==================== design 1
### M2 wires, design 1

Bar = 20 um.
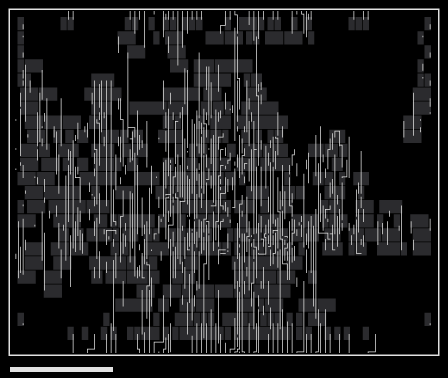

<file path="src/rtl/fetch_sequencer.sv">
// fetch_sequencer
//   Program counter and fetch control for the dual-issue program ROM.
//   Addresses one ROM row per cycle and steers the two ROM data ports so that
//   IR_0 = instr[PC] and IR_1 = instr[PC+1]. Each instruction gets a valid bit.
//   The PC advances by the decoder's issue count. The block also handles branch
//   redirect (one bubble cycle), stall, and halt at end of program.
//
// Ports
//   clk, rst              core clock, synchronous active-high reset
//   Rom_addr_in           ROM row (PC >> 1)
//   pc_1                  PC[0]; mem_0 reads row+1 when PC is odd
//   sel_mem_1 / sel_mem_0 IR_1 / IR_0 source selects
//   ir0_valid, ir1_valid  instruction qualifiers for the decoder
//   pc                    current PC (address of IR_0)
//   issue_cnt, stall      decoder consumption and hold request
//   br_taken, br_target   redirect request and halfword target
//   halt_req              software halt
//   halted                sequencer is parked in HALT
//   perf_dual             dual-issue cycles
//   perf_bubble           flush bubbles
//
// Configuration
//   FETCH_PERF_CNT_EN  when defined, builds the two saturating perf counters.
//                      When undefined, the perf ports are tied to 0.

module fetch_sequencer #(
    parameter int ADDR_W   = 14,
    parameter int PROG_LEN = 8,
    parameter int RESET_PC = 0
) (
    input  logic              clk,
    input  logic              rst,
    output logic [ADDR_W-1:0] Rom_addr_in,
    output logic              pc_1,
    output logic              sel_mem_1,
    output logic [1:0]        sel_mem_0,
    output logic              ir0_valid,
    output logic              ir1_valid,
    output logic [ADDR_W:0]   pc,
    input  logic [1:0]        issue_cnt,
    input  logic              stall,
    input  logic              br_taken,
    input  logic [ADDR_W:0]   br_target,
    input  logic              halt_req,
    output logic              halted,
    output logic [31:0]       perf_dual,
    output logic [31:0]       perf_bubble
);

    localparam int          PW   = ADDR_W + 1;
    localparam logic [31:0] PLEN = 32'(PROG_LEN);

    typedef enum logic [1:0] {ST_BOOT, ST_RUN, ST_FLUSH, ST_HALT} state_t;

    state_t        state_q, state_d;
    logic [PW-1:0] pc_q, pc_d;
    logic [31:0]   pc_ext, pc_sum;
    logic [1:0]    eff_cnt;
    logic          br_go;

    // ROM steering depends only on PC parity, so it has no latency.
    assign pc          = pc_q;
    assign Rom_addr_in = pc_q[PW-1:1];
    assign pc_1        = pc_q[0];
    assign sel_mem_1   = ~pc_q[0];
    assign sel_mem_0   = pc_q[0] ? 2'd2 : 2'd0;

    assign pc_ext    = 32'(pc_q);
    assign ir0_valid = (state_q == ST_RUN) && (pc_ext < PLEN);
    assign ir1_valid = (state_q == ST_RUN) && ((pc_ext + 32'd1) < PLEN);
    assign halted    = (state_q == ST_HALT);

    // A branch only counts while an instruction is actually valid.
    assign br_go = br_taken && ir0_valid;

    // Count 3 is illegal and treated as 0. Dual issue past the program end
    // only consumes the one valid slot.
    always_comb begin
        eff_cnt = 2'd0;
        if (ir0_valid) begin
            case (issue_cnt)
                2'd1:    eff_cnt = 2'd1;
                2'd2:    eff_cnt = ir1_valid ? 2'd2 : 2'd1;
                default: eff_cnt = 2'd0;
            endcase
        end
    end

    assign pc_sum = pc_ext + 32'(eff_cnt);

    always_comb begin
        state_d = state_q;
        pc_d    = pc_q;
        case (state_q)
            ST_BOOT:  state_d = halt_req ? ST_HALT : ST_RUN;
            ST_RUN: begin
                if (halt_req) begin
                    state_d = ST_HALT;
                end else if (br_go) begin
                    // An out-of-program target halts directly and keeps the PC.
                    if (32'(br_target) >= PLEN) begin
                        state_d = ST_HALT;
                    end else begin
                        pc_d    = br_target;
                        state_d = ST_FLUSH;
                    end
                end else if (!stall) begin
                    pc_d = pc_sum[PW-1:0];
                    if (pc_sum >= PLEN) state_d = ST_HALT;
                end
            end
            ST_FLUSH: state_d = halt_req ? ST_HALT : ST_RUN;
            ST_HALT:  state_d = ST_HALT;
            default:  state_d = ST_BOOT;
        endcase
    end

    always_ff @(posedge clk) begin
        if (rst) begin
            state_q <= ST_BOOT;
            pc_q    <= PW'(RESET_PC);
        end else begin
            state_q <= state_d;
            pc_q    <= pc_d;
        end
    end

`ifdef FETCH_PERF_CNT_EN
    logic dual_evt, bubble_evt;

    // Dual issue counts only when the issue really advances the PC.
    assign dual_evt   = (state_q == ST_RUN) && !halt_req && !br_go && !stall &&
                        (eff_cnt == 2'd2);
    assign bubble_evt = (state_q == ST_FLUSH);

    always_ff @(posedge clk) begin
        if (rst) begin
            perf_dual   <= 32'd0;
            perf_bubble <= 32'd0;
        end else begin
            if (dual_evt && (perf_dual != 32'hFFFF_FFFF))
                perf_dual <= perf_dual + 32'd1;
            if (bubble_evt && (perf_bubble != 32'hFFFF_FFFF))
                perf_bubble <= perf_bubble + 32'd1;
        end
    end
`else
    assign perf_dual   = 32'd0;
    assign perf_bubble = 32'd0;
`endif

endmodule

</file>
<file path="config.mk">
export PLATFORM = sky130hd
export DESIGN_NAME = fetch_sequencer
export DESIGN_NICKNAME = d
export VERILOG_FILES = /design/src/rtl/fetch_sequencer.sv
export SDC_FILE = /design/constraint.sdc
export NUM_CORES = 1
export LEC_CHECK = 0
export CAP_MARGIN = 20
export CORE_ASPECT_RATIO = 0.8
export CORE_UTILIZATION = 43
export CTS_BUF_LIST = sky130_fd_sc_hd__clkbuf_4 sky130_fd_sc_hd__clkbuf_8 sky130_fd_sc_hd__clkbuf_16
export DETAILED_ROUTE_END_ITERATION = 16
export PLACE_DENSITY = 0.95
export SETUP_SLACK_MARGIN = 0.3
export SYNTH_ARGS = -nofsm -noshare
export SYNTH_HDL_FRONTEND = slang
export SYNTH_SLANG_ARGS = --single-unit
</file>
<file path="constraint.sdc">
create_clock -name clk -period 9.6 [get_ports clk]
set_input_delay 2.88 -clock clk [delete_from_list [all_inputs] [get_ports clk]]
set_output_delay 2.88 -clock clk [all_outputs]
set_load 0.01 [all_outputs]
</file>
==================== design 2
`config.mk`:
```
export PLATFORM = sky130hd
export DESIGN_NAME = bicubic_window_gen_flat
export DESIGN_NICKNAME = d
export VERILOG_FILES = /design/src/rtl/bicubic_window_gen_if.sv /design/src/rtl/bicubic_window_gen.sv /design/src/flat_wrapper.sv
export SDC_FILE = /design/constraint.sdc
export NUM_CORES = 2
export LEC_CHECK = 0
export CAP_MARGIN = 5
export CORE_MARGIN = 4
export CORE_UTILIZATION = 55
export CTS_CLUSTER_SIZE = 40
export DETAILED_ROUTE_END_ITERATION = 7
export GPL_TIMING_DRIVEN = 0
export PLACE_DENSITY = 0.78
export SYNTH_ARGS = -nofsm -noshare
export SYNTH_HDL_FRONTEND = slang
export SYNTH_SLANG_ARGS = --single-unit
```
`constraint.sdc`:
```
create_clock -name clk -period 71.1 [get_ports clk]
set_input_delay 7.11 -clock clk [delete_from_list [all_inputs] [get_ports clk]]
set_output_delay 7.11 -clock clk [all_outputs]
set_load 0.01 [all_outputs]
```
`src/rtl/bicubic_window_gen_if.sv`:
```
// Pixel-in / window-out handshake bundle for the bicubic 4x4 window generator.
interface bicubic_window_gen_if #(
  parameter int unsigned WIDTH  = 11,
  parameter int unsigned HEIGHT = 6
);
  localparam int unsigned XW    = $clog2(WIDTH);
  localparam int unsigned YW    = $clog2(HEIGHT);
  localparam int unsigned PIX_W = 24;
  localparam int unsigned WIN_W = 16 * PIX_W;

  logic [PIX_W-1:0] in_data;
  logic             in_valid;
  logic             in_ready;
  logic [WIN_W-1:0] out_window;
  logic [XW-1:0]    out_x;
  logic [YW-1:0]    out_y;
  logic             out_last;
  logic             out_valid;
  logic             out_ready;

  modport slave (
    input  in_data, in_valid, out_ready,
    output in_ready, out_window, out_x, out_y, out_last, out_valid
  );

  modport master (
    output in_data, in_valid, out_ready,
    input  in_ready, out_window, out_x, out_y, out_last, out_valid
  );
endinterface

```
`src/rtl/bicubic_window_gen.sv`:
```
// Streaming 4x4 window generator over a padded raster frame: three line buffers
// plus a shifting window register, one window emitted per source pixel.
module bicubic_window_gen #(
  parameter int unsigned WIDTH  = 11,
  parameter int unsigned HEIGHT = 6
) (
  input logic                clk,
  input logic                rst,
  bicubic_window_gen_if.slave bus
);
  localparam int unsigned PW    = WIDTH + 3;
  localparam int unsigned PH    = HEIGHT + 3;
  localparam int unsigned PIX_W = 24;
  localparam int unsigned WIN_W = 16 * PIX_W;
  localparam int unsigned CW    = $clog2(PW);
  localparam int unsigned RW    = $clog2(PH);
  localparam int unsigned XW    = $clog2(WIDTH);
  localparam int unsigned YW    = $clog2(HEIGHT);

  logic [CW-1:0]    in_col_q, in_col_d;
  logic [RW-1:0]    in_row_q, in_row_d;
  logic [PIX_W-1:0] lb0_q [PW];
  logic [PIX_W-1:0] lb1_q [PW];
  logic [PIX_W-1:0] lb2_q [PW];
  logic [WIN_W-1:0] win_q, win_d;
  logic [WIN_W-1:0] out_window_q, out_window_d;
  logic [XW-1:0]    out_x_q, out_x_d;
  logic [YW-1:0]    out_y_q, out_y_d;
  logic             out_last_q, out_last_d;
  logic             out_valid_q, out_valid_d;

  logic             in_ready_c;
  logic             acc_c;
  logic             emit_c;
  logic [PIX_W-1:0] col_c [4];

  assign in_ready_c = ~out_valid_q | bus.out_ready;
  assign acc_c      = bus.in_valid & in_ready_c;
  assign emit_c     = acc_c & (in_row_q >= RW'(3)) & (in_col_q >= CW'(3));

  // Column entering the window, oldest row on top.
  always_comb begin
    col_c[0] = lb2_q[in_col_q];
    col_c[1] = lb1_q[in_col_q];
    col_c[2] = lb0_q[in_col_q];
    col_c[3] = bus.in_data;
  end

  always_comb begin
    in_col_d     = in_col_q;
    in_row_d     = in_row_q;
    win_d        = win_q;
    out_window_d = out_window_q;
    out_x_d      = out_x_q;
    out_y_d      = out_y_q;
    out_last_d   = out_last_q;
    out_valid_d  = out_valid_q;

    if (out_valid_q && bus.out_ready) begin
      out_valid_d = 1'b0;
    end

    if (acc_c) begin
      if (in_col_q == CW'(PW - 1)) begin
        in_col_d = '0;
        in_row_d = (in_row_q == RW'(PH - 1)) ? '0 : in_row_q + RW'(1);
      end else begin
        in_col_d = in_col_q + CW'(1);
      end

      for (int ky = 0; ky < 4; ky++) begin
        for (int kx = 0; kx < 3; kx++) begin
          win_d[(4*ky+kx)*PIX_W +: PIX_W] = win_q[(4*ky+kx+1)*PIX_W +: PIX_W];
        end
        win_d[(4*ky+3)*PIX_W +: PIX_W] = col_c[ky];
      end
    end

    // Output registers capture the post-shift window.
    if (emit_c) begin
      out_window_d = win_d;
      out_x_d      = XW'(in_col_q - CW'(3));
      out_y_d      = YW'(in_row_q - RW'(3));
      out_last_d   = (in_row_q == RW'(PH - 1)) && (in_col_q == CW'(PW - 1));
      out_valid_d  = 1'b1;
    end
  end

  always_ff @(posedge clk or posedge rst) begin
    if (rst) begin
      in_col_q     <= '0;
      in_row_q     <= '0;
      win_q        <= '0;
      out_window_q <= '0;
      out_x_q      <= '0;
      out_y_q      <= '0;
      out_last_q   <= 1'b0;
      out_valid_q  <= 1'b0;
    end else begin
      in_col_q     <= in_col_d;
      in_row_q     <= in_row_d;
      win_q        <= win_d;
      out_window_q <= out_window_d;
      out_x_q      <= out_x_d;
      out_y_q      <= out_y_d;
      out_last_q   <= out_last_d;
      out_valid_q  <= out_valid_d;
    end
  end

  // Line buffers are plain storage; stale rows never reach an emitted window.
  always_ff @(posedge clk) begin
    if (acc_c) begin
      lb2_q[in_col_q] <= lb1_q[in_col_q];
      lb1_q[in_col_q] <= lb0_q[in_col_q];
      lb0_q[in_col_q] <= bus.in_data;
    end
  end

  assign bus.in_ready   = in_ready_c;
  assign bus.out_window = out_window_q;
  assign bus.out_x      = out_x_q;
  assign bus.out_y      = out_y_q;
  assign bus.out_last   = out_last_q;
  assign bus.out_valid  = out_valid_q;
endmodule

```
`src/flat_wrapper.sv`:
```
// flat-port wrapper written by rule: the top's interface ports become plain ports
module bicubic_window_gen_flat 
#(
  parameter int unsigned WIDTH  = 11,
  parameter int unsigned HEIGHT = 6
)
  (clk, rst, bus_in_data, bus_in_valid, bus_out_ready, bus_in_ready, bus_out_window, bus_out_x, bus_out_y, bus_out_last, bus_out_valid);
  bicubic_window_gen_if #(.WIDTH(WIDTH), .HEIGHT(HEIGHT)) bus_i ();
  input logic clk;
  input logic rst;
  input wire logic [$bits(bus_i.in_data)-1:0] bus_in_data;
  input wire logic [$bits(bus_i.in_valid)-1:0] bus_in_valid;
  input wire logic [$bits(bus_i.out_ready)-1:0] bus_out_ready;
  output wire logic [$bits(bus_i.in_ready)-1:0] bus_in_ready;
  output wire logic [$bits(bus_i.out_window)-1:0] bus_out_window;
  output wire logic [$bits(bus_i.out_x)-1:0] bus_out_x;
  output wire logic [$bits(bus_i.out_y)-1:0] bus_out_y;
  output wire logic [$bits(bus_i.out_last)-1:0] bus_out_last;
  output wire logic [$bits(bus_i.out_valid)-1:0] bus_out_valid;
  assign bus_i.in_data = bus_in_data;
  assign bus_i.in_valid = bus_in_valid;
  assign bus_i.out_ready = bus_out_ready;
  assign bus_in_ready = bus_i.in_ready;
  assign bus_out_window = bus_i.out_window;
  assign bus_out_x = bus_i.out_x;
  assign bus_out_y = bus_i.out_y;
  assign bus_out_last = bus_i.out_last;
  assign bus_out_valid = bus_i.out_valid;
  bicubic_window_gen #(.WIDTH(WIDTH), .HEIGHT(HEIGHT)) u_core (.clk(clk), .rst(rst), .bus(bus_i));
endmodule
```
==================== design 3
File: src/rtl/reset_seq_pkg.sv
// Package: reset_seq_pkg
// Shared state encoding and default parameter values for the reset sequencer.
// No ports; imported by reset_sequencer and its testbench.
package reset_seq_pkg;

  typedef enum logic [2:0] {
    ST_ASSERT  = 3'd0,
    ST_HOLD    = 3'd1,
    ST_RELEASE = 3'd2,
    ST_WAIT    = 3'd3,
    ST_RUN     = 3'd4
  } state_e;

  localparam int unsigned DEF_NUM_OUT         = 3;
  localparam int unsigned DEF_SYNC_STAGES     = 2;
  localparam int unsigned DEF_HOLD_CYCLES     = 16;
  localparam int unsigned DEF_STAGGER_CYCLES  = 4;
  localparam int unsigned DEF_TIMEOUT_CYCLES  = 1024;
  localparam int unsigned DEF_DEBOUNCE_CYCLES = 8;
  localparam logic [2:0]  DEF_SW_MASK         = 3'b100;

endpackage

File: src/rtl/reset_sequencer_sync.sv
// Synchroniser primitives used by reset_sequencer.
//   reset_sync : async-assert / sync-deassert reset chain.
//     clock in, rst_n in (async active-low), rst_sync_n out (released STAGES edges after rst_n rises)
//   sync_ff    : plain multi-flop synchroniser for a WIDTH-bit bus, cleared by rst_n.
//     clock in, rst_n in, d in [WIDTH], q out [WIDTH]
module reset_sync #(
  parameter int unsigned STAGES = 2
) (
  input  logic clock,
  input  logic rst_n,
  output logic rst_sync_n
);

  logic [STAGES-1:0] chain_r;
  logic [STAGES:0]   shifted_s;

  // A one is shifted in behind the released reset; the last stage is the clean release.
  assign shifted_s  = {chain_r, 1'b1};
  assign rst_sync_n = chain_r[STAGES-1];

  // Reset chain: cleared asynchronously, filled with ones synchronously.
  always_ff @(posedge clock or negedge rst_n) begin
    if (!rst_n) begin
      chain_r <= '0;
    end else begin
      chain_r <= shifted_s[STAGES-1:0];
    end
  end

endmodule

module sync_ff #(
  parameter int unsigned WIDTH  = 1,
  parameter int unsigned STAGES = 2
) (
  input  logic             clock,
  input  logic             rst_n,
  input  logic [WIDTH-1:0] d,
  output logic [WIDTH-1:0] q
);

  logic [WIDTH-1:0] chain_r [STAGES];

  assign q = chain_r[STAGES-1];

  // Metastability chain for asynchronous level inputs.
  always_ff @(posedge clock or negedge rst_n) begin
    if (!rst_n) begin
      for (int i = 0; i < int'(STAGES); i++) begin
        chain_r[i] <= '0;
      end
    end else begin
      chain_r[0] <= d;
      for (int i = 1; i < int'(STAGES); i++) begin
        chain_r[i] <= chain_r[i-1];
      end
    end
  end

endmodule

File: src/rtl/reset_sequencer.sv
// Module: reset_sequencer
// Synchronises the board reset and releases NUM_OUT reset domains one at a time,
// lowest index first, each gated on its ready handshake (with timeout). A debounced
// push-button soft reset re-sequences only the SW_MASK domains.
// Ports:
//   clock          in   system clock
//   i_reset        in   async active-low board reset (clears every flop)
//   i_sw_reset     in   async active-high soft-reset button
//   i_dep_ready    in   [NUM_OUT] per-domain init-done
//   o_reset        out  [NUM_OUT] active-high domain resets
//   o_all_released out  high in ST_RUN with every domain released
//   o_fault        out  [NUM_OUT] sticky ready-timeout flags
//   o_state        out  [3] current FSM state
module reset_sequencer
  import reset_seq_pkg::*;
#(
  parameter int unsigned        NUM_OUT         = DEF_NUM_OUT,
  parameter int unsigned        SYNC_STAGES     = DEF_SYNC_STAGES,
  parameter int unsigned        HOLD_CYCLES     = DEF_HOLD_CYCLES,
  parameter int unsigned        STAGGER_CYCLES  = DEF_STAGGER_CYCLES,
  parameter int unsigned        TIMEOUT_CYCLES  = DEF_TIMEOUT_CYCLES,
  parameter int unsigned        DEBOUNCE_CYCLES = DEF_DEBOUNCE_CYCLES,
  parameter logic [NUM_OUT-1:0] SW_MASK         = DEF_SW_MASK
) (
  input  logic               clock,
  input  logic               i_reset,
  input  logic               i_sw_reset,
  input  logic [NUM_OUT-1:0] i_dep_ready,
  output logic [NUM_OUT-1:0] o_reset,
  output logic               o_all_released,
  output logic [NUM_OUT-1:0] o_fault,
  output logic [2:0]         o_state
);

  // One shared counter serves hold, stagger and timeout, so size it for the largest.
  localparam int unsigned CNT_LIM0 = (HOLD_CYCLES > STAGGER_CYCLES) ? HOLD_CYCLES : STAGGER_CYCLES;
  localparam int unsigned CNT_LIM  = (CNT_LIM0 > TIMEOUT_CYCLES) ? CNT_LIM0 : TIMEOUT_CYCLES;
  localparam int unsigned CNT_W    = $clog2(CNT_LIM) + 1;
  localparam int unsigned DEB_W    = $clog2(DEBOUNCE_CYCLES) + 1;
  localparam int unsigned IDX_W    = (NUM_OUT > 1) ? $clog2(NUM_OUT) : 1;

  localparam logic [CNT_W-1:0] HOLD_LAST = CNT_W'(HOLD_CYCLES - 1);
  localparam logic [CNT_W-1:0] STAG_LAST = CNT_W'(STAGGER_CYCLES - 1);
  localparam logic [CNT_W-1:0] TOUT_LAST = CNT_W'(TIMEOUT_CYCLES - 1);
  localparam logic [DEB_W-1:0] DEB_LIM   = DEB_W'(DEBOUNCE_CYCLES);
  localparam logic [DEB_W-1:0] DEB_LAST  = DEB_W'(DEBOUNCE_CYCLES - 1);

  // Index of the lowest set bit; the release order is ascending index.
  function automatic logic [IDX_W-1:0] lowest_set(input logic [NUM_OUT-1:0] m);
    logic [IDX_W-1:0] r;
    r = '0;
    for (int i = int'(NUM_OUT) - 1; i >= 0; i--) begin
      if (m[i]) begin
        r = IDX_W'(i);
      end else begin
        r = r;
      end
    end
    return r;
  endfunction

  logic               rst_int_n_s;
  logic [NUM_OUT-1:0] dep_ready_s;
  logic               sw_s;
  logic               sw_req_s;
  logic               ready_hit_s;
  logic               tout_hit_s;

  state_e             state_r,   state_nx;
  logic [CNT_W-1:0]   cnt_r,     cnt_nx;
  logic [NUM_OUT-1:0] mask_r,    mask_nx;
  logic [IDX_W-1:0]   idx_r,     idx_nx;
  logic [NUM_OUT-1:0] reset_r,   reset_nx;
  logic [NUM_OUT-1:0] fault_r,   fault_nx;
  logic               all_rel_r, all_rel_nx;
  logic [DEB_W-1:0]   deb_r,     deb_nx;

  reset_sync #(.STAGES(SYNC_STAGES)) u_rst_sync (
    .clock      (clock),
    .rst_n      (i_reset),
    .rst_sync_n (rst_int_n_s)
  );

  sync_ff #(.WIDTH(NUM_OUT), .STAGES(SYNC_STAGES)) u_ready_sync (
    .clock (clock),
    .rst_n (i_reset),
    .d     (i_dep_ready),
    .q     (dep_ready_s)
  );

  sync_ff #(.WIDTH(1), .STAGES(SYNC_STAGES)) u_sw_sync (
    .clock (clock),
    .rst_n (i_reset),
    .d     (i_sw_reset),
    .q     (sw_s)
  );

  // The request fires on the edge that takes the debounce counter to its limit.
  assign sw_req_s    = sw_s && (deb_r == DEB_LAST);
  assign ready_hit_s = (cnt_r >= STAG_LAST) && dep_ready_s[idx_r];
  assign tout_hit_s  = (cnt_r == TOUT_LAST);

  // Debounce counter: saturates while the button is held, clears when released.
  always_comb begin
    deb_nx = deb_r;
    if (!sw_s) begin
      deb_nx = '0;
    end else if (deb_r != DEB_LIM) begin
      deb_nx = deb_r + DEB_W'(1);
    end else begin
      deb_nx = deb_r;
    end
  end

  // Sequencing FSM next-state and datapath.
  always_comb begin
    state_nx = state_r;
    cnt_nx   = cnt_r;
    mask_nx  = mask_r;
    idx_nx   = idx_r;
    reset_nx = reset_r;
    fault_nx = fault_r;
    case (state_r)
      ST_ASSERT: begin
        if (rst_int_n_s) begin
          mask_nx  = '1;
          cnt_nx   = '0;
          state_nx = ST_HOLD;
        end else begin
          state_nx = ST_ASSERT;
        end
      end
      ST_HOLD: begin
        if (cnt_r == HOLD_LAST) begin
          idx_nx   = lowest_set(mask_r);
          state_nx = ST_RELEASE;
        end else begin
          cnt_nx = cnt_r + CNT_W'(1);
        end
      end
      ST_RELEASE: begin
        // Clearing the mask bit here lets ST_WAIT pick the next domain directly.
        reset_nx[idx_r] = 1'b0;
        mask_nx[idx_r]  = 1'b0;
        cnt_nx          = '0;
        state_nx        = ST_WAIT;
      end
      ST_WAIT: begin
        if (ready_hit_s || tout_hit_s) begin
          if (!ready_hit_s) begin
            fault_nx[idx_r] = 1'b1;
          end else begin
            fault_nx = fault_r;
          end
          cnt_nx = '0;
          if (|mask_r) begin
            idx_nx   = lowest_set(mask_r);
            state_nx = ST_RELEASE;
          end else begin
            state_nx = ST_RUN;
          end
        end else begin
          cnt_nx = cnt_r + CNT_W'(1);
        end
      end
      ST_RUN: begin
        if (sw_req_s && (SW_MASK != '0)) begin
          reset_nx = reset_r | SW_MASK;
          mask_nx  = SW_MASK;
          cnt_nx   = '0;
          state_nx = ST_HOLD;
        end else begin
          state_nx = ST_RUN;
        end
      end
      default: begin
        state_nx = ST_ASSERT;
      end
    endcase
    all_rel_nx = (state_nx == ST_RUN) && !(|reset_nx);
  end

  // State and output registers; the board reset clears everything immediately.
  always_ff @(posedge clock or negedge i_reset) begin
    if (!i_reset) begin
      state_r   <= ST_ASSERT;
      cnt_r     <= '0;
      mask_r    <= '1;
      idx_r     <= '0;
      reset_r   <= '1;
      fault_r   <= '0;
      all_rel_r <= 1'b0;
      deb_r     <= '0;
    end else begin
      state_r   <= state_nx;
      cnt_r     <= cnt_nx;
      mask_r    <= mask_nx;
      idx_r     <= idx_nx;
      reset_r   <= reset_nx;
      fault_r   <= fault_nx;
      all_rel_r <= all_rel_nx;
      deb_r     <= deb_nx;
    end
  end

  assign o_reset        = reset_r;
  assign o_fault        = fault_r;
  assign o_all_released = all_rel_r;
  assign o_state        = state_r;

endmodule

File: config.mk
export PLATFORM = sky130hd
export DESIGN_NAME = reset_sequencer
export DESIGN_NICKNAME = d
export VERILOG_FILES = /design/src/rtl/reset_seq_pkg.sv /design/src/rtl/reset_sequencer_sync.sv /design/src/rtl/reset_sequencer.sv
export SDC_FILE = /design/constraint.sdc
export NUM_CORES = 1
export LEC_CHECK = 0
export CORE_MARGIN = 5
export CORE_UTILIZATION = 55
export CTS_BUF_LIST = sky130_fd_sc_hd__clkbuf_4
export DETAILED_ROUTE_END_ITERATION = 10
export DONT_BUFFER_PORTS = 1
export PLACE_DENSITY = 0.68
export SKIP_LAST_GASP = 1
export SLEW_MARGIN = 20
export SYNTH_ARGS = -nofsm -noshare
export SYNTH_HDL_FRONTEND = slang
export SYNTH_HIERARCHICAL = 1
export SYNTH_SLANG_ARGS = --single-unit
File: constraint.sdc
create_clock -name clock -period 5.2 [get_ports clock]
set_clock_uncertainty 0.1 [all_clocks]
set_input_delay 1.3 -clock clock [delete_from_list [all_inputs] [get_ports clock]]
set_output_delay 1.3 -clock clock [all_outputs]
set_load 0.02 [all_outputs]
### M2 wires, design 3

Bar = 20 um.
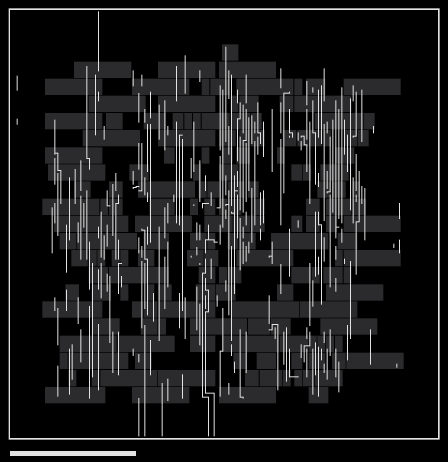
The wires run mostly vertical. The layer holds 48% of the routed length. 146 nets have wire on it. The layer carries 1,580 um of wire.

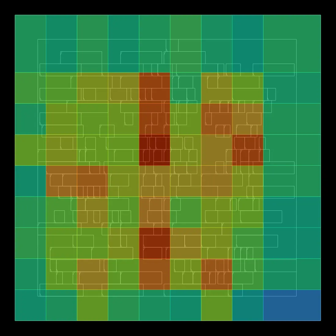
*Congestion heat map, design 3*
Avg WL per Cell: 15.16 um
GRT Overall Usage: 18.03%
Top Usage Layer GRT: met2
Final Core Density: 59.39%
met3 usage: 6.568%

==> Changelog: implementation, design 3 <==
### Implementation results

* Status: completed
* Yosys warns at 6
* Synth area leaders: dfrtp_1 46%, dfstp_2 8.5%, xor2_1 3.8%
* Dominant combinational family: simple AND/OR/NAND/NOR gates
* Non-Filler Instances at 218
* FF-to-FF setup slack at 2.84 ns
* GRT overflow at 0
* Power Clock at 0.205 mW
* WHS Endpoint: u_ready_sync/q[0]$_DFF_PN0_
* Number of global-route vias before repair at 1,310
* Clock transition at path regs at 0.12 ns
* Clock sink count at 40
* Detailed Route WL at 3305 um
* Setup bufs post-CTS at 0
* Area leader, netlist: dfrtp_1
==> design 3: synthesized netlist by cell type (3+ instances only) <==
cell type and n:
buf_4 3, inv_1 7, a21o_1 3, and3_1 5, nor3_1 3, dfstp_2 6
xor2_1 8, nand3_1 9, nand2_1 14, nor2_1 15, dfrtp_1 34, o21ai_0 4
and2_1 5, nand4_1 6, nor3b_1 3, nor2b_1 3, ha_1 3
==> design 3: state kept, by name (all words and copies together), names as in the netlist <==
register / count
u_ready_sync/q: 3
u_sw_sync/chain_r: 1
o_state: 3
u_ready_sync/chain_r: 3
idx_r: 2
mask_r: 3
u_sw_sync/q: 1
o_fault: 3
cnt_r: 11
o_all_released: 1
o_reset: 3
deb_r: 4
u_rst_sync/chain_r: 2
==> design 3: area by class of cell <==
cell class              instances  area, um2
fillers                       278       1334
clock buffers                   5      37.54
multi-input cells             117      778.2
clock inverters                 3      42.54
inverters                       7      26.28
well taps                      46      57.56
flip-flops and latches         40       1008
==> design 3: routing by layer <==
layer	part of all wire [%]	up-vias	GRT usage (%)	routed length [um]
li1	-	594	-	-
met1	46	588	22.58	1510
met2	48	23	27.08	1576
met3	4.6	6	6.568	152
met4	2.0	0	9.677	65
met5	0	-	0	0
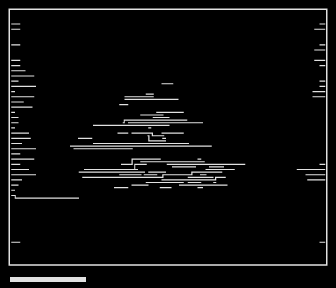
*The metal 3 layer, design 1*
Bar = 20 um.
78 nets have wire on it. The longest straight run is 36.8 um. The layer holds 10% of the routed length. The layer carries 567 um of wire.

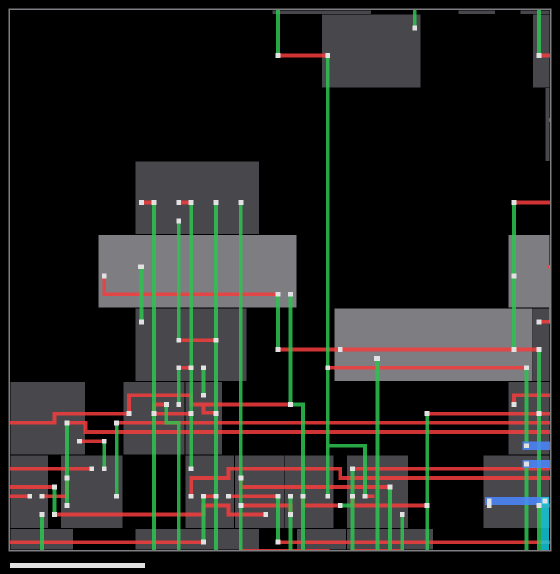
*Layout detail, design 1*
Bar = 5 um. Region (11, 40) to (31, 60) um. Cells in grey, sequential cells in the stronger grey; small squares are vias.
Cyan marks metal 4. Blue marks metal 3. Green marks metal 2. Red marks metal 1.
Netlist names of flops here include pc (2). 15 logic cells have their middle in the window. Sequential cells in the window: 2.

About 'M2 wires' of design 1:
311 nets have wire on it. The layer holds 46% of the routed length. The longest straight run is 28.0 um. The layer carries 2,490 um of wire.

==> Changelog: implementation, design 1 <==
### Implementation results

* Post-synth seq share at 15.19%
* PortBufs at 56
* Status: completed
* Max reg flops at 15
* Setup WS post-layout at 4.026 ns
* Dominant combinational family: buffers and inverters
* P_seq at 0.0730 mW
* Hold path depth at 2
* Part of the power in registers at 42.1%
* Routability Congestion at 0.9740
* Initial antenna violation count at 0
* Post-Syn Instances at 299
* Die Height at 66.57 um
* EDFF count, synth at 0
* Switching share of power at 32.29%
* Fin. max-slew vios at 0
* WS Path Type: in -> reg
* CP Capture Type: flop
* Pwr Density at 69.73 nW/um2
* XOR Share, Synth at 1.563%
## design 1: cells in the mapped netlist, types with 3 or more instances
master | n | area (um2)
a211oi_2 | 4 | 50.05
a21oi_1 | 17 | 85.08
and3_1 | 3 | 18.77
buf_2 | 4 | 20.02
buf_4 | 82 | 615.6
clkbuf_1 | 13 | 48.80
dfxtp_1 | 17 | 340.3
ha_1 | 4 | 50.05
inv_1 | 7 | 26.28
mux2_1 | 12 | 135.1
nand2_1 | 16 | 60.06
nand2b_1 | 3 | 18.77
nand3_1 | 7 | 35.03
nand4_1 | 6 | 37.54
nor2_1 | 17 | 63.81
nor2b_1 | 13 | 81.33
nor3_1 | 13 | 65.06
nor4_1 | 7 | 43.79
nor4b_1 | 3 | 26.28
o21ai_0 | 3 | 15.01
o32ai_1 | 3 | 26.28
or3_1 | 6 | 37.54
or4_1 | 3 | 22.52
xor2_1 | 3 | 26.28
## design 1: per-layer routing
metal | wire, um | track usage (%) | vias up
li1 | - | - | 955
met3 | 567 | 2.329 | 13
met1 | 2312 | 30.22 | 933
met2 | 2491 | 30.94 | 134
met5 | 0 | 0 | -
met4 | 65 | 3.879 | 0
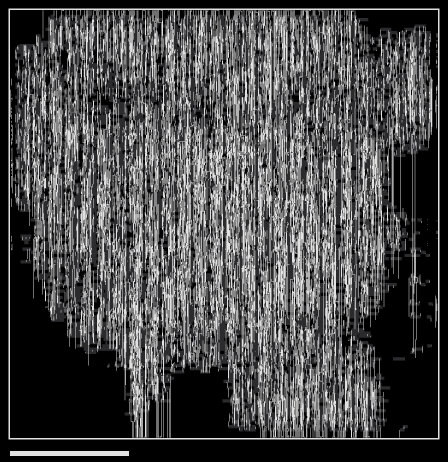
*M2 wires, design 2*
Bar = 100 um.
The wires run mostly vertical. The layer holds 50% of the routed length. 4,137 nets have wire on it.

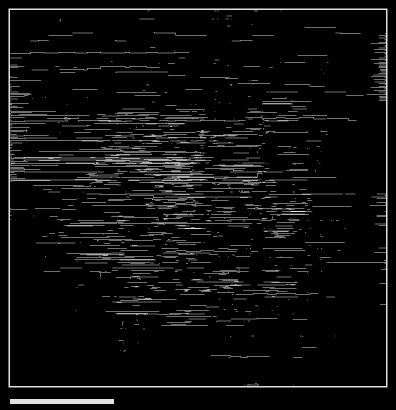
*The metal 3 layer, design 2*
Bar = 100 um.
The layer carries 14,000 um of wire. The layer holds 7.9% of the routed length. The wires run mostly horizontal. 567 nets have wire on it. The longest straight run is 156 um.

==> Changelog: implementation, design 2 <==
### Implementation results

* Status: completed
* Routability Congestion at 0.8308
* Net Sw Power at 1.385 mW
* Largest net degree at the start of global routing at 137
* Fin. max-slew vios at 0
* GRT Overall Usage at 27.02%
* IO Pins at 422
* RR Startpoint: u_core.bus.out_valid$_DFFE_PP0P_
* M1 GR Usage at 33.48%
* Avg WL per Cell at 28.09 um
* GRT overflow at 0
* Avg Vias per Cell at 5.961
* Crit path DAT at 8.70 ns
* Setup WS post-layout at 55.29 ns
* Post_cts resized at 0
* Pwr Density at 49.89 nW/um2
* Setup Total Neg Slack at 0 ns
* Vias post-DR at 37,510
* Chip Footprint at 129,900 um2
* Clock share of power at 22.0%
* RSZ-0062 raised after global routing: false
* FA/HA/MAJ Cells, Area Fraction at 0.1099%
* Die Height at 360.4 um
* Share of cells above drive strength 1 at 25.54%
* Endpoints failing setup at 0
-- design 2: layer usage --
layer	up-vias	wire (um)
met5	-	37
met4	6	9757
met3	394	13990
met2	1761	87960
met1	19440	64970
li1	15900	-
-- design 2: final cells by class --
type / instances / area (um2) / area share, %
flip-flops and latches: 1793 / 49910 / 61.47
multi-input cells: 1779 / 17000 / 20.93
repair buffers: 487 / 5229 / 6.440
clock buffers: 238 / 4796 / 5.907
well taps: 1637 / 2048 / 2.523
plain buffers: 221 / 1270 / 1.564
clock inverters: 76 / 711.9 / 0.8768
inverters: 54 / 212.7 / 0.2620
diodes: 7 / 17.52 / 0.02157
-- design 2: cells in the final DEF (no fill, tap or decap), drive strengths merged, types with 96 or more instances in the layout --
cell type and count:
mux2 672, buf 230, dfrtp 785, mux2i 408, nor2 129, clkbuf 295, a21oi 148, clkdlybuf4s50 421
a22oi 96, edfxtp 1008
-- design 2: worst max-delay path, cell delays in order --
cell,delay (ns)
clkdlybuf4s50_1,0.46
nand2b_1,0.09
buf_2,0.36
clkdlybuf4s50_1,0.66

## Gallery

The metal 1 layer.
image #1
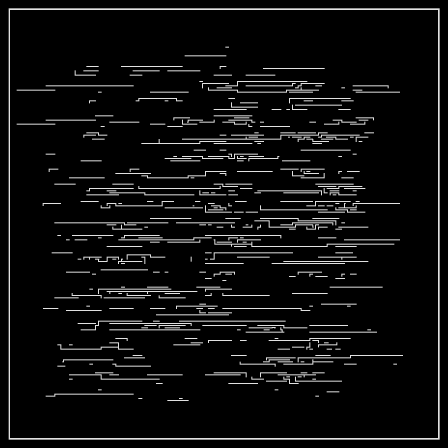
image #2
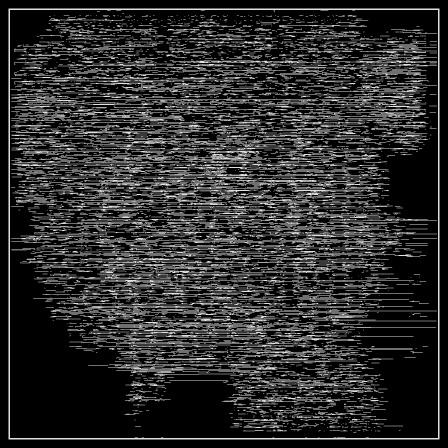
image #3
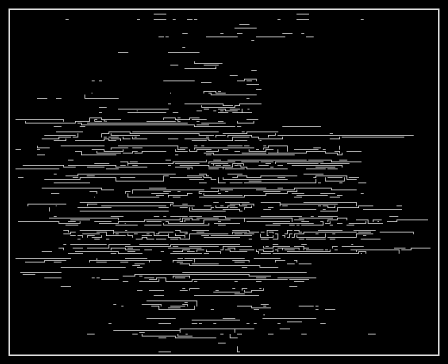
For design 3, see image #1.
For design 1, see image #3.
For design 2, see image #2.


==================== design 4
### Congestion heat map, design 4

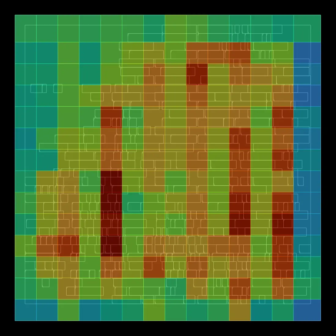

<file path="src/rtl/uart_rx_monitor.sv">
// Oversampling 8N1 UART receiver feeding a first-word-fall-through FIFO with valid/ready pop.
// Define UART_RX_MONITOR_PARITY_EN to add an even-parity bit between the data and the stop bit.
module uart_rx_monitor #(
  parameter int BaudDiv   = 868,
  parameter int FifoDepth = 8
) (
  input  logic                         clk_i,
  input  logic                         rst_i,
  input  logic                         uart_rx_i,
  input  logic                         clear_i,
  output logic [7:0]                   data_o,
  output logic                         valid_o,
  input  logic                         ready_i,
  output logic [$clog2(FifoDepth):0]   fifo_count_o,
  output logic                         frame_err_o,
  output logic                         parity_err_o,
  output logic                         overflow_o
);

  localparam int CW = $clog2(BaudDiv);
  localparam int AW = $clog2(FifoDepth);
  localparam logic [CW-1:0] HALF  = CW'(BaudDiv/2 - 1);
  localparam logic [CW-1:0] FULLC = CW'(BaudDiv - 1);

  typedef enum logic [2:0] {IDLE, START, DATA, PARITY, STOP, WAIT_IDLE} state_t;

  state_t        state;
  logic          rx_meta, rx_s;
  logic [CW-1:0] cnt;
  logic [2:0]    bit_idx;
  logic [7:0]    shreg;
  logic          par_bad;
  logic          push;

  always_ff @(posedge clk_i or posedge rst_i) begin
    if (rst_i) begin
      rx_meta <= 1'b1;
      rx_s    <= 1'b1;
    end else begin
      rx_meta <= uart_rx_i;
      rx_s    <= rx_meta;
    end
  end

`ifdef UART_RX_MONITOR_PARITY_EN
  logic par_bit, par_err_q;
  assign par_bad      = ^{shreg, par_bit};
  assign parity_err_o = par_err_q;
`else
  assign par_bad      = 1'b0;
  assign parity_err_o = 1'b0;
`endif

  always_ff @(posedge clk_i or posedge rst_i) begin
    if (rst_i) begin
      state       <= IDLE;
      cnt         <= '0;
      bit_idx     <= '0;
      shreg       <= '0;
      frame_err_o <= 1'b0;
`ifdef UART_RX_MONITOR_PARITY_EN
      par_bit     <= 1'b0;
      par_err_q   <= 1'b0;
`endif
    end else begin
      frame_err_o <= 1'b0;
`ifdef UART_RX_MONITOR_PARITY_EN
      par_err_q   <= 1'b0;
`endif
      case (state)
        IDLE: if (!rx_s) begin
          cnt   <= HALF;
          state <= START;
        end
        START: begin
          if (cnt != '0) cnt <= cnt - CW'(1);
          else if (rx_s) state <= IDLE;   // line bounced back high: glitch, not a start bit
          else begin
            cnt     <= FULLC;
            bit_idx <= '0;
            state   <= DATA;
          end
        end
        DATA: begin
          if (cnt != '0) cnt <= cnt - CW'(1);
          else begin
            shreg[bit_idx] <= rx_s;
            cnt            <= FULLC;
            bit_idx        <= bit_idx + 3'd1;
`ifdef UART_RX_MONITOR_PARITY_EN
            if (bit_idx == 3'd7) state <= PARITY;
`else
            if (bit_idx == 3'd7) state <= STOP;
`endif
          end
        end
`ifdef UART_RX_MONITOR_PARITY_EN
        PARITY: begin
          if (cnt != '0) cnt <= cnt - CW'(1);
          else begin
            par_bit <= rx_s;
            cnt     <= FULLC;
            state   <= STOP;
          end
        end
`endif
        STOP: begin
          if (cnt != '0) cnt <= cnt - CW'(1);
          else begin
`ifdef UART_RX_MONITOR_PARITY_EN
            par_err_q <= par_bad;
`endif
            if (rx_s) state <= IDLE;
            else begin
              frame_err_o <= 1'b1;
              state       <= WAIT_IDLE;
            end
          end
        end
        WAIT_IDLE: if (rx_s) state <= IDLE;
        default: state <= IDLE;
      endcase
    end
  end

  // Push straight from the stop sample so an empty FIFO shows the byte on the next cycle.
  assign push = (state == STOP) && (cnt == '0) && rx_s && !par_bad;

  logic [7:0]  mem [FifoDepth];
  logic [AW:0] wr_ptr, rd_ptr;
  logic        empty, full, pop, wr_en;

  assign empty        = (wr_ptr == rd_ptr);
  assign full         = (wr_ptr[AW] != rd_ptr[AW]) && (wr_ptr[AW-1:0] == rd_ptr[AW-1:0]);
  assign valid_o      = !empty;
  assign pop          = valid_o && ready_i;
  assign wr_en        = push && (!full || pop);
  assign data_o       = valid_o ? mem[rd_ptr[AW-1:0]] : 8'h00;
  assign fifo_count_o = wr_ptr - rd_ptr;

  always_ff @(posedge clk_i or posedge rst_i) begin
    if (rst_i) begin
      wr_ptr     <= '0;
      rd_ptr     <= '0;
      overflow_o <= 1'b0;
    end else if (clear_i) begin
      wr_ptr     <= '0;
      rd_ptr     <= '0;
      overflow_o <= 1'b0;
    end else begin
      if (pop)   rd_ptr <= rd_ptr + 1'b1;
      if (wr_en) wr_ptr <= wr_ptr + 1'b1;
      if (push && full && !pop) overflow_o <= 1'b1;
    end
  end

  always_ff @(posedge clk_i) begin
    if (wr_en && !clear_i) mem[wr_ptr[AW-1:0]] <= shreg;
  end

endmodule

</file>
<file path="config.mk">
export PLATFORM = sky130hd
export DESIGN_NAME = uart_rx_monitor
export DESIGN_NICKNAME = d
export VERILOG_FILES = /design/src/rtl/uart_rx_monitor.sv
export SDC_FILE = /design/constraint.sdc
export NUM_CORES = 1
export LEC_CHECK = 0
export CAP_MARGIN = 0
export CORE_MARGIN = 3
export CORE_UTILIZATION = 54
export DETAILED_ROUTE_END_ITERATION = 6
export MAX_ROUTING_LAYER = met4
export PLACE_DENSITY = 0.75
export SLEW_MARGIN = 20
export SYNTH_ARGS = -nofsm -noshare
export SYNTH_HDL_FRONTEND = slang
export SYNTH_SLANG_ARGS = --single-unit
</file>
<file path="constraint.sdc">
create_clock -name clk_i -period 2.8 [get_ports clk_i]
set_input_delay 0.84 -clock clk_i [delete_from_list [all_inputs] [get_ports clk_i]]
set_output_delay 0.84 -clock clk_i [all_outputs]
set_load 0.02 [all_outputs]
</file>
==================== design 5
**config.mk**
```make
export PLATFORM = sky130hd
export DESIGN_NAME = ccg_lut_eval_pipe
export DESIGN_NICKNAME = d
export VERILOG_FILES = /design/src/rtl/ccg_lut_eval_pipe.sv
export SDC_FILE = /design/constraint.sdc
export NUM_CORES = 1
export LEC_CHECK = 0
export CAP_MARGIN = 10
export CELL_PAD_IN_SITES_DETAIL_PLACEMENT = 0
export CELL_PAD_IN_SITES_GLOBAL_PLACEMENT = 1
export CORE_MARGIN = 5
export CORE_UTILIZATION = 54
export CTS_CLUSTER_SIZE = 24
export DETAILED_ROUTE_END_ITERATION = 7
export PLACE_DENSITY_LB_ADDON = 0.2
export SYNTH_ARGS = -nofsm -noshare
export SYNTH_HDL_FRONTEND = slang
export SYNTH_SLANG_ARGS = --single-unit
```
**constraint.sdc**
```tcl
create_clock -name clk -period 5.1 [get_ports clk]
set_input_delay 1.53 -clock clk [delete_from_list [all_inputs] [get_ports clk]]
set_output_delay 1.53 -clock clk [all_outputs]
set_load 0.02 [all_outputs]
```
**src/rtl/ccg_lut_eval_pipe.sv**
```systemverilog
// Run-time reprogrammable N_IN-input LUT bank evaluated through a 2-stage valid/ready pipeline.
// Optional build macro CCG_LUT_PARITY_EN: adds an even-parity bit to f and rejects constant tables.
module ccg_lut_eval_pipe #(
  parameter int unsigned N_IN  = 4,
  parameter int unsigned N_OUT = 15,
  parameter int unsigned CNT_W = 16
) (
  input  logic                                   clk,
  input  logic                                   rst,
  input  logic                                   cfg_we,
  input  logic [$clog2(N_OUT > 1 ? N_OUT : 2)-1:0] cfg_idx,
  input  logic [2**N_IN-1:0]                     cfg_data,
  output logic                                   cfg_ack,
  input  logic                                   in_valid,
  output logic                                   in_ready,
  input  logic [N_IN-1:0]                        x,
  output logic                                   out_valid,
  input  logic                                   out_ready,
`ifdef CCG_LUT_PARITY_EN
  output logic [N_OUT:0]                         f,
`else
  output logic [N_OUT-1:0]                       f,
`endif
  output logic [CNT_W-1:0]                       eval_cnt,
  output logic                                   busy
);

  localparam int unsigned DEPTH = 2**N_IN;
  localparam int unsigned IDX_W = $clog2(N_OUT > 1 ? N_OUT : 2);
`ifdef CCG_LUT_PARITY_EN
  localparam int unsigned F_W = N_OUT + 1;
`else
  localparam int unsigned F_W = N_OUT;
`endif

  typedef enum logic [1:0] {
    ST_RUN,
    ST_DRAIN,
    ST_WRITE
  } state_t;

  state_t            state, state_nxt;
  logic [DEPTH-1:0]  lut [N_OUT];
  logic [IDX_W-1:0]  idx_q;
  logic [DEPTH-1:0]  data_q;
  logic              s1_v, s2_v;
  logic [N_IN-1:0]   s1_x;
  logic [N_OUT-1:0]  eval_f;
  logic [F_W-1:0]    f_q;
  logic [CNT_W-1:0]  cnt_q;
  logic              s2_adv, s1_adv, accept, out_hs, idx_ok, lut_wr;

  assign s2_adv    = !s2_v || out_ready;
  assign s1_adv    = !s1_v || s2_adv;
  assign in_ready  = s1_adv && (state == ST_RUN) && !cfg_we;
  assign accept    = in_valid && in_ready;
  assign out_hs    = s2_v && out_ready;
  assign out_valid = s2_v;
  assign f         = f_q;
  assign busy      = (state != ST_RUN);
  assign idx_ok    = {{(32-IDX_W){1'b0}}, idx_q} < N_OUT;

`ifdef CCG_LUT_PARITY_EN
  logic data_const, rej_q;
  assign data_const = (data_q == '0) || (data_q == '1);
  assign eval_cnt   = cnt_q | {rej_q, {(CNT_W-1){1'b0}}};
`else
  assign eval_cnt   = cnt_q;
`endif

  always_comb begin
    state_nxt = state;
    cfg_ack   = 1'b0;
    lut_wr    = 1'b0;
    case (state)
      ST_RUN:   if (cfg_we) state_nxt = ST_DRAIN;
      ST_DRAIN: if (!s1_v && !s2_v) state_nxt = ST_WRITE;
      ST_WRITE: begin
        cfg_ack   = 1'b1;
`ifdef CCG_LUT_PARITY_EN
        lut_wr    = idx_ok && !data_const;
`else
        lut_wr    = idx_ok;
`endif
        state_nxt = ST_RUN;
      end
      default:  state_nxt = ST_RUN;
    endcase
  end

  // Request fields are captured on the RUN->DRAIN edge so the requester may change them afterwards.
  always_ff @(posedge clk) begin
    if (rst) begin
      state  <= ST_RUN;
      idx_q  <= '0;
      data_q <= '0;
    end else begin
      state <= state_nxt;
      if (state == ST_RUN && cfg_we) begin
        idx_q  <= cfg_idx;
        data_q <= cfg_data;
      end
    end
  end

  // Reset table for LUT j is a buffer of x[j % N_IN].
  always_ff @(posedge clk) begin
    if (rst) begin
      for (int unsigned j = 0; j < N_OUT; j++)
        for (int unsigned k = 0; k < DEPTH; k++)
          lut[j][k] <= k[j % N_IN];
    end else if (lut_wr) begin
      lut[idx_q] <= data_q;
    end
  end

  always_comb begin
    eval_f = '0;
    for (int unsigned j = 0; j < N_OUT; j++)
      eval_f[j] = lut[j][s1_x];
  end

  always_ff @(posedge clk) begin
    if (rst) begin
      s1_v <= 1'b0;
      s2_v <= 1'b0;
      s1_x <= '0;
      f_q  <= '0;
    end else begin
      if (s1_adv) begin
        s1_v <= accept;
        if (accept) s1_x <= x;
      end
      if (s2_adv) begin
        s2_v <= s1_v;
`ifdef CCG_LUT_PARITY_EN
        if (s1_v) f_q <= {^eval_f, eval_f};
`else
        if (s1_v) f_q <= eval_f;
`endif
      end
    end
  end

  always_ff @(posedge clk) begin
    if (rst) begin
      cnt_q <= '0;
    end else if (out_hs && (cnt_q != '1)) begin
      cnt_q <= cnt_q + 1'b1;
    end
  end

`ifdef CCG_LUT_PARITY_EN
  always_ff @(posedge clk) begin
    if (rst) begin
      rej_q <= 1'b0;
    end else if (state == ST_WRITE && idx_ok && data_const) begin
      rej_q <= 1'b1;
    end
  end
`endif

endmodule

```
==================== design 6
[config.mk]
export PLATFORM = sky130hd
export DESIGN_NAME = bus_responder
export DESIGN_NICKNAME = d
export VERILOG_FILES = /design/src/rtl/bus_responder_pkg.sv /design/src/rtl/bus_region_decode.sv /design/src/rtl/bus_responder.sv
export SDC_FILE = /design/constraint.sdc
export NUM_CORES = 1
export LEC_CHECK = 0
export CORE_UTILIZATION = 40
export DETAILED_ROUTE_END_ITERATION = 10
export HOLD_SLACK_MARGIN = 0.06
export PLACE_DENSITY = 0.72
export SETUP_SLACK_MARGIN = 0.4
export SYNTH_ARGS = -nofsm -noshare
export SYNTH_HDL_FRONTEND = slang
export SYNTH_SLANG_ARGS = --single-unit
[constraint.sdc]
create_clock -name i_Clk -period 1.6 [get_ports i_Clk]
set_input_delay 0.4 -clock i_Clk [delete_from_list [all_inputs] [get_ports i_Clk]]
set_output_delay 0.4 -clock i_Clk [all_outputs]
set_load 0.02 [all_outputs]
[src/rtl/bus_responder_pkg.sv]
// bus_responder_pkg
// Shared definitions for the CPU bus responder: memory region encoding,
// region boundary constants and the responder FSM state encoding.
// Configuration macro: ECHO_RAM_EN (adds the echo-RAM window constants).
package bus_responder_pkg;

    // Region code as seen on o_Mem_Region
    typedef enum logic [1:0] {
        REG_ROM  = 2'd0,
        REG_WRAM = 2'd1,
        REG_HRAM = 2'd2,
        REG_NONE = 2'd3
    } region_e;

    // Responder FSM states
    typedef enum logic [1:0] {
        ST_IDLE   = 2'd0,
        ST_DECODE = 2'd1,
        ST_WAIT   = 2'd2,
        ST_RESP   = 2'd3
    } state_e;

    // ROM starts at address 0, so only its upper bound is needed
    localparam logic [15:0] ROM_HI  = 16'h7FFF;
    localparam logic [15:0] WRAM_LO = 16'hC000;
    localparam logic [15:0] WRAM_HI = 16'hDFFF;
    localparam logic [15:0] HRAM_LO = 16'hFF80;
    localparam logic [15:0] HRAM_HI = 16'hFFFE;
`ifdef ECHO_RAM_EN
    // Echo window mirrors WRAM one 8 KiB page lower
    localparam logic [15:0] ECHO_LO     = 16'hE000;
    localparam logic [15:0] ECHO_HI     = 16'hFDFF;
    localparam logic [15:0] ECHO_OFFSET = 16'h2000;
`endif

    // Value returned for reads that reach no memory
    localparam logic [7:0] DATA_UNMAPPED = 8'hFF;

endpackage

[src/rtl/bus_region_decode.sv]
// bus_region_decode
// Combinational address decoder: classifies a CPU address into a memory
// region and produces the address presented to memory.
// Ports:
//   i_Address  in  16  CPU address
//   o_Region   out 2   decoded region (ROM, WRAM, HRAM, none)
//   o_Mem_Addr out 16  translated memory address
// Configuration macro: ECHO_RAM_EN (E000-FDFF aliases WRAM at address-2000h).
module bus_region_decode
    import bus_responder_pkg::*;
(
    input  logic [15:0] i_Address,
    output region_e     o_Region,
    output logic [15:0] o_Mem_Addr
);

    // Region lookup and address translation
    always_comb begin
        o_Region   = REG_NONE;
        o_Mem_Addr = i_Address;
        if (i_Address <= ROM_HI) begin
            o_Region = REG_ROM;
        end else if (i_Address >= WRAM_LO && i_Address <= WRAM_HI) begin
            o_Region = REG_WRAM;
`ifdef ECHO_RAM_EN
        end else if (i_Address >= ECHO_LO && i_Address <= ECHO_HI) begin
            o_Region   = REG_WRAM;
            o_Mem_Addr = i_Address - ECHO_OFFSET;
`endif
        end else if (i_Address >= HRAM_LO && i_Address <= HRAM_HI) begin
            o_Region = REG_HRAM;
        end else begin
            o_Region = REG_NONE;
        end
    end

endmodule

[src/rtl/bus_responder.sv]
// bus_responder
// Accepts single CPU bus transactions, decodes the target region and either
// forwards them to memory (waiting for an ack, with timeout) or answers them
// locally (unmapped reads return FFh, unmapped/ROM writes are discarded).
// Ports:
//   i_Clk, i_Reset_n                 clock, async active-low reset
//   i_Address_Out/i_Address          CPU request strobe and address
//   i_Bus_In/i_Bus_Out/i_Data        CPU read / write select, write data
//   o_Data, o_Ready, o_Error         read data, completion and error pulses
//   o_Mem_Req/We/Addr/Wdata/Region   memory request side (held until ack)
//   i_Mem_Ack, i_Mem_Rdata           memory completion and read data
// Parameter TIMEOUT_CYCLES: WAIT cycles allowed before giving up on an ack.
// Configuration macro: ECHO_RAM_EN (see bus_region_decode).
module bus_responder
    import bus_responder_pkg::*;
#(
    parameter int TIMEOUT_CYCLES = 8
) (
    input  logic        i_Clk,
    input  logic        i_Reset_n,
    input  logic        i_Address_Out,
    input  logic [15:0] i_Address,
    input  logic        i_Bus_In,
    input  logic        i_Bus_Out,
    input  logic [7:0]  i_Data,
    output logic [7:0]  o_Data,
    output logic        o_Ready,
    output logic        o_Error,
    output logic        o_Mem_Req,
    output logic        o_Mem_We,
    output logic [15:0] o_Mem_Addr,
    output logic [7:0]  o_Mem_Wdata,
    output logic [1:0]  o_Mem_Region,
    input  logic        i_Mem_Ack,
    input  logic [7:0]  i_Mem_Rdata
);

    localparam int CNT_W = (TIMEOUT_CYCLES > 1) ? $clog2(TIMEOUT_CYCLES) : 1;
    localparam logic [CNT_W-1:0] CNT_LAST = CNT_W'(TIMEOUT_CYCLES - 1);

    state_e             state_q, state_d;
    logic [15:0]        addr_q, addr_d;
    logic               is_read_q, is_read_d;
    logic [7:0]         cpu_wdata_q, cpu_wdata_d;
    logic [CNT_W-1:0]   cnt_q, cnt_d;
    logic [7:0]         data_q, data_d;
    logic               ready_q, ready_d;
    logic               error_q, error_d;
    logic               mem_req_q, mem_req_d;
    logic               mem_we_q, mem_we_d;
    logic [15:0]        mem_addr_q, mem_addr_d;
    logic [7:0]         mem_wdata_q, mem_wdata_d;
    region_e            mem_region_q, mem_region_d;

    region_e            dec_region;
    logic [15:0]        dec_addr;

    bus_region_decode u_decode (
        .i_Address  (addr_q),
        .o_Region   (dec_region),
        .o_Mem_Addr (dec_addr)
    );

    // Next-state and output computation; o_Ready is raised on entry to RESP
    always_comb begin
        state_d      = state_q;
        addr_d       = addr_q;
        is_read_d    = is_read_q;
        cpu_wdata_d  = cpu_wdata_q;
        cnt_d        = cnt_q;
        data_d       = data_q;
        ready_d      = 1'b0;
        error_d      = 1'b0;
        mem_req_d    = mem_req_q;
        mem_we_d     = mem_we_q;
        mem_addr_d   = mem_addr_q;
        mem_wdata_d  = mem_wdata_q;
        mem_region_d = mem_region_q;
        case (state_q)
            ST_IDLE: begin
                cnt_d = '0;
                if (i_Address_Out) begin
                    if (i_Bus_In ^ i_Bus_Out) begin
                        addr_d      = i_Address;
                        is_read_d   = i_Bus_In;
                        cpu_wdata_d = i_Data;
                        state_d     = ST_DECODE;
                    end else begin
                        // Ambiguous direction: flag it and stay idle
                        error_d = 1'b1;
                    end
                end else begin
                    state_d = ST_IDLE;
                end
            end
            ST_DECODE: begin
                // Writes to ROM never reach memory
                if (dec_region != REG_NONE && (is_read_q || dec_region != REG_ROM)) begin
                    mem_req_d    = 1'b1;
                    mem_we_d     = ~is_read_q;
                    mem_addr_d   = dec_addr;
                    mem_wdata_d  = cpu_wdata_q;
                    mem_region_d = dec_region;
                    cnt_d        = '0;
                    state_d      = ST_WAIT;
                end else begin
                    if (is_read_q) begin
                        data_d = DATA_UNMAPPED;
                    end else begin
                        data_d = data_q;
                    end
                    ready_d = 1'b1;
                    state_d = ST_RESP;
                end
            end
            ST_WAIT: begin
                if (i_Mem_Ack) begin
                    mem_req_d = 1'b0;
                    if (is_read_q) begin
                        data_d = i_Mem_Rdata;
                    end else begin
                        data_d = data_q;
                    end
                    ready_d = 1'b1;
                    state_d = ST_RESP;
                end else if (cnt_q == CNT_LAST) begin
                    mem_req_d = 1'b0;
                    if (is_read_q) begin
                        data_d = DATA_UNMAPPED;
                    end else begin
                        data_d = data_q;
                    end
                    ready_d = 1'b1;
                    error_d = 1'b1;
                    state_d = ST_RESP;
                end else begin
                    cnt_d = cnt_q + CNT_W'(1);
                end
            end
            ST_RESP: begin
                state_d = ST_IDLE;
            end
            default: begin
                state_d = ST_IDLE;
            end
        endcase
    end

    // State and output registers
    always_ff @(posedge i_Clk or negedge i_Reset_n) begin
        if (!i_Reset_n) begin
            state_q      <= ST_IDLE;
            addr_q       <= 16'h0000;
            is_read_q    <= 1'b0;
            cpu_wdata_q  <= 8'h00;
            cnt_q        <= '0;
            data_q       <= 8'h00;
            ready_q      <= 1'b0;
            error_q      <= 1'b0;
            mem_req_q    <= 1'b0;
            mem_we_q     <= 1'b0;
            mem_addr_q   <= 16'h0000;
            mem_wdata_q  <= 8'h00;
            mem_region_q <= REG_NONE;
        end else begin
            state_q      <= state_d;
            addr_q       <= addr_d;
            is_read_q    <= is_read_d;
            cpu_wdata_q  <= cpu_wdata_d;
            cnt_q        <= cnt_d;
            data_q       <= data_d;
            ready_q      <= ready_d;
            error_q      <= error_d;
            mem_req_q    <= mem_req_d;
            mem_we_q     <= mem_we_d;
            mem_addr_q   <= mem_addr_d;
            mem_wdata_q  <= mem_wdata_d;
            mem_region_q <= mem_region_d;
        end
    end

    assign o_Data       = data_q;
    assign o_Ready      = ready_q;
    assign o_Error      = error_q;
    assign o_Mem_Req    = mem_req_q;
    assign o_Mem_We     = mem_we_q;
    assign o_Mem_Addr   = mem_addr_q;
    assign o_Mem_Wdata  = mem_wdata_q;
    assign o_Mem_Region = mem_region_q;

endmodule

==================== design 7
### config.mk
export PLATFORM = sky130hd
export DESIGN_NAME = line_mem_arbiter
export DESIGN_NICKNAME = d
export VERILOG_FILES = /design/src/rtl/mem_arb_pkg.sv /design/src/rtl/rr_pick2.sv /design/src/rtl/line_mem_arbiter.sv
export SDC_FILE = /design/constraint.sdc
export NUM_CORES = 1
export LEC_CHECK = 0
export ABC_AREA = 1
export CAP_MARGIN = 20
export CORE_AREA = 2 2 342 344
export CTS_CLUSTER_DIAMETER = 120
export CTS_CLUSTER_SIZE = 8
export DETAILED_ROUTE_END_ITERATION = 10
export DIE_AREA = 0 0 344 346
export HOLD_SLACK_MARGIN = 0.06
export PLACE_DENSITY = 0.41
export SYNTH_ARGS = -nofsm -noshare
export SYNTH_HDL_FRONTEND = slang
export SYNTH_HIERARCHICAL = 1
export SYNTH_SLANG_ARGS = --single-unit
### constraint.sdc
create_clock -name clk -period 2 [get_ports clk]
set_clock_uncertainty 0.1 [all_clocks]
set_input_delay 0.2 -clock clk [delete_from_list [all_inputs] [get_ports clk]]
set_output_delay 0.2 -clock clk [all_outputs]
set_load 0.02 [all_outputs]
### src/rtl/mem_arb_pkg.sv
// rtl/mem_arb_pkg.sv - shared state encoding, owner IDs and line geometry helper for line-memory arbitration
package mem_arb_pkg;

  typedef enum logic [2:0] {
    IDLE    = 3'd0,
    ISSUE   = 3'd1,
    WAIT_RD = 3'd2,
    WAIT_WR = 3'd3,
    RESP    = 3'd4
  } state_t;

  localparam logic REQ_I = 1'b0;
  localparam logic REQ_D = 1'b1;

  function automatic int offset_bits(input int line_size);
    return $clog2(line_size);
  endfunction

endpackage

### src/rtl/rr_pick2.sv
// rtl/rr_pick2.sv - combinational 2-way picker; LINE_ARB_DPRIO_EN selects fixed priority to port 1
module rr_pick2
  import mem_arb_pkg::*;
(
  input  logic [1:0] eligible,
  input  logic       last_grant,
  output logic [1:0] grant
);

`ifdef LINE_ARB_DPRIO_EN
  logic unused_last_grant;
  assign unused_last_grant = last_grant;

  always_comb begin
    grant = 2'b00;
    if (eligible[1])      grant = 2'b10;
    else if (eligible[0]) grant = 2'b01;
  end
`else
  always_comb begin
    grant = 2'b00;
    case (eligible)
      2'b01:   grant = 2'b01;
      2'b10:   grant = 2'b10;
      // On a tie the port that did not win last time goes next.
      2'b11:   grant = (last_grant == REQ_D) ? 2'b01 : 2'b10;
      default: grant = 2'b00;
    endcase
  end
`endif

endmodule

### src/rtl/line_mem_arbiter.sv
// rtl/line_mem_arbiter.sv - shares one line-granular DataMemory between I-cache (req0) and D-cache (req1)
// Optional LINE_ARB_DPRIO_EN: D-cache always wins ties instead of round-robin.
module line_mem_arbiter
  import mem_arb_pkg::*;
#(
  parameter int LINE_SIZE  = 16,
  parameter int ADDR_WIDTH = 32
) (
  input  logic                   clk,
  input  logic                   reset,
  input  logic                   rq0_valid,
  input  logic [ADDR_WIDTH-1:0]  rq0_addr,
  input  logic                   rq0_read,
  input  logic                   rq0_write,
  input  logic [LINE_SIZE*8-1:0] rq0_din,
  output logic                   rq0_ready,
  output logic                   rq0_out_valid,
  output logic [LINE_SIZE*8-1:0] rq0_dout,
  input  logic                   rq1_valid,
  input  logic [ADDR_WIDTH-1:0]  rq1_addr,
  input  logic                   rq1_read,
  input  logic                   rq1_write,
  input  logic [LINE_SIZE*8-1:0] rq1_din,
  output logic                   rq1_ready,
  output logic                   rq1_out_valid,
  output logic [LINE_SIZE*8-1:0] rq1_dout,
  output logic                   mem_input_valid,
  output logic [ADDR_WIDTH-1:0]  mem_addr,
  output logic                   mem_read,
  output logic                   mem_write,
  output logic [LINE_SIZE*8-1:0] mem_din,
  input  logic                   mem_output_valid,
  input  logic [LINE_SIZE*8-1:0] mem_dout,
  input  logic                   mem_ready
);

  localparam int OFFSET_BITS = offset_bits(LINE_SIZE);

  state_t                 state, state_next;
  logic                   owner;
  logic                   last_grant;
  logic [1:0]             eligible;
  logic [1:0]             grant;
  logic                   take;
  logic                   to_resp;
  logic [ADDR_WIDTH-1:0]  sel_addr;
  logic                   sel_write;
  logic [LINE_SIZE*8-1:0] sel_din;
  logic [LINE_SIZE*8-1:0] resp_data;

  assign eligible[0] = rq0_valid && (rq0_read || rq0_write);
  assign eligible[1] = rq1_valid && (rq1_read || rq1_write);

  rr_pick2 u_pick (
    .eligible   (eligible),
    .last_grant (last_grant),
    .grant      (grant)
  );

  // Read+write together is handled as a write.
  assign sel_addr  = grant[1] ? rq1_addr  : rq0_addr;
  assign sel_write = grant[1] ? rq1_write : rq0_write;
  assign sel_din   = grant[1] ? rq1_din   : rq0_din;
  assign resp_data = (state == WAIT_RD) ? mem_dout : '0;

  always_ff @(posedge clk) begin
    if (reset) state <= IDLE;
    else       state <= state_next;
  end

  always_comb begin
    state_next = state;
    take       = 1'b0;
    rq0_ready  = 1'b0;
    rq1_ready  = 1'b0;
    case (state)
      IDLE: begin
        if (mem_ready && (grant != 2'b00)) begin
          take       = 1'b1;
          rq0_ready  = grant[0];
          rq1_ready  = grant[1];
          state_next = ISSUE;
        end
      end
      ISSUE:   state_next = mem_write ? WAIT_WR : WAIT_RD;
      WAIT_RD: if (mem_output_valid) state_next = RESP;
      WAIT_WR: if (mem_ready) state_next = RESP;
      RESP:    state_next = IDLE;
      default: state_next = IDLE;
    endcase
  end

  assign to_resp = (state != RESP) && (state_next == RESP);

  always_ff @(posedge clk) begin
    if (reset) begin
      owner           <= REQ_I;
      last_grant      <= REQ_D;
      mem_input_valid <= 1'b0;
      mem_addr        <= '0;
      mem_read        <= 1'b0;
      mem_write       <= 1'b0;
      mem_din         <= '0;
      rq0_out_valid   <= 1'b0;
      rq1_out_valid   <= 1'b0;
      rq0_dout        <= '0;
      rq1_dout        <= '0;
    end else begin
      mem_input_valid <= 1'b0;
      rq0_out_valid   <= 1'b0;
      rq1_out_valid   <= 1'b0;
      if (take) begin
        owner           <= grant[1];
        last_grant      <= grant[1];
        mem_input_valid <= 1'b1;
        mem_addr        <= sel_addr >> OFFSET_BITS;
        mem_read        <= !sel_write;
        mem_write       <= sel_write;
        mem_din         <= sel_din;
      end
      if (to_resp) begin
        if (owner == REQ_D) begin
          rq1_out_valid <= 1'b1;
          rq1_dout      <= resp_data;
        end else begin
          rq0_out_valid <= 1'b1;
          rq0_dout      <= resp_data;
        end
      end
    end
  end

  a_rq0_both_ops : assert property (@(posedge clk) disable iff (reset)
    !(rq0_valid && rq0_read && rq0_write))
    else $error("rq0 requested read and write together; treated as write");
  a_rq1_both_ops : assert property (@(posedge clk) disable iff (reset)
    !(rq1_valid && rq1_read && rq1_write))
    else $error("rq1 requested read and write together; treated as write");

endmodule

## Gallery

M2 wires.
picture 1
Bar = 20 um.
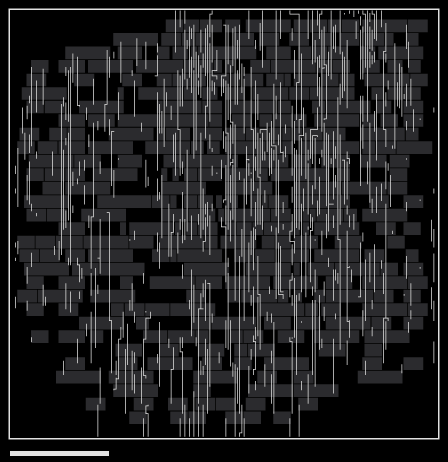
picture 2
Bar = 20 um.
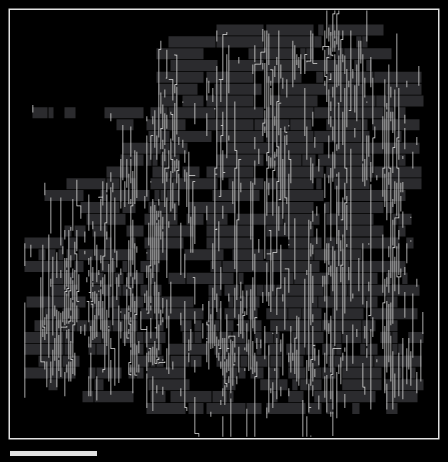
picture 3
Bar = 100 um.
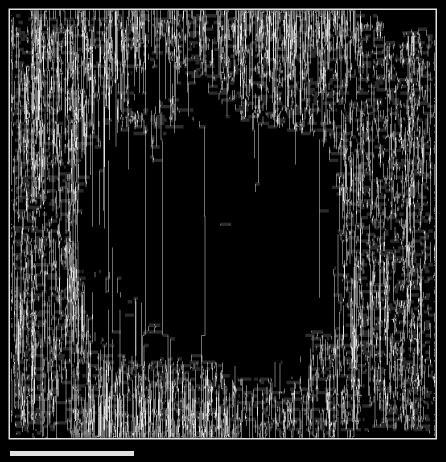
picture 4
Bar = 50 um.
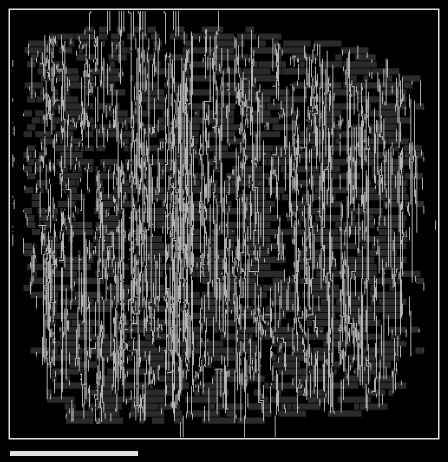
- smallest die: picture 1
- largest die: picture 3
picture 1 -> design 6
picture 3 -> design 7
picture 2 -> design 4
picture 4 -> design 5

### Signal wires on met4, design 7

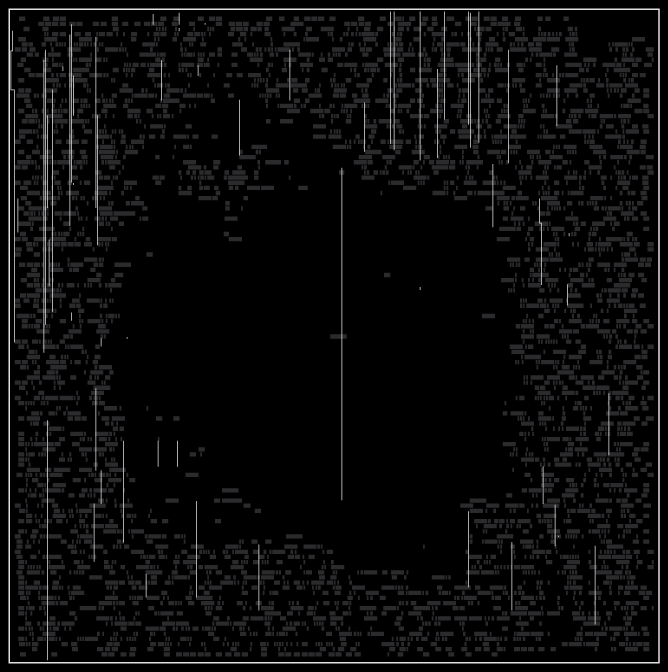
The longest straight run is 176 um. The layer carries 2,650 um of wire. The wires run mostly vertical. The layer holds 2.7% of the routed length.

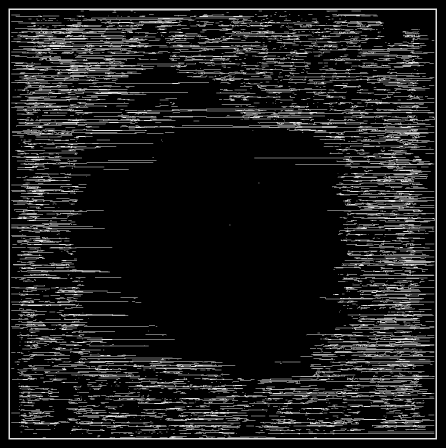
*The metal 1 layer, design 7*
The longest straight run is 134 um. 3,835 nets have wire on it. The layer holds 41% of the routed length. The wires run mostly horizontal.

==> Changelog: implementation, design 7 <==
### Implementation results

* Setup Total Neg Slack at -0.1296 ns
* Post-Syn Instances at 2,929
* Number of max-cap violations at 0
* Switching share of power at 29.91%
* Crit path DAT at 1.77 ns
* Residual DRC at 0
* FF-to-FF setup slack at 0.10 ns
* Final min period at 2.067 ns
* RR Startpoint: last_grant$_SDFFE_PP1P_
* Failing checks: setup timing
* Synth area leaders: dfxtp_1 45%, nand2_1 19%, nor2_1 13%
* Mapped cell area at 18,710 um2
* Biggest consumer: the clock network
* Rows at 125
* Log Warnings at 36
* Post-route antenna net violation count at 0
* Max-slew headroom at 58.62%
* Setup WS post-layout at -0.06681 ns
* Worst EP required at 1.70 ns
* Status: finished, violations left
* Part of the power in registers at 38.8%
* Post_cts resized at 182
* Endpoints failing setup at 2
* Pre-CTS WS at -0.4143 ns
* Most frequent logic cell in the layout: nand2_1
* Most common cell in the synthesized netlist: nand2_1
* Vias post-DR at 21,200
## design 7: sequential cells by signal, indices dropped and copies added, names as in the netlist
signal           count
rq1_out_valid        1
rq0_out_valid        1
mem_din            128
rq0_dout           128
mem_addr            28
last_grant           1
rq1_dout           128
mem_write            1
mem_read             1
mem_input_valid      1
state                3
owner                1
## design 7: per-layer routing
metal,up-vias,global-route usage (%),part of all wire (%)
met4,20,4.800,2.7
met2,725,26.13,46
met5,-,0,0.13
li1,10830,-,-
met1,9487,18.65,41
met3,135,6.214,9.9
## design 7: final cells by class
type / instances / area, um2 / area share [%]
Sequential cell: 422 / 8456 / 26.34
Antenna cell: 6 / 15.01 / 0.04677
Clock inverter: 6 / 100.1 / 0.3118
Multi-Input combinational cell: 2133 / 8752 / 27.27
Inverter: 151 / 591.8 / 1.844
Tap cell: 1524 / 1907 / 5.940
Clock buffer: 63 / 1523 / 4.744
Timing Repair Buffer: 1062 / 10760 / 33.51
## design 7: worst max-delay path, stage by stage (launching register included)
cell and delay, ns:
dfxtp_4 0.36, a21oi_4 0.20, o21ai_2 0.09, nor2_4 0.16, inv_6 0.06, nor2_4 0.11
buf_6 0.13
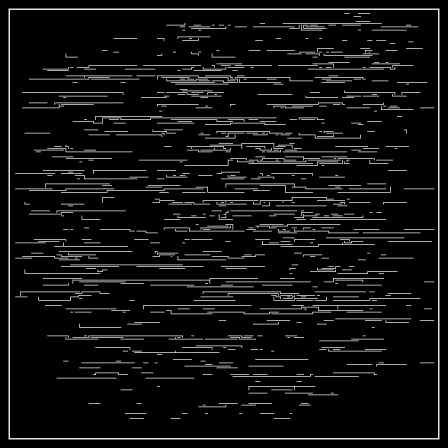
*The metal 1 layer, design 6*
334 nets have wire on it. The longest straight run is 27.6 um.

==> Changelog: implementation, design 6 <==
### Implementation results

* Final Total Pwr at 9.672 mW
* Setup Total Neg Slack at -1.266 ns
* Failing checks: setup timing
* Beginning of the critical path: addr_q[6]$_DFFE_PN0P_
* Post-synth seq share at 60.13%
* Status: finished, violations left
* Global-route wire length before repair at 9984 um
* Residual DRC at 0
* Yosys warns at 0
* Initial DRT Pass Iterations at 4
* Top_reg_cell synth: dfrtp_1
* PortBufs at 75
* Synth top area share at 58.28%
* Iteration-0 DRC Markers at 74
* Post-Synth AOI/OAI Area at 9.448%
* Worst reg2reg path endpoint: o_Data[6]$_DFFE_PN0P_
* WS Path Type: reg -> reg
* GRT overflow at 0
* Post-synth top cells: 66 x dfrtp_1, 46 x mux2_2, 11 x o21ai_0, 10 x nand2_1, 8 x o22a_1
* Worst Hold Class: in -> async
* Post-synth regs at 68
* Endpoints failing setup at 40
* Avg Vias per Cell at 4.800
* Setup WS post-layout at -0.07538 ns
* XOR Share, Synth at 0.6181%
* Share of cells above drive strength 1 at 56.10%
* RSZ-0062 raised after global routing: true
## design 6: worst max-delay path, cell delays in order, from the launching register on
cell and delay, ns:
dfrtp_1 0.39, and3_4 0.19, a211oi_4 0.35, o21ai_4 0.14, nor3b_4 0.17, buf_6 0.15, o22a_1 0.17
## design 6: registers in the layout, summed over array words and instances, names as in the netlist
signal,flops
addr_q,16
cnt_q,3
cpu_wdata_q,8
is_read_q,1
o_Data,8
o_Error,1
o_Mem_Addr,16
o_Mem_Region,2
o_Mem_Req,1
o_Mem_Wdata,8
o_Mem_We,1
o_Ready,1
state_q,2
## design 6: routing by layer
metal / vias up / GRT usage [%] / wire (um)
met4: 0 / 10.30 / 213
met5: - / 0 / 0
met2: 57 / 28.93 / 3247
met3: 18 / 2.857 / 236
met1: 1033 / 22.11 / 3061
li1: 1004 / - / -
## design 6: what timing repair did
item,4_1_cts,5_1_grt
pin swaps,10,18
setup buffers,12,12
gates resized,252,21
gates cloned,0,2
setup endpoints to repair,104,106
## design 6: area by class of cell
type | instances | share of cell area (%)
clock buffer | 13 | 3.168
clock inverter | 2 | 0.7455
timing repair buffer | 132 | 27.90
sequential | 68 | 36.32
multi-input combinational | 123 | 28.78
tap | 96 | 2.556
inverter | 6 | 0.5325
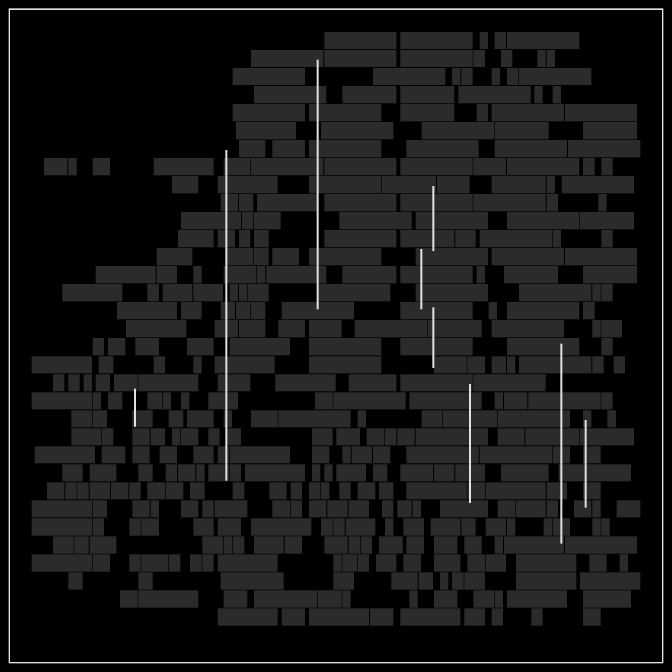
*Signal wires on met4, design 4*
6 nets have wire on it. The layer carries 180 um of wire. The longest straight run is 49.6 um. The wires run mostly vertical. The layer holds 2.0% of the routed length.

Notes on 'Congestion heat map' of design 4 above:
GRT Overall Usage: 19.84%
M1 GR Usage: 26.43%
M2 GR Usage: 30.79%

==> Changelog: implementation, design 4 <==
### Implementation results

* Status: completed
* Area leader, netlist: edfxtp_1
* Number of global-route vias before repair at 2,901
* Initial antenna violation count at 0
* Comb pwr share at 1.2%
* Number of H-tree levels at 3
* Combinational Gates at 202
* Yosys warns at 0
* Rows at 33
* Routability Congestion at 0.8469
* Cycle use final at 96.50%
* Final min period at 2.702 ns
* RR Startpoint: cnt[3]$_DFFE_PP0P_
* Final Total Pwr at 2.553 mW
* GRT overflow at 0
* Met3 usage at 3.609%
* Pwr Density at 481.6 nW/um2
* Family with the most delay on the worst path: adder cells
* Nets at 393
* Placed Cells incl. Taps at 471
* Yosys Instances at 339
* Register area at 2825 um2
* Max-slew headroom at 59.63%
* CP Capture Type: output pin
* Hold Buf Count CTS at 0
* WHS at 0.3618 ns
* Final Core Density at 64.20%
* Critical-path cell list: inv_1 -> ha_1 -> fa_1 -> inv_1 -> clkdlybuf4s15_1
design 4: cell families (layout without fill, tap and decap cells):
family	count (synthesis)	in the layout	share of synthesized area, %
AND-OR/OR-AND	61	61	9.109
XOR/XNOR	8	8	1.518
adder cells (fa/ha/maj)	9	9	2.602
buffers and inverters	37	82	3.416
flip-flops	100	100	61.21
multiplexers	27	27	10.54
other	1	1	0.08124
AND/OR/NAND/NOR	96	96	11.52
design 4: cell usage in the layout, fill, tap and decap left out, types with 3 or more instances in the layout:
cell type	n
a21oi_1	17
a22o_1	3
and3_1	4
buf_12	3
buf_2	9
buf_4	25
clkbuf_8	9
clkdlybuf4s50_1	7
dfrtp_1	34
edfxtp_1	64
ha_1	7
inv_1	16
inv_6	3
mux2_2	9
mux4_2	16
nand2_1	20
nand2b_1	3
nand3_1	5
nand4_1	3
nor2_1	16
nor2b_1	4
nor3_1	13
nor4_1	7
o211ai_1	4
o21ai_0	10
o31ai_1	4
or3_1	3
xnor2_1	5
xor2_1	3
design 4: flip-flops by register name, summed over array words and instances (netlist names), 3 cells and up:
register / count
bit_idx: 3
cnt: 10
mem: 64
rd_ptr: 4
shreg: 8
state: 3
wr_ptr: 4
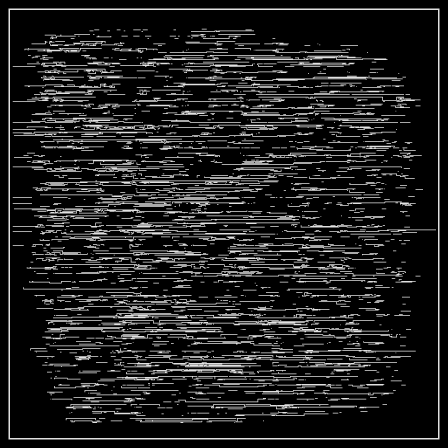
*The metal 1 layer, design 5*
The longest straight run is 43.7 um. The layer carries 13,000 um of wire. 989 nets have wire on it. The wires run mostly horizontal. The layer holds 42% of the routed length.

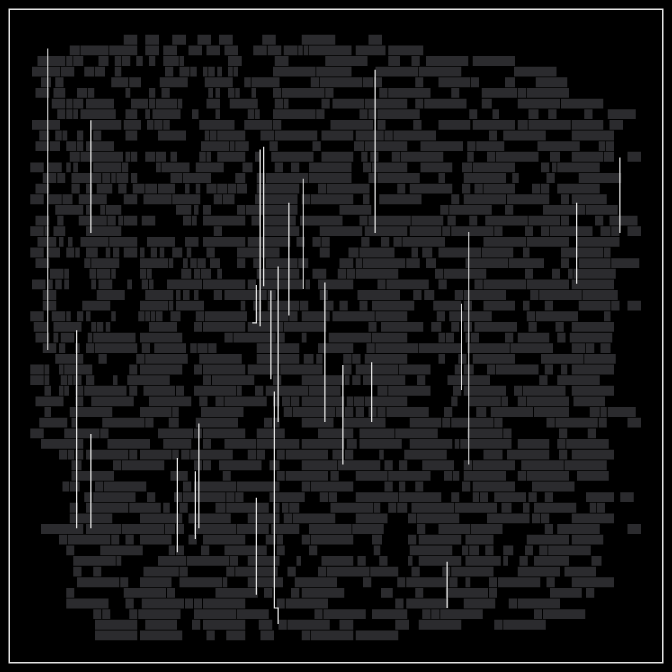
*Signal wires on met4, design 5*
The wires run mostly vertical. The layer holds 2.6% of the routed length.

==> Changelog: implementation, design 5 <==
### Implementation results

* Status: completed
* Peak VDD IR at 0.2741 mV
* Post-route antenna net violation count at 0
* Worst EP required at 3.57 ns
* Core Area at 24,250 um2
* RR Startpoint: s1_x[0]$_SDFFE_PP0P_
* Clock share of power at 44.5%
* Clock Latency Late Sink at 0.55 ns
* Cycle use final at 89.11%
* Avg Vias per Cell at 5.957
* Clock sink count at 299
* Leakage at 4.699 nW
* Power Clock at 2.47 mW
* Max reg flops at 240
* Hpwl dp at 17,060 um
* Ant diodes at 0
* Initial DRT Pass Iterations at 5
design 5: per-layer routing:
layer / part of all wire, % / GRT usage (%) / wire, um
met2: 47 / 34.92 / 14480
met4: 2.6 / 6.226 / 789
met3: 7.9 / 4.361 / 2433
met1: 42 / 31.93 / 12980
met5: 0 / 0 / 0
design 5: placed cells by master, fill, tap and decap left out, types with 5 or more instances in the layout:
| cell type | netlist | routed |
|---|---|---|
| clkdlybuf4s50_1 | 0 | 62 |
| a211oi_1 | 15 | 15 |
| nor3_1 | 20 | 20 |
| a21oi_1 | 28 | 28 |
| o21ai_0 | 27 | 16 |
| o21a_1 | 5 | 5 |
| bufinv_16 | 0 | 8 |
| dfxtp_1 | 59 | 57 |
| nor2b_1 | 21 | 21 |
| mux4_2 | 60 | 60 |
| clkinv_2 | 0 | 5 |
| buf_4 | 2 | 31 |
| nand2_1 | 51 | 51 |
| nand3_1 | 9 | 9 |
| nand2b_1 | 30 | 30 |
| nor2_1 | 28 | 28 |
| clkbuf_16 | 0 | 31 |
| or3_1 | 90 | 90 |
| edfxtp_1 | 240 | 240 |
| o21ai_1 | 0 | 11 |
| o22ai_1 | 15 | 15 |
| and2_1 | 123 | 123 |
| or2b_1 | 5 | 5 |

==================== design 8
### M2 wires, design 8

Bar = 20 um.
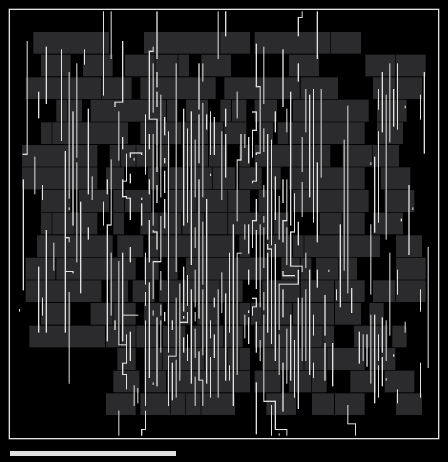

$ cat config.mk
export PLATFORM = sky130hd
export DESIGN_NAME = multicycle_ctrl
export DESIGN_NICKNAME = d
export VERILOG_FILES = /design/src/rtl/multicycle_ctrl.sv
export SDC_FILE = /design/constraint.sdc
export NUM_CORES = 1
export LEC_CHECK = 0
export CORE_UTILIZATION = 44
export DETAILED_ROUTE_END_ITERATION = 7
export HOLD_SLACK_MARGIN = 0.15
export PLACE_DENSITY_LB_ADDON = 0.08
export SLEW_MARGIN = 20
export SYNTH_ARGS = -nofsm -noshare
export SYNTH_HDL_FRONTEND = slang
export SYNTH_SLANG_ARGS = --single-unit
$ cat constraint.sdc
create_clock -name clk -period 1.9 [get_ports clk]
set_input_delay 0.38 -clock clk [delete_from_list [all_inputs] [get_ports clk]]
set_output_delay 0.38 -clock clk [all_outputs]
set_load 0.01 [all_outputs]
$ cat src/rtl/multicycle_ctrl.sv
// Multi-cycle main controller for the RV32I-subset core: decodes the instruction
// register and sequences each instruction over 3-5 cycles, driving ALU and datapath controls.
module multicycle_ctrl #(
  parameter int XLEN        = 32,
  parameter bit TRAP_STICKY = 1'b1
) (
  input  logic       clk,
  input  logic       rst_n,
  input  logic [6:0] op,
  input  logic [2:0] funct3,
  input  logic       funct7b5,
  input  logic       eq,
  output logic [2:0] alu_ctrl,
  output logic [1:0] alu_src_a,
  output logic [1:0] alu_src_b,
  output logic [1:0] result_src,
  output logic [1:0] imm_src,
  output logic       adr_src,
  output logic       ir_write,
  output logic       pc_write,
  output logic       reg_write,
  output logic       mem_write,
  output logic       instr_done,
  output logic       illegal,
  output logic [3:0] state_dbg
);

  typedef enum logic [3:0] {
    S_FETCH    = 4'd0,
    S_DECODE   = 4'd1,
    S_MEMADR   = 4'd2,
    S_MEMREAD  = 4'd3,
    S_MEMWB    = 4'd4,
    S_MEMWRITE = 4'd5,
    S_EXECR    = 4'd6,
    S_EXECI    = 4'd7,
    S_ALUWB    = 4'd8,
    S_JAL      = 4'd9,
    S_BRANCH   = 4'd10,
    S_TRAP     = 4'd11
  } state_t;

  localparam logic [6:0] OP_LW  = 7'b0000011;
  localparam logic [6:0] OP_SW  = 7'b0100011;
  localparam logic [6:0] OP_R   = 7'b0110011;
  localparam logic [6:0] OP_I   = 7'b0010011;
  localparam logic [6:0] OP_JAL = 7'b1101111;
  localparam logic [6:0] OP_BR  = 7'b1100011;

  localparam logic [2:0] ALU_ADD = 3'b000;
  localparam logic [2:0] ALU_SUB = 3'b001;
  localparam logic [2:0] ALU_AND = 3'b010;
  localparam logic [2:0] ALU_OR  = 3'b011;
  localparam logic [2:0] ALU_SLT = 3'b101;

  state_t     r_state;
  state_t     w_next_state;
  logic       r_run;

  logic [2:0] r_alu_ctrl,   w_alu_ctrl;
  logic [1:0] r_alu_src_a,  w_alu_src_a;
  logic [1:0] r_alu_src_b,  w_alu_src_b;
  logic [1:0] r_result_src, w_result_src;
  logic       r_adr_src,    w_adr_src;
  logic       r_ir_write,   w_ir_write;
  logic       r_pc_update,  w_pc_update;
  logic       r_branch,     w_branch;
  logic       r_reg_write,  w_reg_write;
  logic       r_mem_write,  w_mem_write;
  logic       r_instr_done, w_instr_done;
  logic       r_illegal,    w_illegal;

  logic [2:0] w_alu_dec;
  logic       w_f3_ok;
  logic       w_br_ok;

  // r_run holds the FSM in FETCH for the first edge after reset so FETCH controls appear.
  always_ff @(posedge clk or negedge rst_n) begin
    if (!rst_n) begin
      r_state <= S_FETCH;
      r_run   <= 1'b0;
    end else begin
      r_state <= w_next_state;
      r_run   <= 1'b1;
    end
  end

  always_comb begin
    w_alu_dec = ALU_ADD;
    w_f3_ok   = 1'b1;
    case (funct3)
      3'b000:  w_alu_dec = (op == OP_R && funct7b5) ? ALU_SUB : ALU_ADD;
      3'b010:  w_alu_dec = ALU_SLT;
      3'b110:  w_alu_dec = ALU_OR;
      3'b111:  w_alu_dec = ALU_AND;
      default: w_f3_ok   = 1'b0;
    endcase
    w_br_ok = (funct3 == 3'b000) || (funct3 == 3'b001);
  end

  always_comb begin
    w_next_state = S_FETCH;
    if (r_run) begin
      case (r_state)
        S_FETCH:  w_next_state = S_DECODE;
        S_DECODE: begin
          case (op)
            OP_LW, OP_SW: w_next_state = S_MEMADR;
            OP_R:         w_next_state = w_f3_ok ? S_EXECR : S_TRAP;
            OP_I:         w_next_state = w_f3_ok ? S_EXECI : S_TRAP;
            OP_JAL:       w_next_state = S_JAL;
            OP_BR:        w_next_state = w_br_ok ? S_BRANCH : S_TRAP;
            default:      w_next_state = S_TRAP;
          endcase
        end
        S_MEMADR:   w_next_state = (op == OP_LW) ? S_MEMREAD : S_MEMWRITE;
        S_MEMREAD:  w_next_state = S_MEMWB;
        S_EXECR:    w_next_state = S_ALUWB;
        S_EXECI:    w_next_state = S_ALUWB;
        S_JAL:      w_next_state = S_ALUWB;
        S_TRAP:     w_next_state = TRAP_STICKY ? S_TRAP : S_FETCH;
        default:    w_next_state = S_FETCH;
      endcase
    end
  end

  // Controls are derived from the state being entered, then registered.
  always_comb begin
    w_alu_ctrl   = ALU_ADD;
    w_alu_src_a  = 2'b00;
    w_alu_src_b  = 2'b00;
    w_result_src = 2'b00;
    w_adr_src    = 1'b0;
    w_ir_write   = 1'b0;
    w_pc_update  = 1'b0;
    w_branch     = 1'b0;
    w_reg_write  = 1'b0;
    w_mem_write  = 1'b0;
    w_instr_done = 1'b0;
    w_illegal    = 1'b0;
    case (w_next_state)
      S_FETCH: begin
        w_ir_write   = 1'b1;
        w_alu_src_b  = 2'b10;
        w_result_src = 2'b10;
        w_pc_update  = 1'b1;
      end
      S_DECODE: begin
        w_alu_src_a = 2'b01;
        w_alu_src_b = 2'b01;
      end
      S_MEMADR: begin
        w_alu_src_a = 2'b10;
        w_alu_src_b = 2'b01;
      end
      S_MEMREAD:  w_adr_src = 1'b1;
      S_MEMWB: begin
        w_result_src = 2'b01;
        w_reg_write  = 1'b1;
        w_instr_done = 1'b1;
      end
      S_MEMWRITE: begin
        w_adr_src    = 1'b1;
        w_mem_write  = 1'b1;
        w_instr_done = 1'b1;
      end
      S_EXECR: begin
        w_alu_src_a = 2'b10;
        w_alu_ctrl  = w_alu_dec;
      end
      S_EXECI: begin
        w_alu_src_a = 2'b10;
        w_alu_src_b = 2'b01;
        w_alu_ctrl  = w_alu_dec;
      end
      S_ALUWB: begin
        w_reg_write  = 1'b1;
        w_instr_done = 1'b1;
      end
      S_JAL: begin
        w_alu_src_a = 2'b01;
        w_alu_src_b = 2'b10;
        w_pc_update = 1'b1;
      end
      S_BRANCH: begin
        w_alu_src_a  = 2'b10;
        w_alu_ctrl   = ALU_SUB;
        w_branch     = 1'b1;
        w_instr_done = 1'b1;
      end
      S_TRAP:  w_illegal = 1'b1;
      default: ;
    endcase
  end

  always_ff @(posedge clk or negedge rst_n) begin
    if (!rst_n) begin
      r_alu_ctrl   <= 3'b000;
      r_alu_src_a  <= 2'b00;
      r_alu_src_b  <= 2'b00;
      r_result_src <= 2'b00;
      r_adr_src    <= 1'b0;
      r_ir_write   <= 1'b0;
      r_pc_update  <= 1'b0;
      r_branch     <= 1'b0;
      r_reg_write  <= 1'b0;
      r_mem_write  <= 1'b0;
      r_instr_done <= 1'b0;
      r_illegal    <= 1'b0;
    end else begin
      r_alu_ctrl   <= w_alu_ctrl;
      r_alu_src_a  <= w_alu_src_a;
      r_alu_src_b  <= w_alu_src_b;
      r_result_src <= w_result_src;
      r_adr_src    <= w_adr_src;
      r_ir_write   <= w_ir_write;
      r_pc_update  <= w_pc_update;
      r_branch     <= w_branch;
      r_reg_write  <= w_reg_write;
      r_mem_write  <= w_mem_write;
      r_instr_done <= w_instr_done;
      r_illegal    <= w_illegal;
    end
  end

  always_comb begin
    case (op)
      OP_LW, OP_I: imm_src = 2'b00;
      OP_SW:       imm_src = 2'b01;
      OP_BR:       imm_src = 2'b10;
      OP_JAL:      imm_src = 2'b11;
      default:     imm_src = 2'b00;
    endcase
  end

  // funct3[0] distinguishes bne (taken on !eq) from beq (taken on eq).
  assign pc_write   = r_pc_update | (r_branch & (eq ^ funct3[0]));
  assign alu_ctrl   = r_alu_ctrl;
  assign alu_src_a  = r_alu_src_a;
  assign alu_src_b  = r_alu_src_b;
  assign result_src = r_result_src;
  assign adr_src    = r_adr_src;
  assign ir_write   = r_ir_write;
  assign reg_write  = r_reg_write;
  assign mem_write  = r_mem_write;
  assign instr_done = r_instr_done;
  assign illegal    = r_illegal;
  assign state_dbg  = r_state;

endmodule
==================== design 9
## src/rtl/wb_arbiter_if.sv

```systemverilog
// Write-back bus bundle: ALU and MEM result sources plus the register-manager write port.
// The arbiter takes the slave view; the surrounding pipeline and register manager drive the master view.
interface wb_arbiter_if #(
   parameter int xlen = 32
);
   logic [xlen-1:0] alu_res;
   logic [4:0]      alu_rd;
   logic            alu_res_v;
   logic            alu_ok;

   logic [xlen-1:0] mem_res;
   logic [4:0]      mem_rd;
   logic            mem_res_v;
   logic            mem_ok;

   logic [xlen-1:0] result;
   logic [4:0]      rd;
   logic            result_v;
   logic            result_ready;

   modport slave (
      input  alu_res, alu_rd, alu_res_v,
      output alu_ok,
      input  mem_res, mem_rd, mem_res_v,
      output mem_ok,
      output result, rd, result_v,
      input  result_ready
   );

   modport master (
      output alu_res, alu_rd, alu_res_v,
      input  alu_ok,
      output mem_res, mem_rd, mem_res_v,
      input  mem_ok,
      input  result, rd, result_v,
      output result_ready
   );
endinterface

```

## src/rtl/wb_arbiter.sv

```systemverilog
// Write-back arbiter: one holding slot per source, age-ordered grant, registered write port.
// Writes to r0 are drained from their slot without disturbing the output register.
module wb_arbiter #(
   parameter int xlen = 32
) (
   input logic         clk,
   input logic         rst_n,
   wb_arbiter_if.slave bus
);
   localparam int ALU = 0;
   localparam int MEM = 1;

   typedef enum logic {EMPTY = 1'b0, FULL = 1'b1} slot_state_t;

   logic [xlen-1:0] src_res [2];
   logic [4:0]      src_rd  [2];
   logic [1:0]      src_v;

   logic [xlen-1:0] slot_data [2];
   logic [4:0]      slot_rd   [2];
   logic [1:0]      full;
   logic [1:0]      grant;
   logic [1:0]      ok;
   logic [1:0]      hs;

   logic            alu_older_reg;
   logic            out_free;
   logic [xlen-1:0] sel_data;
   logic [4:0]      sel_rd;
   logic            load;

   logic [xlen-1:0] result_reg;
   logic [4:0]      rd_reg;
   logic            result_v_reg;

   assign src_res[ALU] = bus.alu_res;
   assign src_rd[ALU]  = bus.alu_rd;
   assign src_v[ALU]   = bus.alu_res_v;
   assign src_res[MEM] = bus.mem_res;
   assign src_rd[MEM]  = bus.mem_rd;
   assign src_v[MEM]   = bus.mem_res_v;

   assign bus.alu_ok   = ok[ALU];
   assign bus.mem_ok   = ok[MEM];
   assign bus.result   = result_reg;
   assign bus.rd       = rd_reg;
   assign bus.result_v = result_v_reg;

   assign out_free = !result_v_reg || bus.result_ready;

   // A lone full slot always wins; with both full the age flag decides.
   always_comb begin
      grant      = 2'b00;
      grant[ALU] = out_free && full[ALU] && (!full[MEM] || alu_older_reg);
      grant[MEM] = out_free && full[MEM] && (!full[ALU] || !alu_older_reg);
   end

   generate
      for (genvar gi = 0; gi < 2; gi++) begin : g_slot
         slot_state_t     state_reg;
         logic [xlen-1:0] data_reg;
         logic [4:0]      rd_slot_reg;

         assign full[gi]      = (state_reg == FULL);
         assign ok[gi]        = !full[gi] || grant[gi];
         assign hs[gi]        = src_v[gi] && ok[gi];
         assign slot_data[gi] = data_reg;
         assign slot_rd[gi]   = rd_slot_reg;

         // A granted slot may be refilled in the same cycle, staying FULL.
         always_ff @(posedge clk) begin
            if (rst_n) begin
               state_reg   <= EMPTY;
               data_reg    <= '0;
               rd_slot_reg <= '0;
            end else begin
               case (state_reg)
                  EMPTY: begin
                     if (hs[gi]) begin
                        state_reg   <= FULL;
                        data_reg    <= src_res[gi];
                        rd_slot_reg <= src_rd[gi];
                     end
                  end
                  FULL: begin
                     if (hs[gi]) begin
                        data_reg    <= src_res[gi];
                        rd_slot_reg <= src_rd[gi];
                     end else if (grant[gi]) begin
                        state_reg <= EMPTY;
                     end
                  end
                  default: state_reg <= EMPTY;
               endcase
            end
         end
      end
   endgenerate

   // The slot that keeps an older entry becomes the older one; a simultaneous capture favours MEM.
   always_ff @(posedge clk) begin
      if (rst_n) begin
         alu_older_reg <= 1'b0;
      end else if (hs[ALU] && hs[MEM]) begin
         alu_older_reg <= 1'b0;
      end else if (hs[ALU] && full[MEM] && !grant[MEM]) begin
         alu_older_reg <= 1'b0;
      end else if (hs[MEM] && full[ALU] && !grant[ALU]) begin
         alu_older_reg <= 1'b1;
      end
   end

   always_comb begin
      sel_data = grant[MEM] ? slot_data[MEM] : slot_data[ALU];
      sel_rd   = grant[MEM] ? slot_rd[MEM]   : slot_rd[ALU];
      load     = (|grant) && (sel_rd != 5'd0);
   end

   // Data and rd are left untouched when nothing loads so an r0 drain never disturbs them.
   always_ff @(posedge clk) begin
      if (rst_n) begin
         result_v_reg <= 1'b0;
         result_reg   <= '0;
         rd_reg       <= '0;
      end else if (out_free) begin
         result_v_reg <= load;
         if (load) begin
            result_reg <= sel_data;
            rd_reg     <= sel_rd;
         end
      end
   end
endmodule

```

## src/flat_wrapper.sv

```systemverilog
// flat-port wrapper written by rule: the top's interface ports become plain ports
module wb_arbiter_flat 
#(
   parameter int xlen = 32
)
  (clk, rst_n, bus_alu_res, bus_alu_rd, bus_alu_res_v, bus_alu_ok, bus_mem_res, bus_mem_rd, bus_mem_res_v, bus_mem_ok, bus_result, bus_rd, bus_result_v, bus_result_ready);
  wb_arbiter_if #(.xlen(xlen)) bus_i ();
  input logic clk;
  input logic rst_n;
  input wire logic [$bits(bus_i.alu_res)-1:0] bus_alu_res;
  input wire logic [$bits(bus_i.alu_rd)-1:0] bus_alu_rd;
  input wire logic [$bits(bus_i.alu_res_v)-1:0] bus_alu_res_v;
  output wire logic [$bits(bus_i.alu_ok)-1:0] bus_alu_ok;
  input wire logic [$bits(bus_i.mem_res)-1:0] bus_mem_res;
  input wire logic [$bits(bus_i.mem_rd)-1:0] bus_mem_rd;
  input wire logic [$bits(bus_i.mem_res_v)-1:0] bus_mem_res_v;
  output wire logic [$bits(bus_i.mem_ok)-1:0] bus_mem_ok;
  output wire logic [$bits(bus_i.result)-1:0] bus_result;
  output wire logic [$bits(bus_i.rd)-1:0] bus_rd;
  output wire logic [$bits(bus_i.result_v)-1:0] bus_result_v;
  input wire logic [$bits(bus_i.result_ready)-1:0] bus_result_ready;
  assign bus_i.alu_res = bus_alu_res;
  assign bus_i.alu_rd = bus_alu_rd;
  assign bus_i.alu_res_v = bus_alu_res_v;
  assign bus_alu_ok = bus_i.alu_ok;
  assign bus_i.mem_res = bus_mem_res;
  assign bus_i.mem_rd = bus_mem_rd;
  assign bus_i.mem_res_v = bus_mem_res_v;
  assign bus_mem_ok = bus_i.mem_ok;
  assign bus_result = bus_i.result;
  assign bus_rd = bus_i.rd;
  assign bus_result_v = bus_i.result_v;
  assign bus_i.result_ready = bus_result_ready;
  wb_arbiter #(.xlen(xlen)) u_core (.clk(clk), .rst_n(rst_n), .bus(bus_i));
endmodule
```

## config.mk

```make
export PLATFORM = sky130hd
export DESIGN_NAME = wb_arbiter_flat
export DESIGN_NICKNAME = d
export VERILOG_FILES = /design/src/rtl/wb_arbiter_if.sv /design/src/rtl/wb_arbiter.sv /design/src/flat_wrapper.sv
export SDC_FILE = /design/constraint.sdc
export NUM_CORES = 1
export LEC_CHECK = 0
export CAP_MARGIN = 20
export CORE_MARGIN = 2
export CORE_UTILIZATION = 52
export CTS_CLUSTER_SIZE = 40
export DETAILED_ROUTE_END_ITERATION = 6
export PLACE_DENSITY = 0.93
export SYNTH_ARGS = -nofsm -noshare
export SYNTH_HDL_FRONTEND = slang
export SYNTH_SLANG_ARGS = --single-unit
```

## constraint.sdc

```tcl
create_clock -name clk -period 3.8 [get_ports clk]
set_input_delay 0.38 -clock clk [delete_from_list [all_inputs] [get_ports clk]]
set_output_delay 0.38 -clock clk [all_outputs]
set_load 0.01 [all_outputs]
```

==================== design 10
### src/rtl/lc3b_regfile_sb.sv
// LC-3b general register file: eight registers, one write-back port,
// two bypassed read ports and a per-register pending-write scoreboard.
// Decode reserves destinations (issue), write-back retires them; readers
// get write-through data plus a busy flag for hazard stalls.
module lc3b_regfile_sb #(
    parameter int width     = 16,
    parameter int pend_bits = 2
) (
    input  logic             clk,
    input  logic             reset,
    input  logic             issue_valid,
    input  logic [2:0]       issue_dest,
    output logic             issue_ok,
    input  logic             wb_valid,
    input  logic [2:0]       wb_dest,
    input  logic [width-1:0] wb_data,
    input  logic [2:0]       src_a,
    input  logic [2:0]       src_b,
    output logic [width-1:0] reada,
    output logic [width-1:0] readb,
    output logic             busy_a,
    output logic             busy_b,
    output logic [7:0]       busy_mask,
    output logic             underflow_err
);

    localparam logic [pend_bits-1:0] cnt_max = '1;
    localparam logic [pend_bits-1:0] cnt_one = pend_bits'(1);

    logic [width-1:0]     regs [8];
    logic [pend_bits-1:0] cnt  [8];
    logic [7:0]           inc;
    logic [7:0]           dec;

    // Reservation is granted below saturation, or at saturation when the
    // same register retires a write this cycle (net count unchanged).
    always_comb begin
        issue_ok = issue_valid &&
                   ((cnt[issue_dest] != cnt_max) ||
                    (wb_valid && (wb_dest == issue_dest)));
    end

    // One-hot issue/retire decode per register.
    always_comb begin
        inc = '0;
        dec = '0;
        for (int i = 0; i < 8; i++) begin
            inc[i] = issue_ok && (issue_dest == 3'(i));
            dec[i] = wb_valid && (wb_dest == 3'(i));
        end
    end

    // Read ports with same-cycle write-back bypass.
    always_comb begin
        reada = (wb_valid && (wb_dest == src_a)) ? wb_data : regs[src_a];
        readb = (wb_valid && (wb_dest == src_b)) ? wb_data : regs[src_b];
    end

    // Busy flags: the final outstanding write retiring this cycle clears
    // busy early; a same-cycle issue only shows from the next cycle.
    always_comb begin
        busy_a = (cnt[src_a] != '0) &&
                 !(wb_valid && (wb_dest == src_a) && (cnt[src_a] == cnt_one));
        busy_b = (cnt[src_b] != '0) &&
                 !(wb_valid && (wb_dest == src_b) && (cnt[src_b] == cnt_one));
    end

    // Raw scoreboard view straight from the counters, no bypass.
    always_comb begin
        busy_mask = '0;
        for (int i = 0; i < 8; i++) begin
            busy_mask[i] = (cnt[i] != '0);
        end
    end

    // Register storage, pending counters and sticky underflow flag.
    always_ff @(posedge clk) begin
        if (reset) begin
            for (int i = 0; i < 8; i++) begin
                regs[i] <= '0;
                cnt[i]  <= '0;
            end
            underflow_err <= 1'b0;
        end else begin
            if (wb_valid) begin
                regs[wb_dest] <= wb_data;
            end
            for (int i = 0; i < 8; i++) begin
                if (inc[i] && !dec[i]) begin
                    cnt[i] <= cnt[i] + cnt_one;
                end else if (dec[i] && !inc[i]) begin
                    if (cnt[i] != '0) begin
                        cnt[i] <= cnt[i] - cnt_one;
                    end else begin
                        underflow_err <= 1'b1;
                    end
                end
            end
        end
    end

endmodule

### config.mk
export PLATFORM = sky130hd
export DESIGN_NAME = lc3b_regfile_sb
export DESIGN_NICKNAME = d
export VERILOG_FILES = /design/src/rtl/lc3b_regfile_sb.sv
export SDC_FILE = /design/constraint.sdc
export NUM_CORES = 1
export LEC_CHECK = 0
export ABC_AREA = 1
export CORE_ASPECT_RATIO = 1.5
export CORE_MARGIN = 2
export CORE_UTILIZATION = 45
export CTS_BUF_LIST = sky130_fd_sc_hd__clkbuf_4 sky130_fd_sc_hd__clkbuf_8
export DETAILED_ROUTE_END_ITERATION = 16
export PLACE_DENSITY = 0.65
export SYNTH_ARGS = -nofsm -noshare
export SYNTH_HDL_FRONTEND = slang
export SYNTH_SLANG_ARGS = --single-unit
export TNS_END_PERCENT = 10
### constraint.sdc
create_clock -name clk -period 2.3 [get_ports clk]
set_input_delay 0.575 -clock clk [delete_from_list [all_inputs] [get_ports clk]]
set_output_delay 0.575 -clock clk [all_outputs]
set_load 0.05 [all_outputs]
==================== design 11
[src/rtl/fcpu_cdb_arbiter.sv]
// Round-robin arbiter for the common data bus. It picks at most one completed
// functional-unit result per cycle and drives it onto a registered CDB broadcast.
module fcpu_cdb_arbiter #(
  parameter int N_REQ  = 4,
  parameter int TAG_W  = 5,
  parameter int DATA_W = 32
) (
  input  logic                      clk,
  input  logic                      rst_n,
  input  logic                      flush,
  input  logic [N_REQ-1:0]          req_valid,
  input  logic [N_REQ*TAG_W-1:0]    req_tag,
  input  logic [N_REQ*DATA_W-1:0]   req_data,
  output logic [N_REQ-1:0]          req_ready,
  output logic                      cdb_valid,
  output logic [TAG_W-1:0]          cdb_tag,
  output logic [DATA_W-1:0]         cdb_data,
  output logic [$clog2(N_REQ)-1:0]  cdb_src
);

  localparam int SRC_W = $clog2(N_REQ);

  // Handshake: requester i transfers at a rising edge when req_valid[i] & req_ready[i].
  // req_ready is a pure function of req_valid, ptr_q, flush and rst_n, and is never
  // asserted toward a requester that is not valid, so every grant is a transfer.
  // The CDB side has no backpressure: cdb_valid is a one-cycle broadcast.

  logic [SRC_W-1:0]  ptr_q, ptr_d;
  logic              cdb_valid_q;
  logic [TAG_W-1:0]  cdb_tag_q;
  logic [DATA_W-1:0] cdb_data_q;
  logic [SRC_W-1:0]  cdb_src_q;

  logic              grant_vld;
  logic [SRC_W-1:0]  grant_idx;
  logic [SRC_W:0]    scan_idx;
  logic [SRC_W-1:0]  scan_sel;

  // One extra bit on scan_idx holds ptr+k (at most 2*N_REQ-2) before wrapping,
  // so non-power-of-two N_REQ wraps at N_REQ and not at 2**SRC_W.
  always_comb begin
    grant_vld = 1'b0;
    grant_idx = '0;
    scan_idx  = '0;
    scan_sel  = '0;
    if (rst_n && !flush) begin
      for (int k = 0; k < N_REQ; k++) begin
        scan_idx = {1'b0, ptr_q} + (SRC_W+1)'(k);
        if (scan_idx >= (SRC_W+1)'(N_REQ)) begin
          scan_idx = scan_idx - (SRC_W+1)'(N_REQ);
        end
        scan_sel = scan_idx[SRC_W-1:0];
        if (!grant_vld && req_valid[scan_sel]) begin
          grant_vld = 1'b1;
          grant_idx = scan_sel;
        end
      end
    end
  end

  always_comb begin
    req_ready = '0;
    if (grant_vld) begin
      req_ready[grant_idx] = 1'b1;
    end
  end

  always_comb begin
    ptr_d = ptr_q;
    if (grant_vld) begin
      ptr_d = (grant_idx == SRC_W'(N_REQ - 1)) ? '0 : grant_idx + 1'b1;
    end
  end

  always_ff @(posedge clk or negedge rst_n) begin
    if (!rst_n) begin
      ptr_q       <= '0;
      cdb_valid_q <= 1'b0;
      cdb_tag_q   <= '0;
      cdb_data_q  <= '0;
      cdb_src_q   <= '0;
    end else begin
      ptr_q       <= ptr_d;
      cdb_valid_q <= grant_vld;
      if (grant_vld) begin
        cdb_tag_q  <= req_tag[grant_idx*TAG_W +: TAG_W];
        cdb_data_q <= req_data[grant_idx*DATA_W +: DATA_W];
        cdb_src_q  <= grant_idx;
      end
    end
  end

  assign cdb_valid = cdb_valid_q;
  assign cdb_tag   = cdb_tag_q;
  assign cdb_data  = cdb_data_q;
  assign cdb_src   = cdb_src_q;

endmodule

[config.mk]
export PLATFORM = sky130hd
export DESIGN_NAME = fcpu_cdb_arbiter
export DESIGN_NICKNAME = d
export VERILOG_FILES = /design/src/rtl/fcpu_cdb_arbiter.sv
export SDC_FILE = /design/constraint.sdc
export NUM_CORES = 1
export LEC_CHECK = 0
export CORE_ASPECT_RATIO = 1.4
export CORE_MARGIN = 3
export CORE_UTILIZATION = 35
export CTS_BUF_LIST = sky130_fd_sc_hd__clkbuf_2
export CTS_CLUSTER_SIZE = 24
export DETAILED_ROUTE_END_ITERATION = 12
export GPL_ROUTABILITY_DRIVEN = 0
export GPL_TIMING_DRIVEN = 1
export PLACE_DENSITY = 0.82
export SYNTH_ARGS = -nofsm -noshare
export SYNTH_HDL_FRONTEND = slang
export SYNTH_SLANG_ARGS = --single-unit
[constraint.sdc]
create_clock -name clk -period 2.1 [get_ports clk]
set_input_delay 0.42 -clock clk [delete_from_list [all_inputs] [get_ports clk]]
set_output_delay 0.42 -clock clk [all_outputs]
set_load 0.1 [all_outputs]
### Congestion heat map, design 11

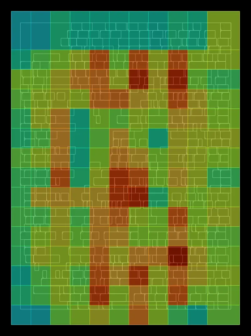
M2 GR Usage: 38.98%
Avg WL per Cell: 16.98 um
met3 usage: 6.260%

==> Changelog: implementation, design 11 <==
### Implementation results

* Status: finished, violations left
* Worst EP required at 1.68 ns
* Vias post-DR at 2,856
* Internal power at 1.898 mW
* Non-CTS buffers at 232
* Number of max-cap violations at 0
* Comb/total area at 30.43%
* Failing checks: setup timing
* Part of the power in registers at 27.1%
* Biggest Area Class: buffers
* Synth area leaders: dfrtp_1 39%, mux2i_1 27%, o221ai_1 12%
* Setup WS post-layout at -0.3331 ns
* CTS tree: yes
* Register area at 1052 um2
* Pre-CTS WS at -0.4302 ns
* Endpoints failing setup at 4
* Rows at 37
* Post-synthesis chip area from yosys at 2710 um2
* M1 GR Usage at 21.63%
* Die Height at 110.1 um
==> design 11: timing repair <==
action	in CTS	in global routing
endpoints found under the setup margin	4	40
cloned	0	0
setup buffers	3	3
resized	6	14
pin swaps	2	4
==> design 11: cell families (layout without fill, tap and decap cells) <==
logic type	Yosys count	in the layout	synth area share, %
flip-flops	42	42	38.78
AND/OR/NAND/NOR	60	60	9.741
multiplexers	74	74	27.33
buffers and inverters	24	244	8.402
AND-OR/OR-AND	42	42	13.90
adder cells (fa/ha/maj)	4	4	1.847
==> design 11: path summary, 6_finish.rpt <==
check                                  startpoint                       end  slack, ns  cells after the start
max                                  req_valid[3]              req_ready[0]      -0.33                      8
min                                         rst_n      ptr_q[1]$_DFFE_PN0P_       0.08                      2
max reg2reg                  ptr_q[1]$_DFFE_PN0P_  cdb_data[14]$_DFFE_PN0P_       0.11                      9
min reg2reg                cdb_src[0]$_DFFE_PN0P_    cdb_src[0]$_DFFE_PN0P_       0.51                      2
max in group asynchronous                   rst_n  cdb_data[29]$_DFFE_PN0P_       1.63                      2
min in group clk           cdb_src[0]$_DFFE_PN0P_    cdb_src[0]$_DFFE_PN0P_       0.51                      2
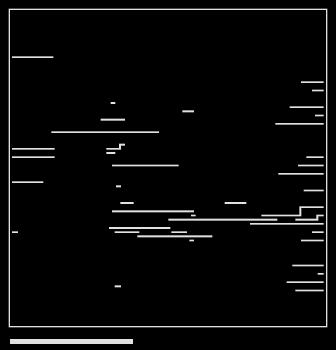
*The metal 3 layer, design 8*
Bar = 20 um.
The layer holds 7.0% of the routed length. The longest straight run is 17.5 um.

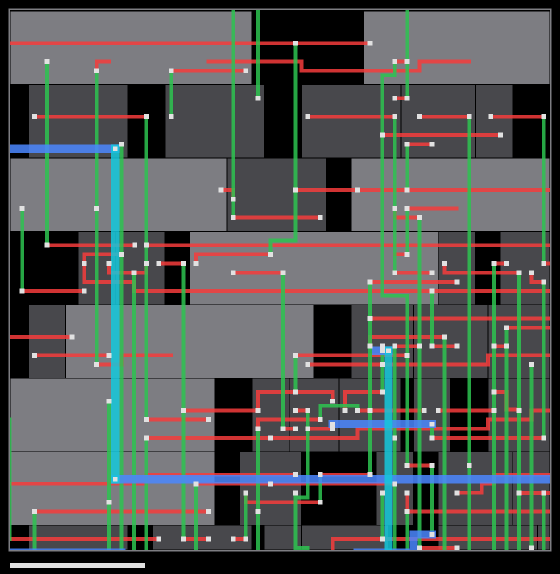
*Layout detail, design 8*
Bar = 5 um. Region (3, 29) to (23, 49) um. Cells in grey, sequential cells in the stronger grey; small squares are vias.
Cyan marks metal 4. Green marks metal 2. Red marks metal 1. Blue marks metal 3.
Sequential cells in the window: 8. 30 logic cells have their middle in the window. Most frequent: dfrtp_1 (8), clkdlybuf4s50_1 (4).

About 'M2 wires' of design 8:
161 nets have wire on it. The wires run mostly vertical. The longest straight run is 26.5 um.

==> Changelog: implementation, design 8 <==
### Implementation results

* Status: completed
* Final Total Pwr at 1.119 mW
* Met3 usage at 4.386%
* Setup WS post-layout at 0.04641 ns
* Initial antenna violation count at 0
* Top_reg_cell synth: dfrtp_1
* RSZ-0062 raised after global routing: false
* Post-synth regs at 21
* EDFF count, synth at 0
* Clock tree buffer depth at 2
* Vias post-DR at 1,081
* Beginning of the critical path: op[1]
* Share of cells above drive strength 1 at 31.21%
* Endpoints failing setup at 0
* FP Core Util at 47.95%
* Area Growth Syn to Fin at 59.61%
* Post-Synth Simple-Gate Area at 24.07%
* Hold Buf Count CTS at 0
* Crit path DAT at 2.07 ns
* Pre-CTS WS at -0.4841 ns
* Routability Congestion at 0.8968
* Leakage at 0.8293 nW
* IO Pins at 36
-- design 8: flip-flops by register name, summed over array words and instances, names as in the netlist --
| name | count |
|---|---|
| ir_write | 1 |
| reg_write | 1 |
| illegal | 1 |
| result_src | 2 |
| instr_done | 1 |
| alu_src_b | 2 |
| state_dbg | 4 |
| r_branch | 1 |
| r_run | 1 |
| adr_src | 1 |
| alu_ctrl | 3 |
| mem_write | 1 |
| alu_src_a | 2 |
-- design 8: stage by stage --
stage / cells / util, %
finish: 201 / 76.53
global placement: 195 / 72.92
global route: 201 / 76.53
detailed placement: 195 / 72.92
CTS: 201 / 75.69
floorplan: 109 / -
-- design 8: per-layer routing --
layer,up-vias,part of all wire [%]
met2,53,51
met3,10,7.0
met5,-,0
met4,0,1.9
li1,512,-
met1,506,40
-- design 8: final cells by class --
| type | count | area (um2) |
|---|---|---|
| Fill cell | 173 | 529.3 |
| Inverter | 12 | 45.04 |
| Timing Repair Buffer | 63 | 543.0 |
| Multi-Input combinational cell | 73 | 548.0 |
| Tap cell | 28 | 35.03 |
| Clock inverter | 1 | 5.005 |
| Sequential cell | 21 | 526.8 |
| Clock buffer | 3 | 22.52 |
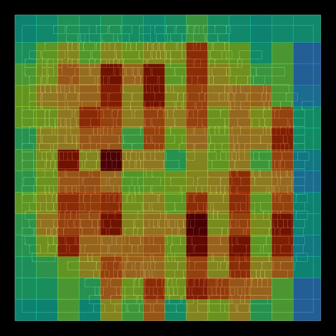
*Congestion heat map, design 9*
M1 GR Usage: 31.79%
Top Usage Layer GRT: met2
GRT Overall Usage: 26.62%
Avg WL per Cell: 17.16 um

==> Changelog: implementation, design 9 <==
### Implementation results

* Measured slew at the worst slew-check pin at 1.047 ns
* Worst min-delay path startpoint: bus_mem_rd[1]
* Die Height at 98.53 um
* Net Sw Power at 0.9529 mW
* Post_cts resized at 0
* Log Warnings at 26
* Clock sink count at 115
* Iteration-0 DRC Markers at 235
* Residual DRC at 0
* Fill count at 613
* GRT overflow at 0
* Comb/total area at 33.68%
* Mean Syn Cell Area at 8.885 um2
* Share of cells above drive strength 1 at 11.74%
* Status: completed
* Max-slew headroom at 30.07%
* Power Clock at 1.54 mW
* CP Capture Type: output pin
* Pre-CTS WS at 0.9717 ns
* PortBufs at 118
* WL met3 at 768 um
* P_seq at 1.39 mW
* Count of non-CTS inverters in the layout at 2
* RSZ-0062 raised after global routing: false
* Hold path depth at 3
* Well-tap cell count at 108
* Combinational cell power at 0.628 mW
[design 9: logic make-up after synthesis]
| group | after synthesis | share of synthesized area, % |
|---|---|---|
| and+or+nand+nor | 168 | 14.81 |
| buffers and inverters | 42 | 4.335 |
| DFF | 115 | 49.54 |
| AOI/OAI and AO/OA | 161 | 23.34 |
| muxes | 37 | 7.970 |
[design 9: synthesized netlist by cell type]
cell / n
a211oi_1: 6
a211oi_2: 28
a21bo_1: 1
a21boi_4: 1
a21oi_1: 113
a21oi_2: 2
a2bb2oi_1: 1
a31oi_1: 1
and2_1: 1
and2_4: 1
buf_1: 3
buf_2: 11
buf_6: 4
clkbuf_1: 22
dfxtp_1: 115
inv_1: 2
mux2i_1: 37
nand2_1: 151
nand2_4: 1
nand2b_1: 4
nor2_1: 4
nor2b_1: 2
nor3_4: 1
nor3b_1: 1
o21ai_0: 1
o21ai_1: 2
o21ai_4: 1
o22ai_1: 1
o31ai_1: 1
o32ai_1: 2
or4_1: 1
or4_4: 1
[design 9: metal layers]
layer / global-route usage [%] / vias up
met5: 0 / -
met4: 11.70 / 0
met3: 6.454 / 20
met2: 45.63 / 168
met1: 31.79 / 2011
li1: - / 2005
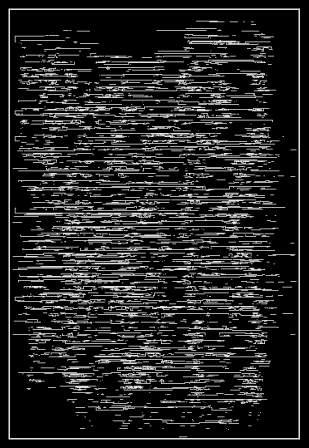
*The metal 1 layer, design 10*
The longest straight run is 62.6 um. The layer carries 11,000 um of wire. The layer holds 35% of the routed length.

==> Changelog: implementation, design 10 <==
### Implementation results

* Status: finished, violations left
* Failing checks: setup timing
* Initial antenna violation count at 0
* Endpoints failing setup at 34
* Rows at 62
* FA/HA/MAJ Cells, Area Fraction at 0.1425%
* Number of max-cap violations at 0
* Clock buffers at 17
* Max-slew headroom at 65.06%
* Mux cell area share at 0%
* Setup WS post-layout at -0.1745 ns
* Hold Fails Final Rpt at 0
* Post-synth ARST share at 0%
* RSZ-0062 raised after global routing: true
* FP Core Util at 45.82%
* XOR Share, Synth at 0.09976%
* Count of non-CTS inverters in the layout at 117
* Most frequent logic cell in the layout: nor2_1
* Area leader, netlist: edfxtp_1
* Post-synth top cells: 192 x nor2_1, 170 x o21ai_0, 150 x nand2_1, 144 x edfxtp_1, 108 x a21oi_1
[design 10: flip-flops by register name, summed over array words and instances (netlist names)]
name           count
cnt               16
regs             128
underflow_err      1
[design 10: worst reg2reg max path: stages, from the launching register on]
cell      delay [ns]
edfxtp_1        0.45
buf_4           0.17
nand2_1         0.05
nand2_1         0.05
nand2_1         0.05
nand2_1         0.06
nand2_2         0.09
nand2_2         0.07
nand3_4         0.11
nand3_1         0.26
o21ai_1         0.21
inv_1           0.09
nand2_1         0.10
[design 10: metal layers]
layer / global-route usage [%] / wire length (um) / up-vias
li1: - / - / 4186
met1: 35.72 / 10970 / 4276
met2: 55.81 / 16100 / 510
met3: 3.525 / 2543 / 111
met4: 16.92 / 1837 / 0
met5: 0 / 0 / -
[design 10: metrics by stage]
step	std cells	power (mW)	cell area, um2
CTS	1560	7.379	12310
detailed placement	1510	5.228	11330
floorplan	1109	4.268	9037
global route	1562	7.656	12400
finish	1562	7.409	12400
global placement	1510	5.205	11330
[design 10: where the power goes]
part           internal [mW]  switching, mW  total [mW]
registers               3.08         0.0781        3.15
logic                  0.927           1.30        2.23
clock network          0.888           1.14        2.03
total                   4.89           2.52        7.41

==> notes/layouts.md <==
Pictures saved along the way, in no particular order.

M2 wires.
Bar = 20 um.
(a)
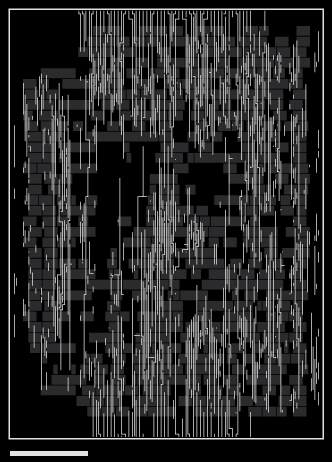
(b)
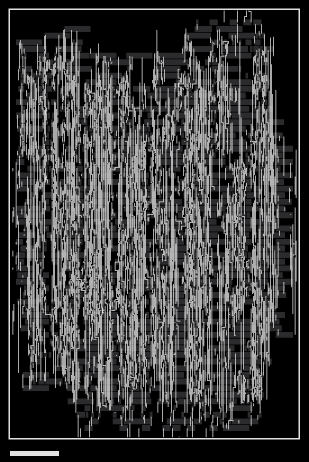
(c)
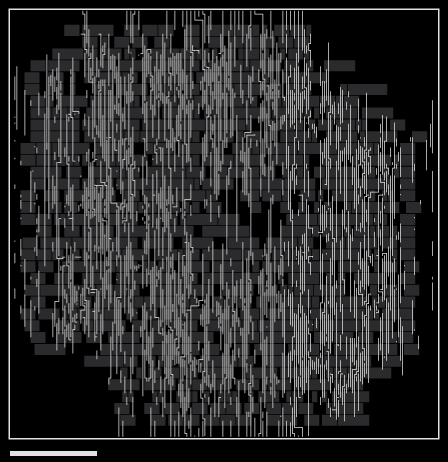
For design 9, see (c).
For design 10, see (b).
For design 11, see (a).
- largest die: (b)



## Gallery

The metal 1 layer.
panel A
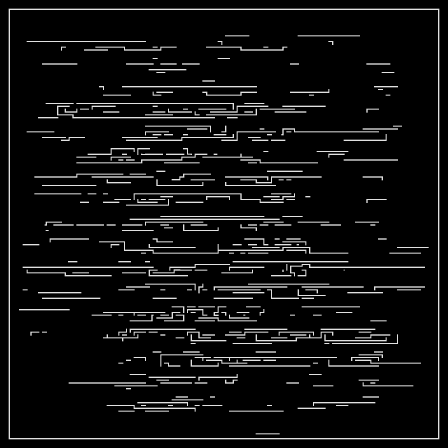
panel B
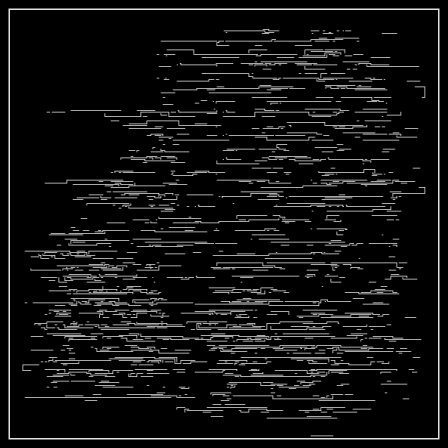
panel C
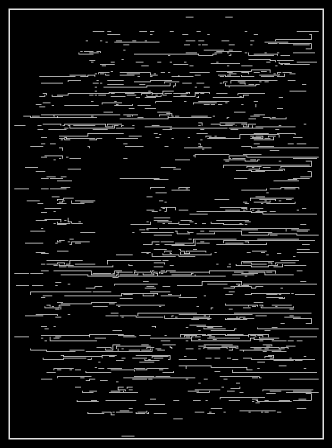
panel D
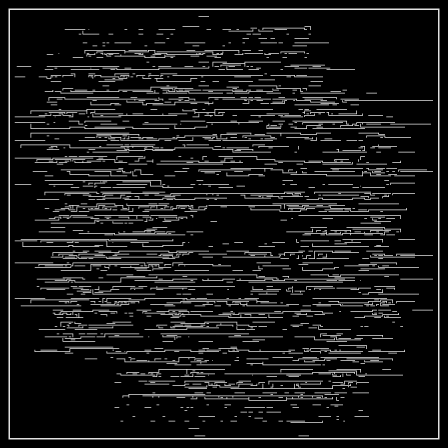
panel B: design 4
panel D: design 9
panel C: design 11
panel A: design 8

Key to panel C:
The layer holds 34% of the routed length. The layer carries 3,260 um of wire. The wires run mostly horizontal. 511 nets have wire on it. The longest straight run is 35.9 um.


==> notes/layouts.md <==
Pictures saved along the way, in no particular order.

Signal wires on met4.
shot_01.png
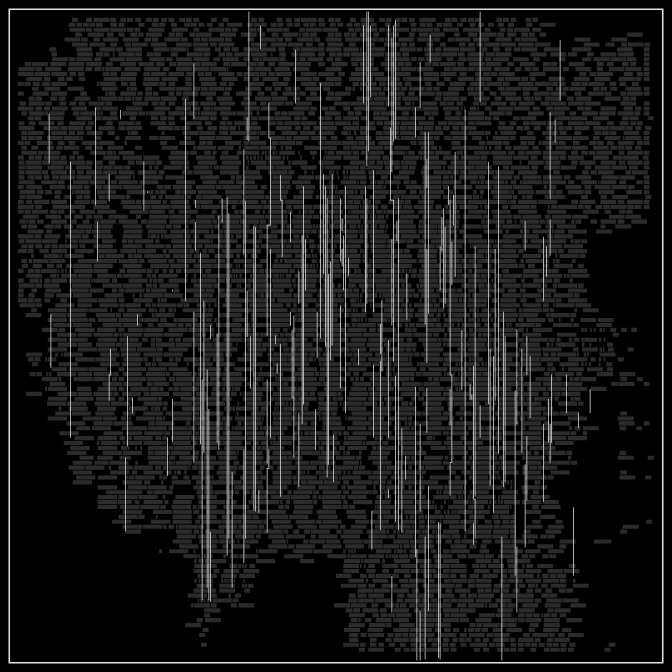
shot_02.png
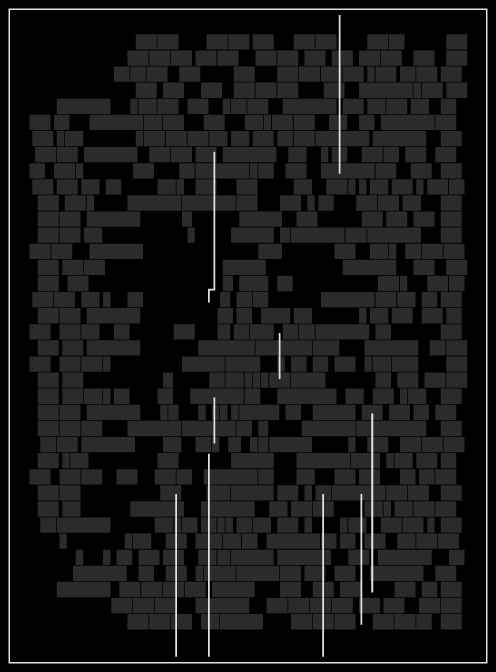
shot_03.png
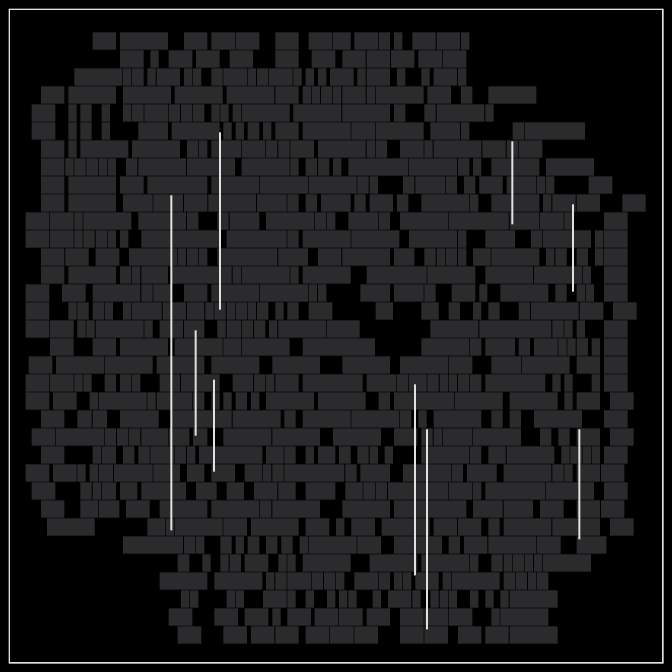
shot_04.png
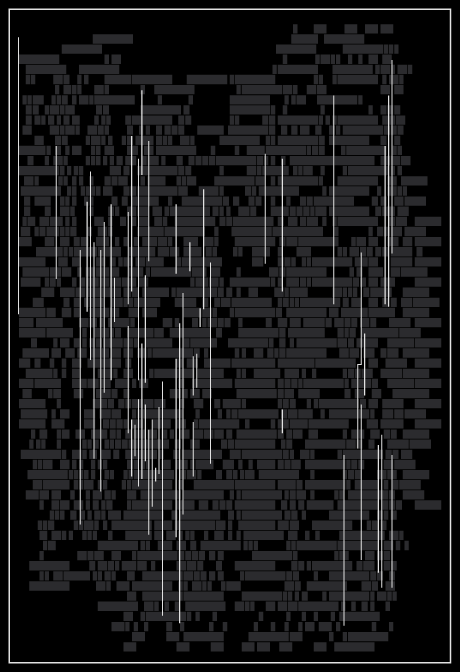
shot_05.png
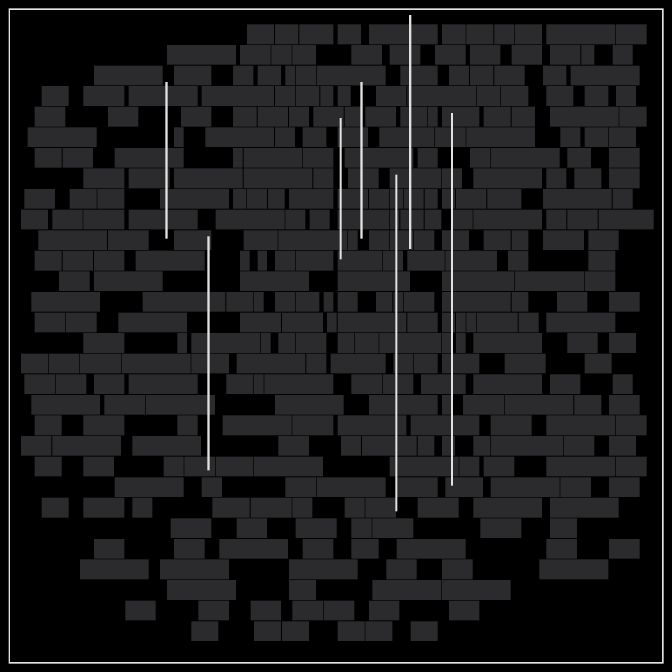
shot_04.png comes from design 10.
shot_02.png comes from design 11.
shot_03.png comes from design 9.
shot_05.png comes from design 6.
shot_01.png comes from design 2.

Power and IR drop assume default switching activity.
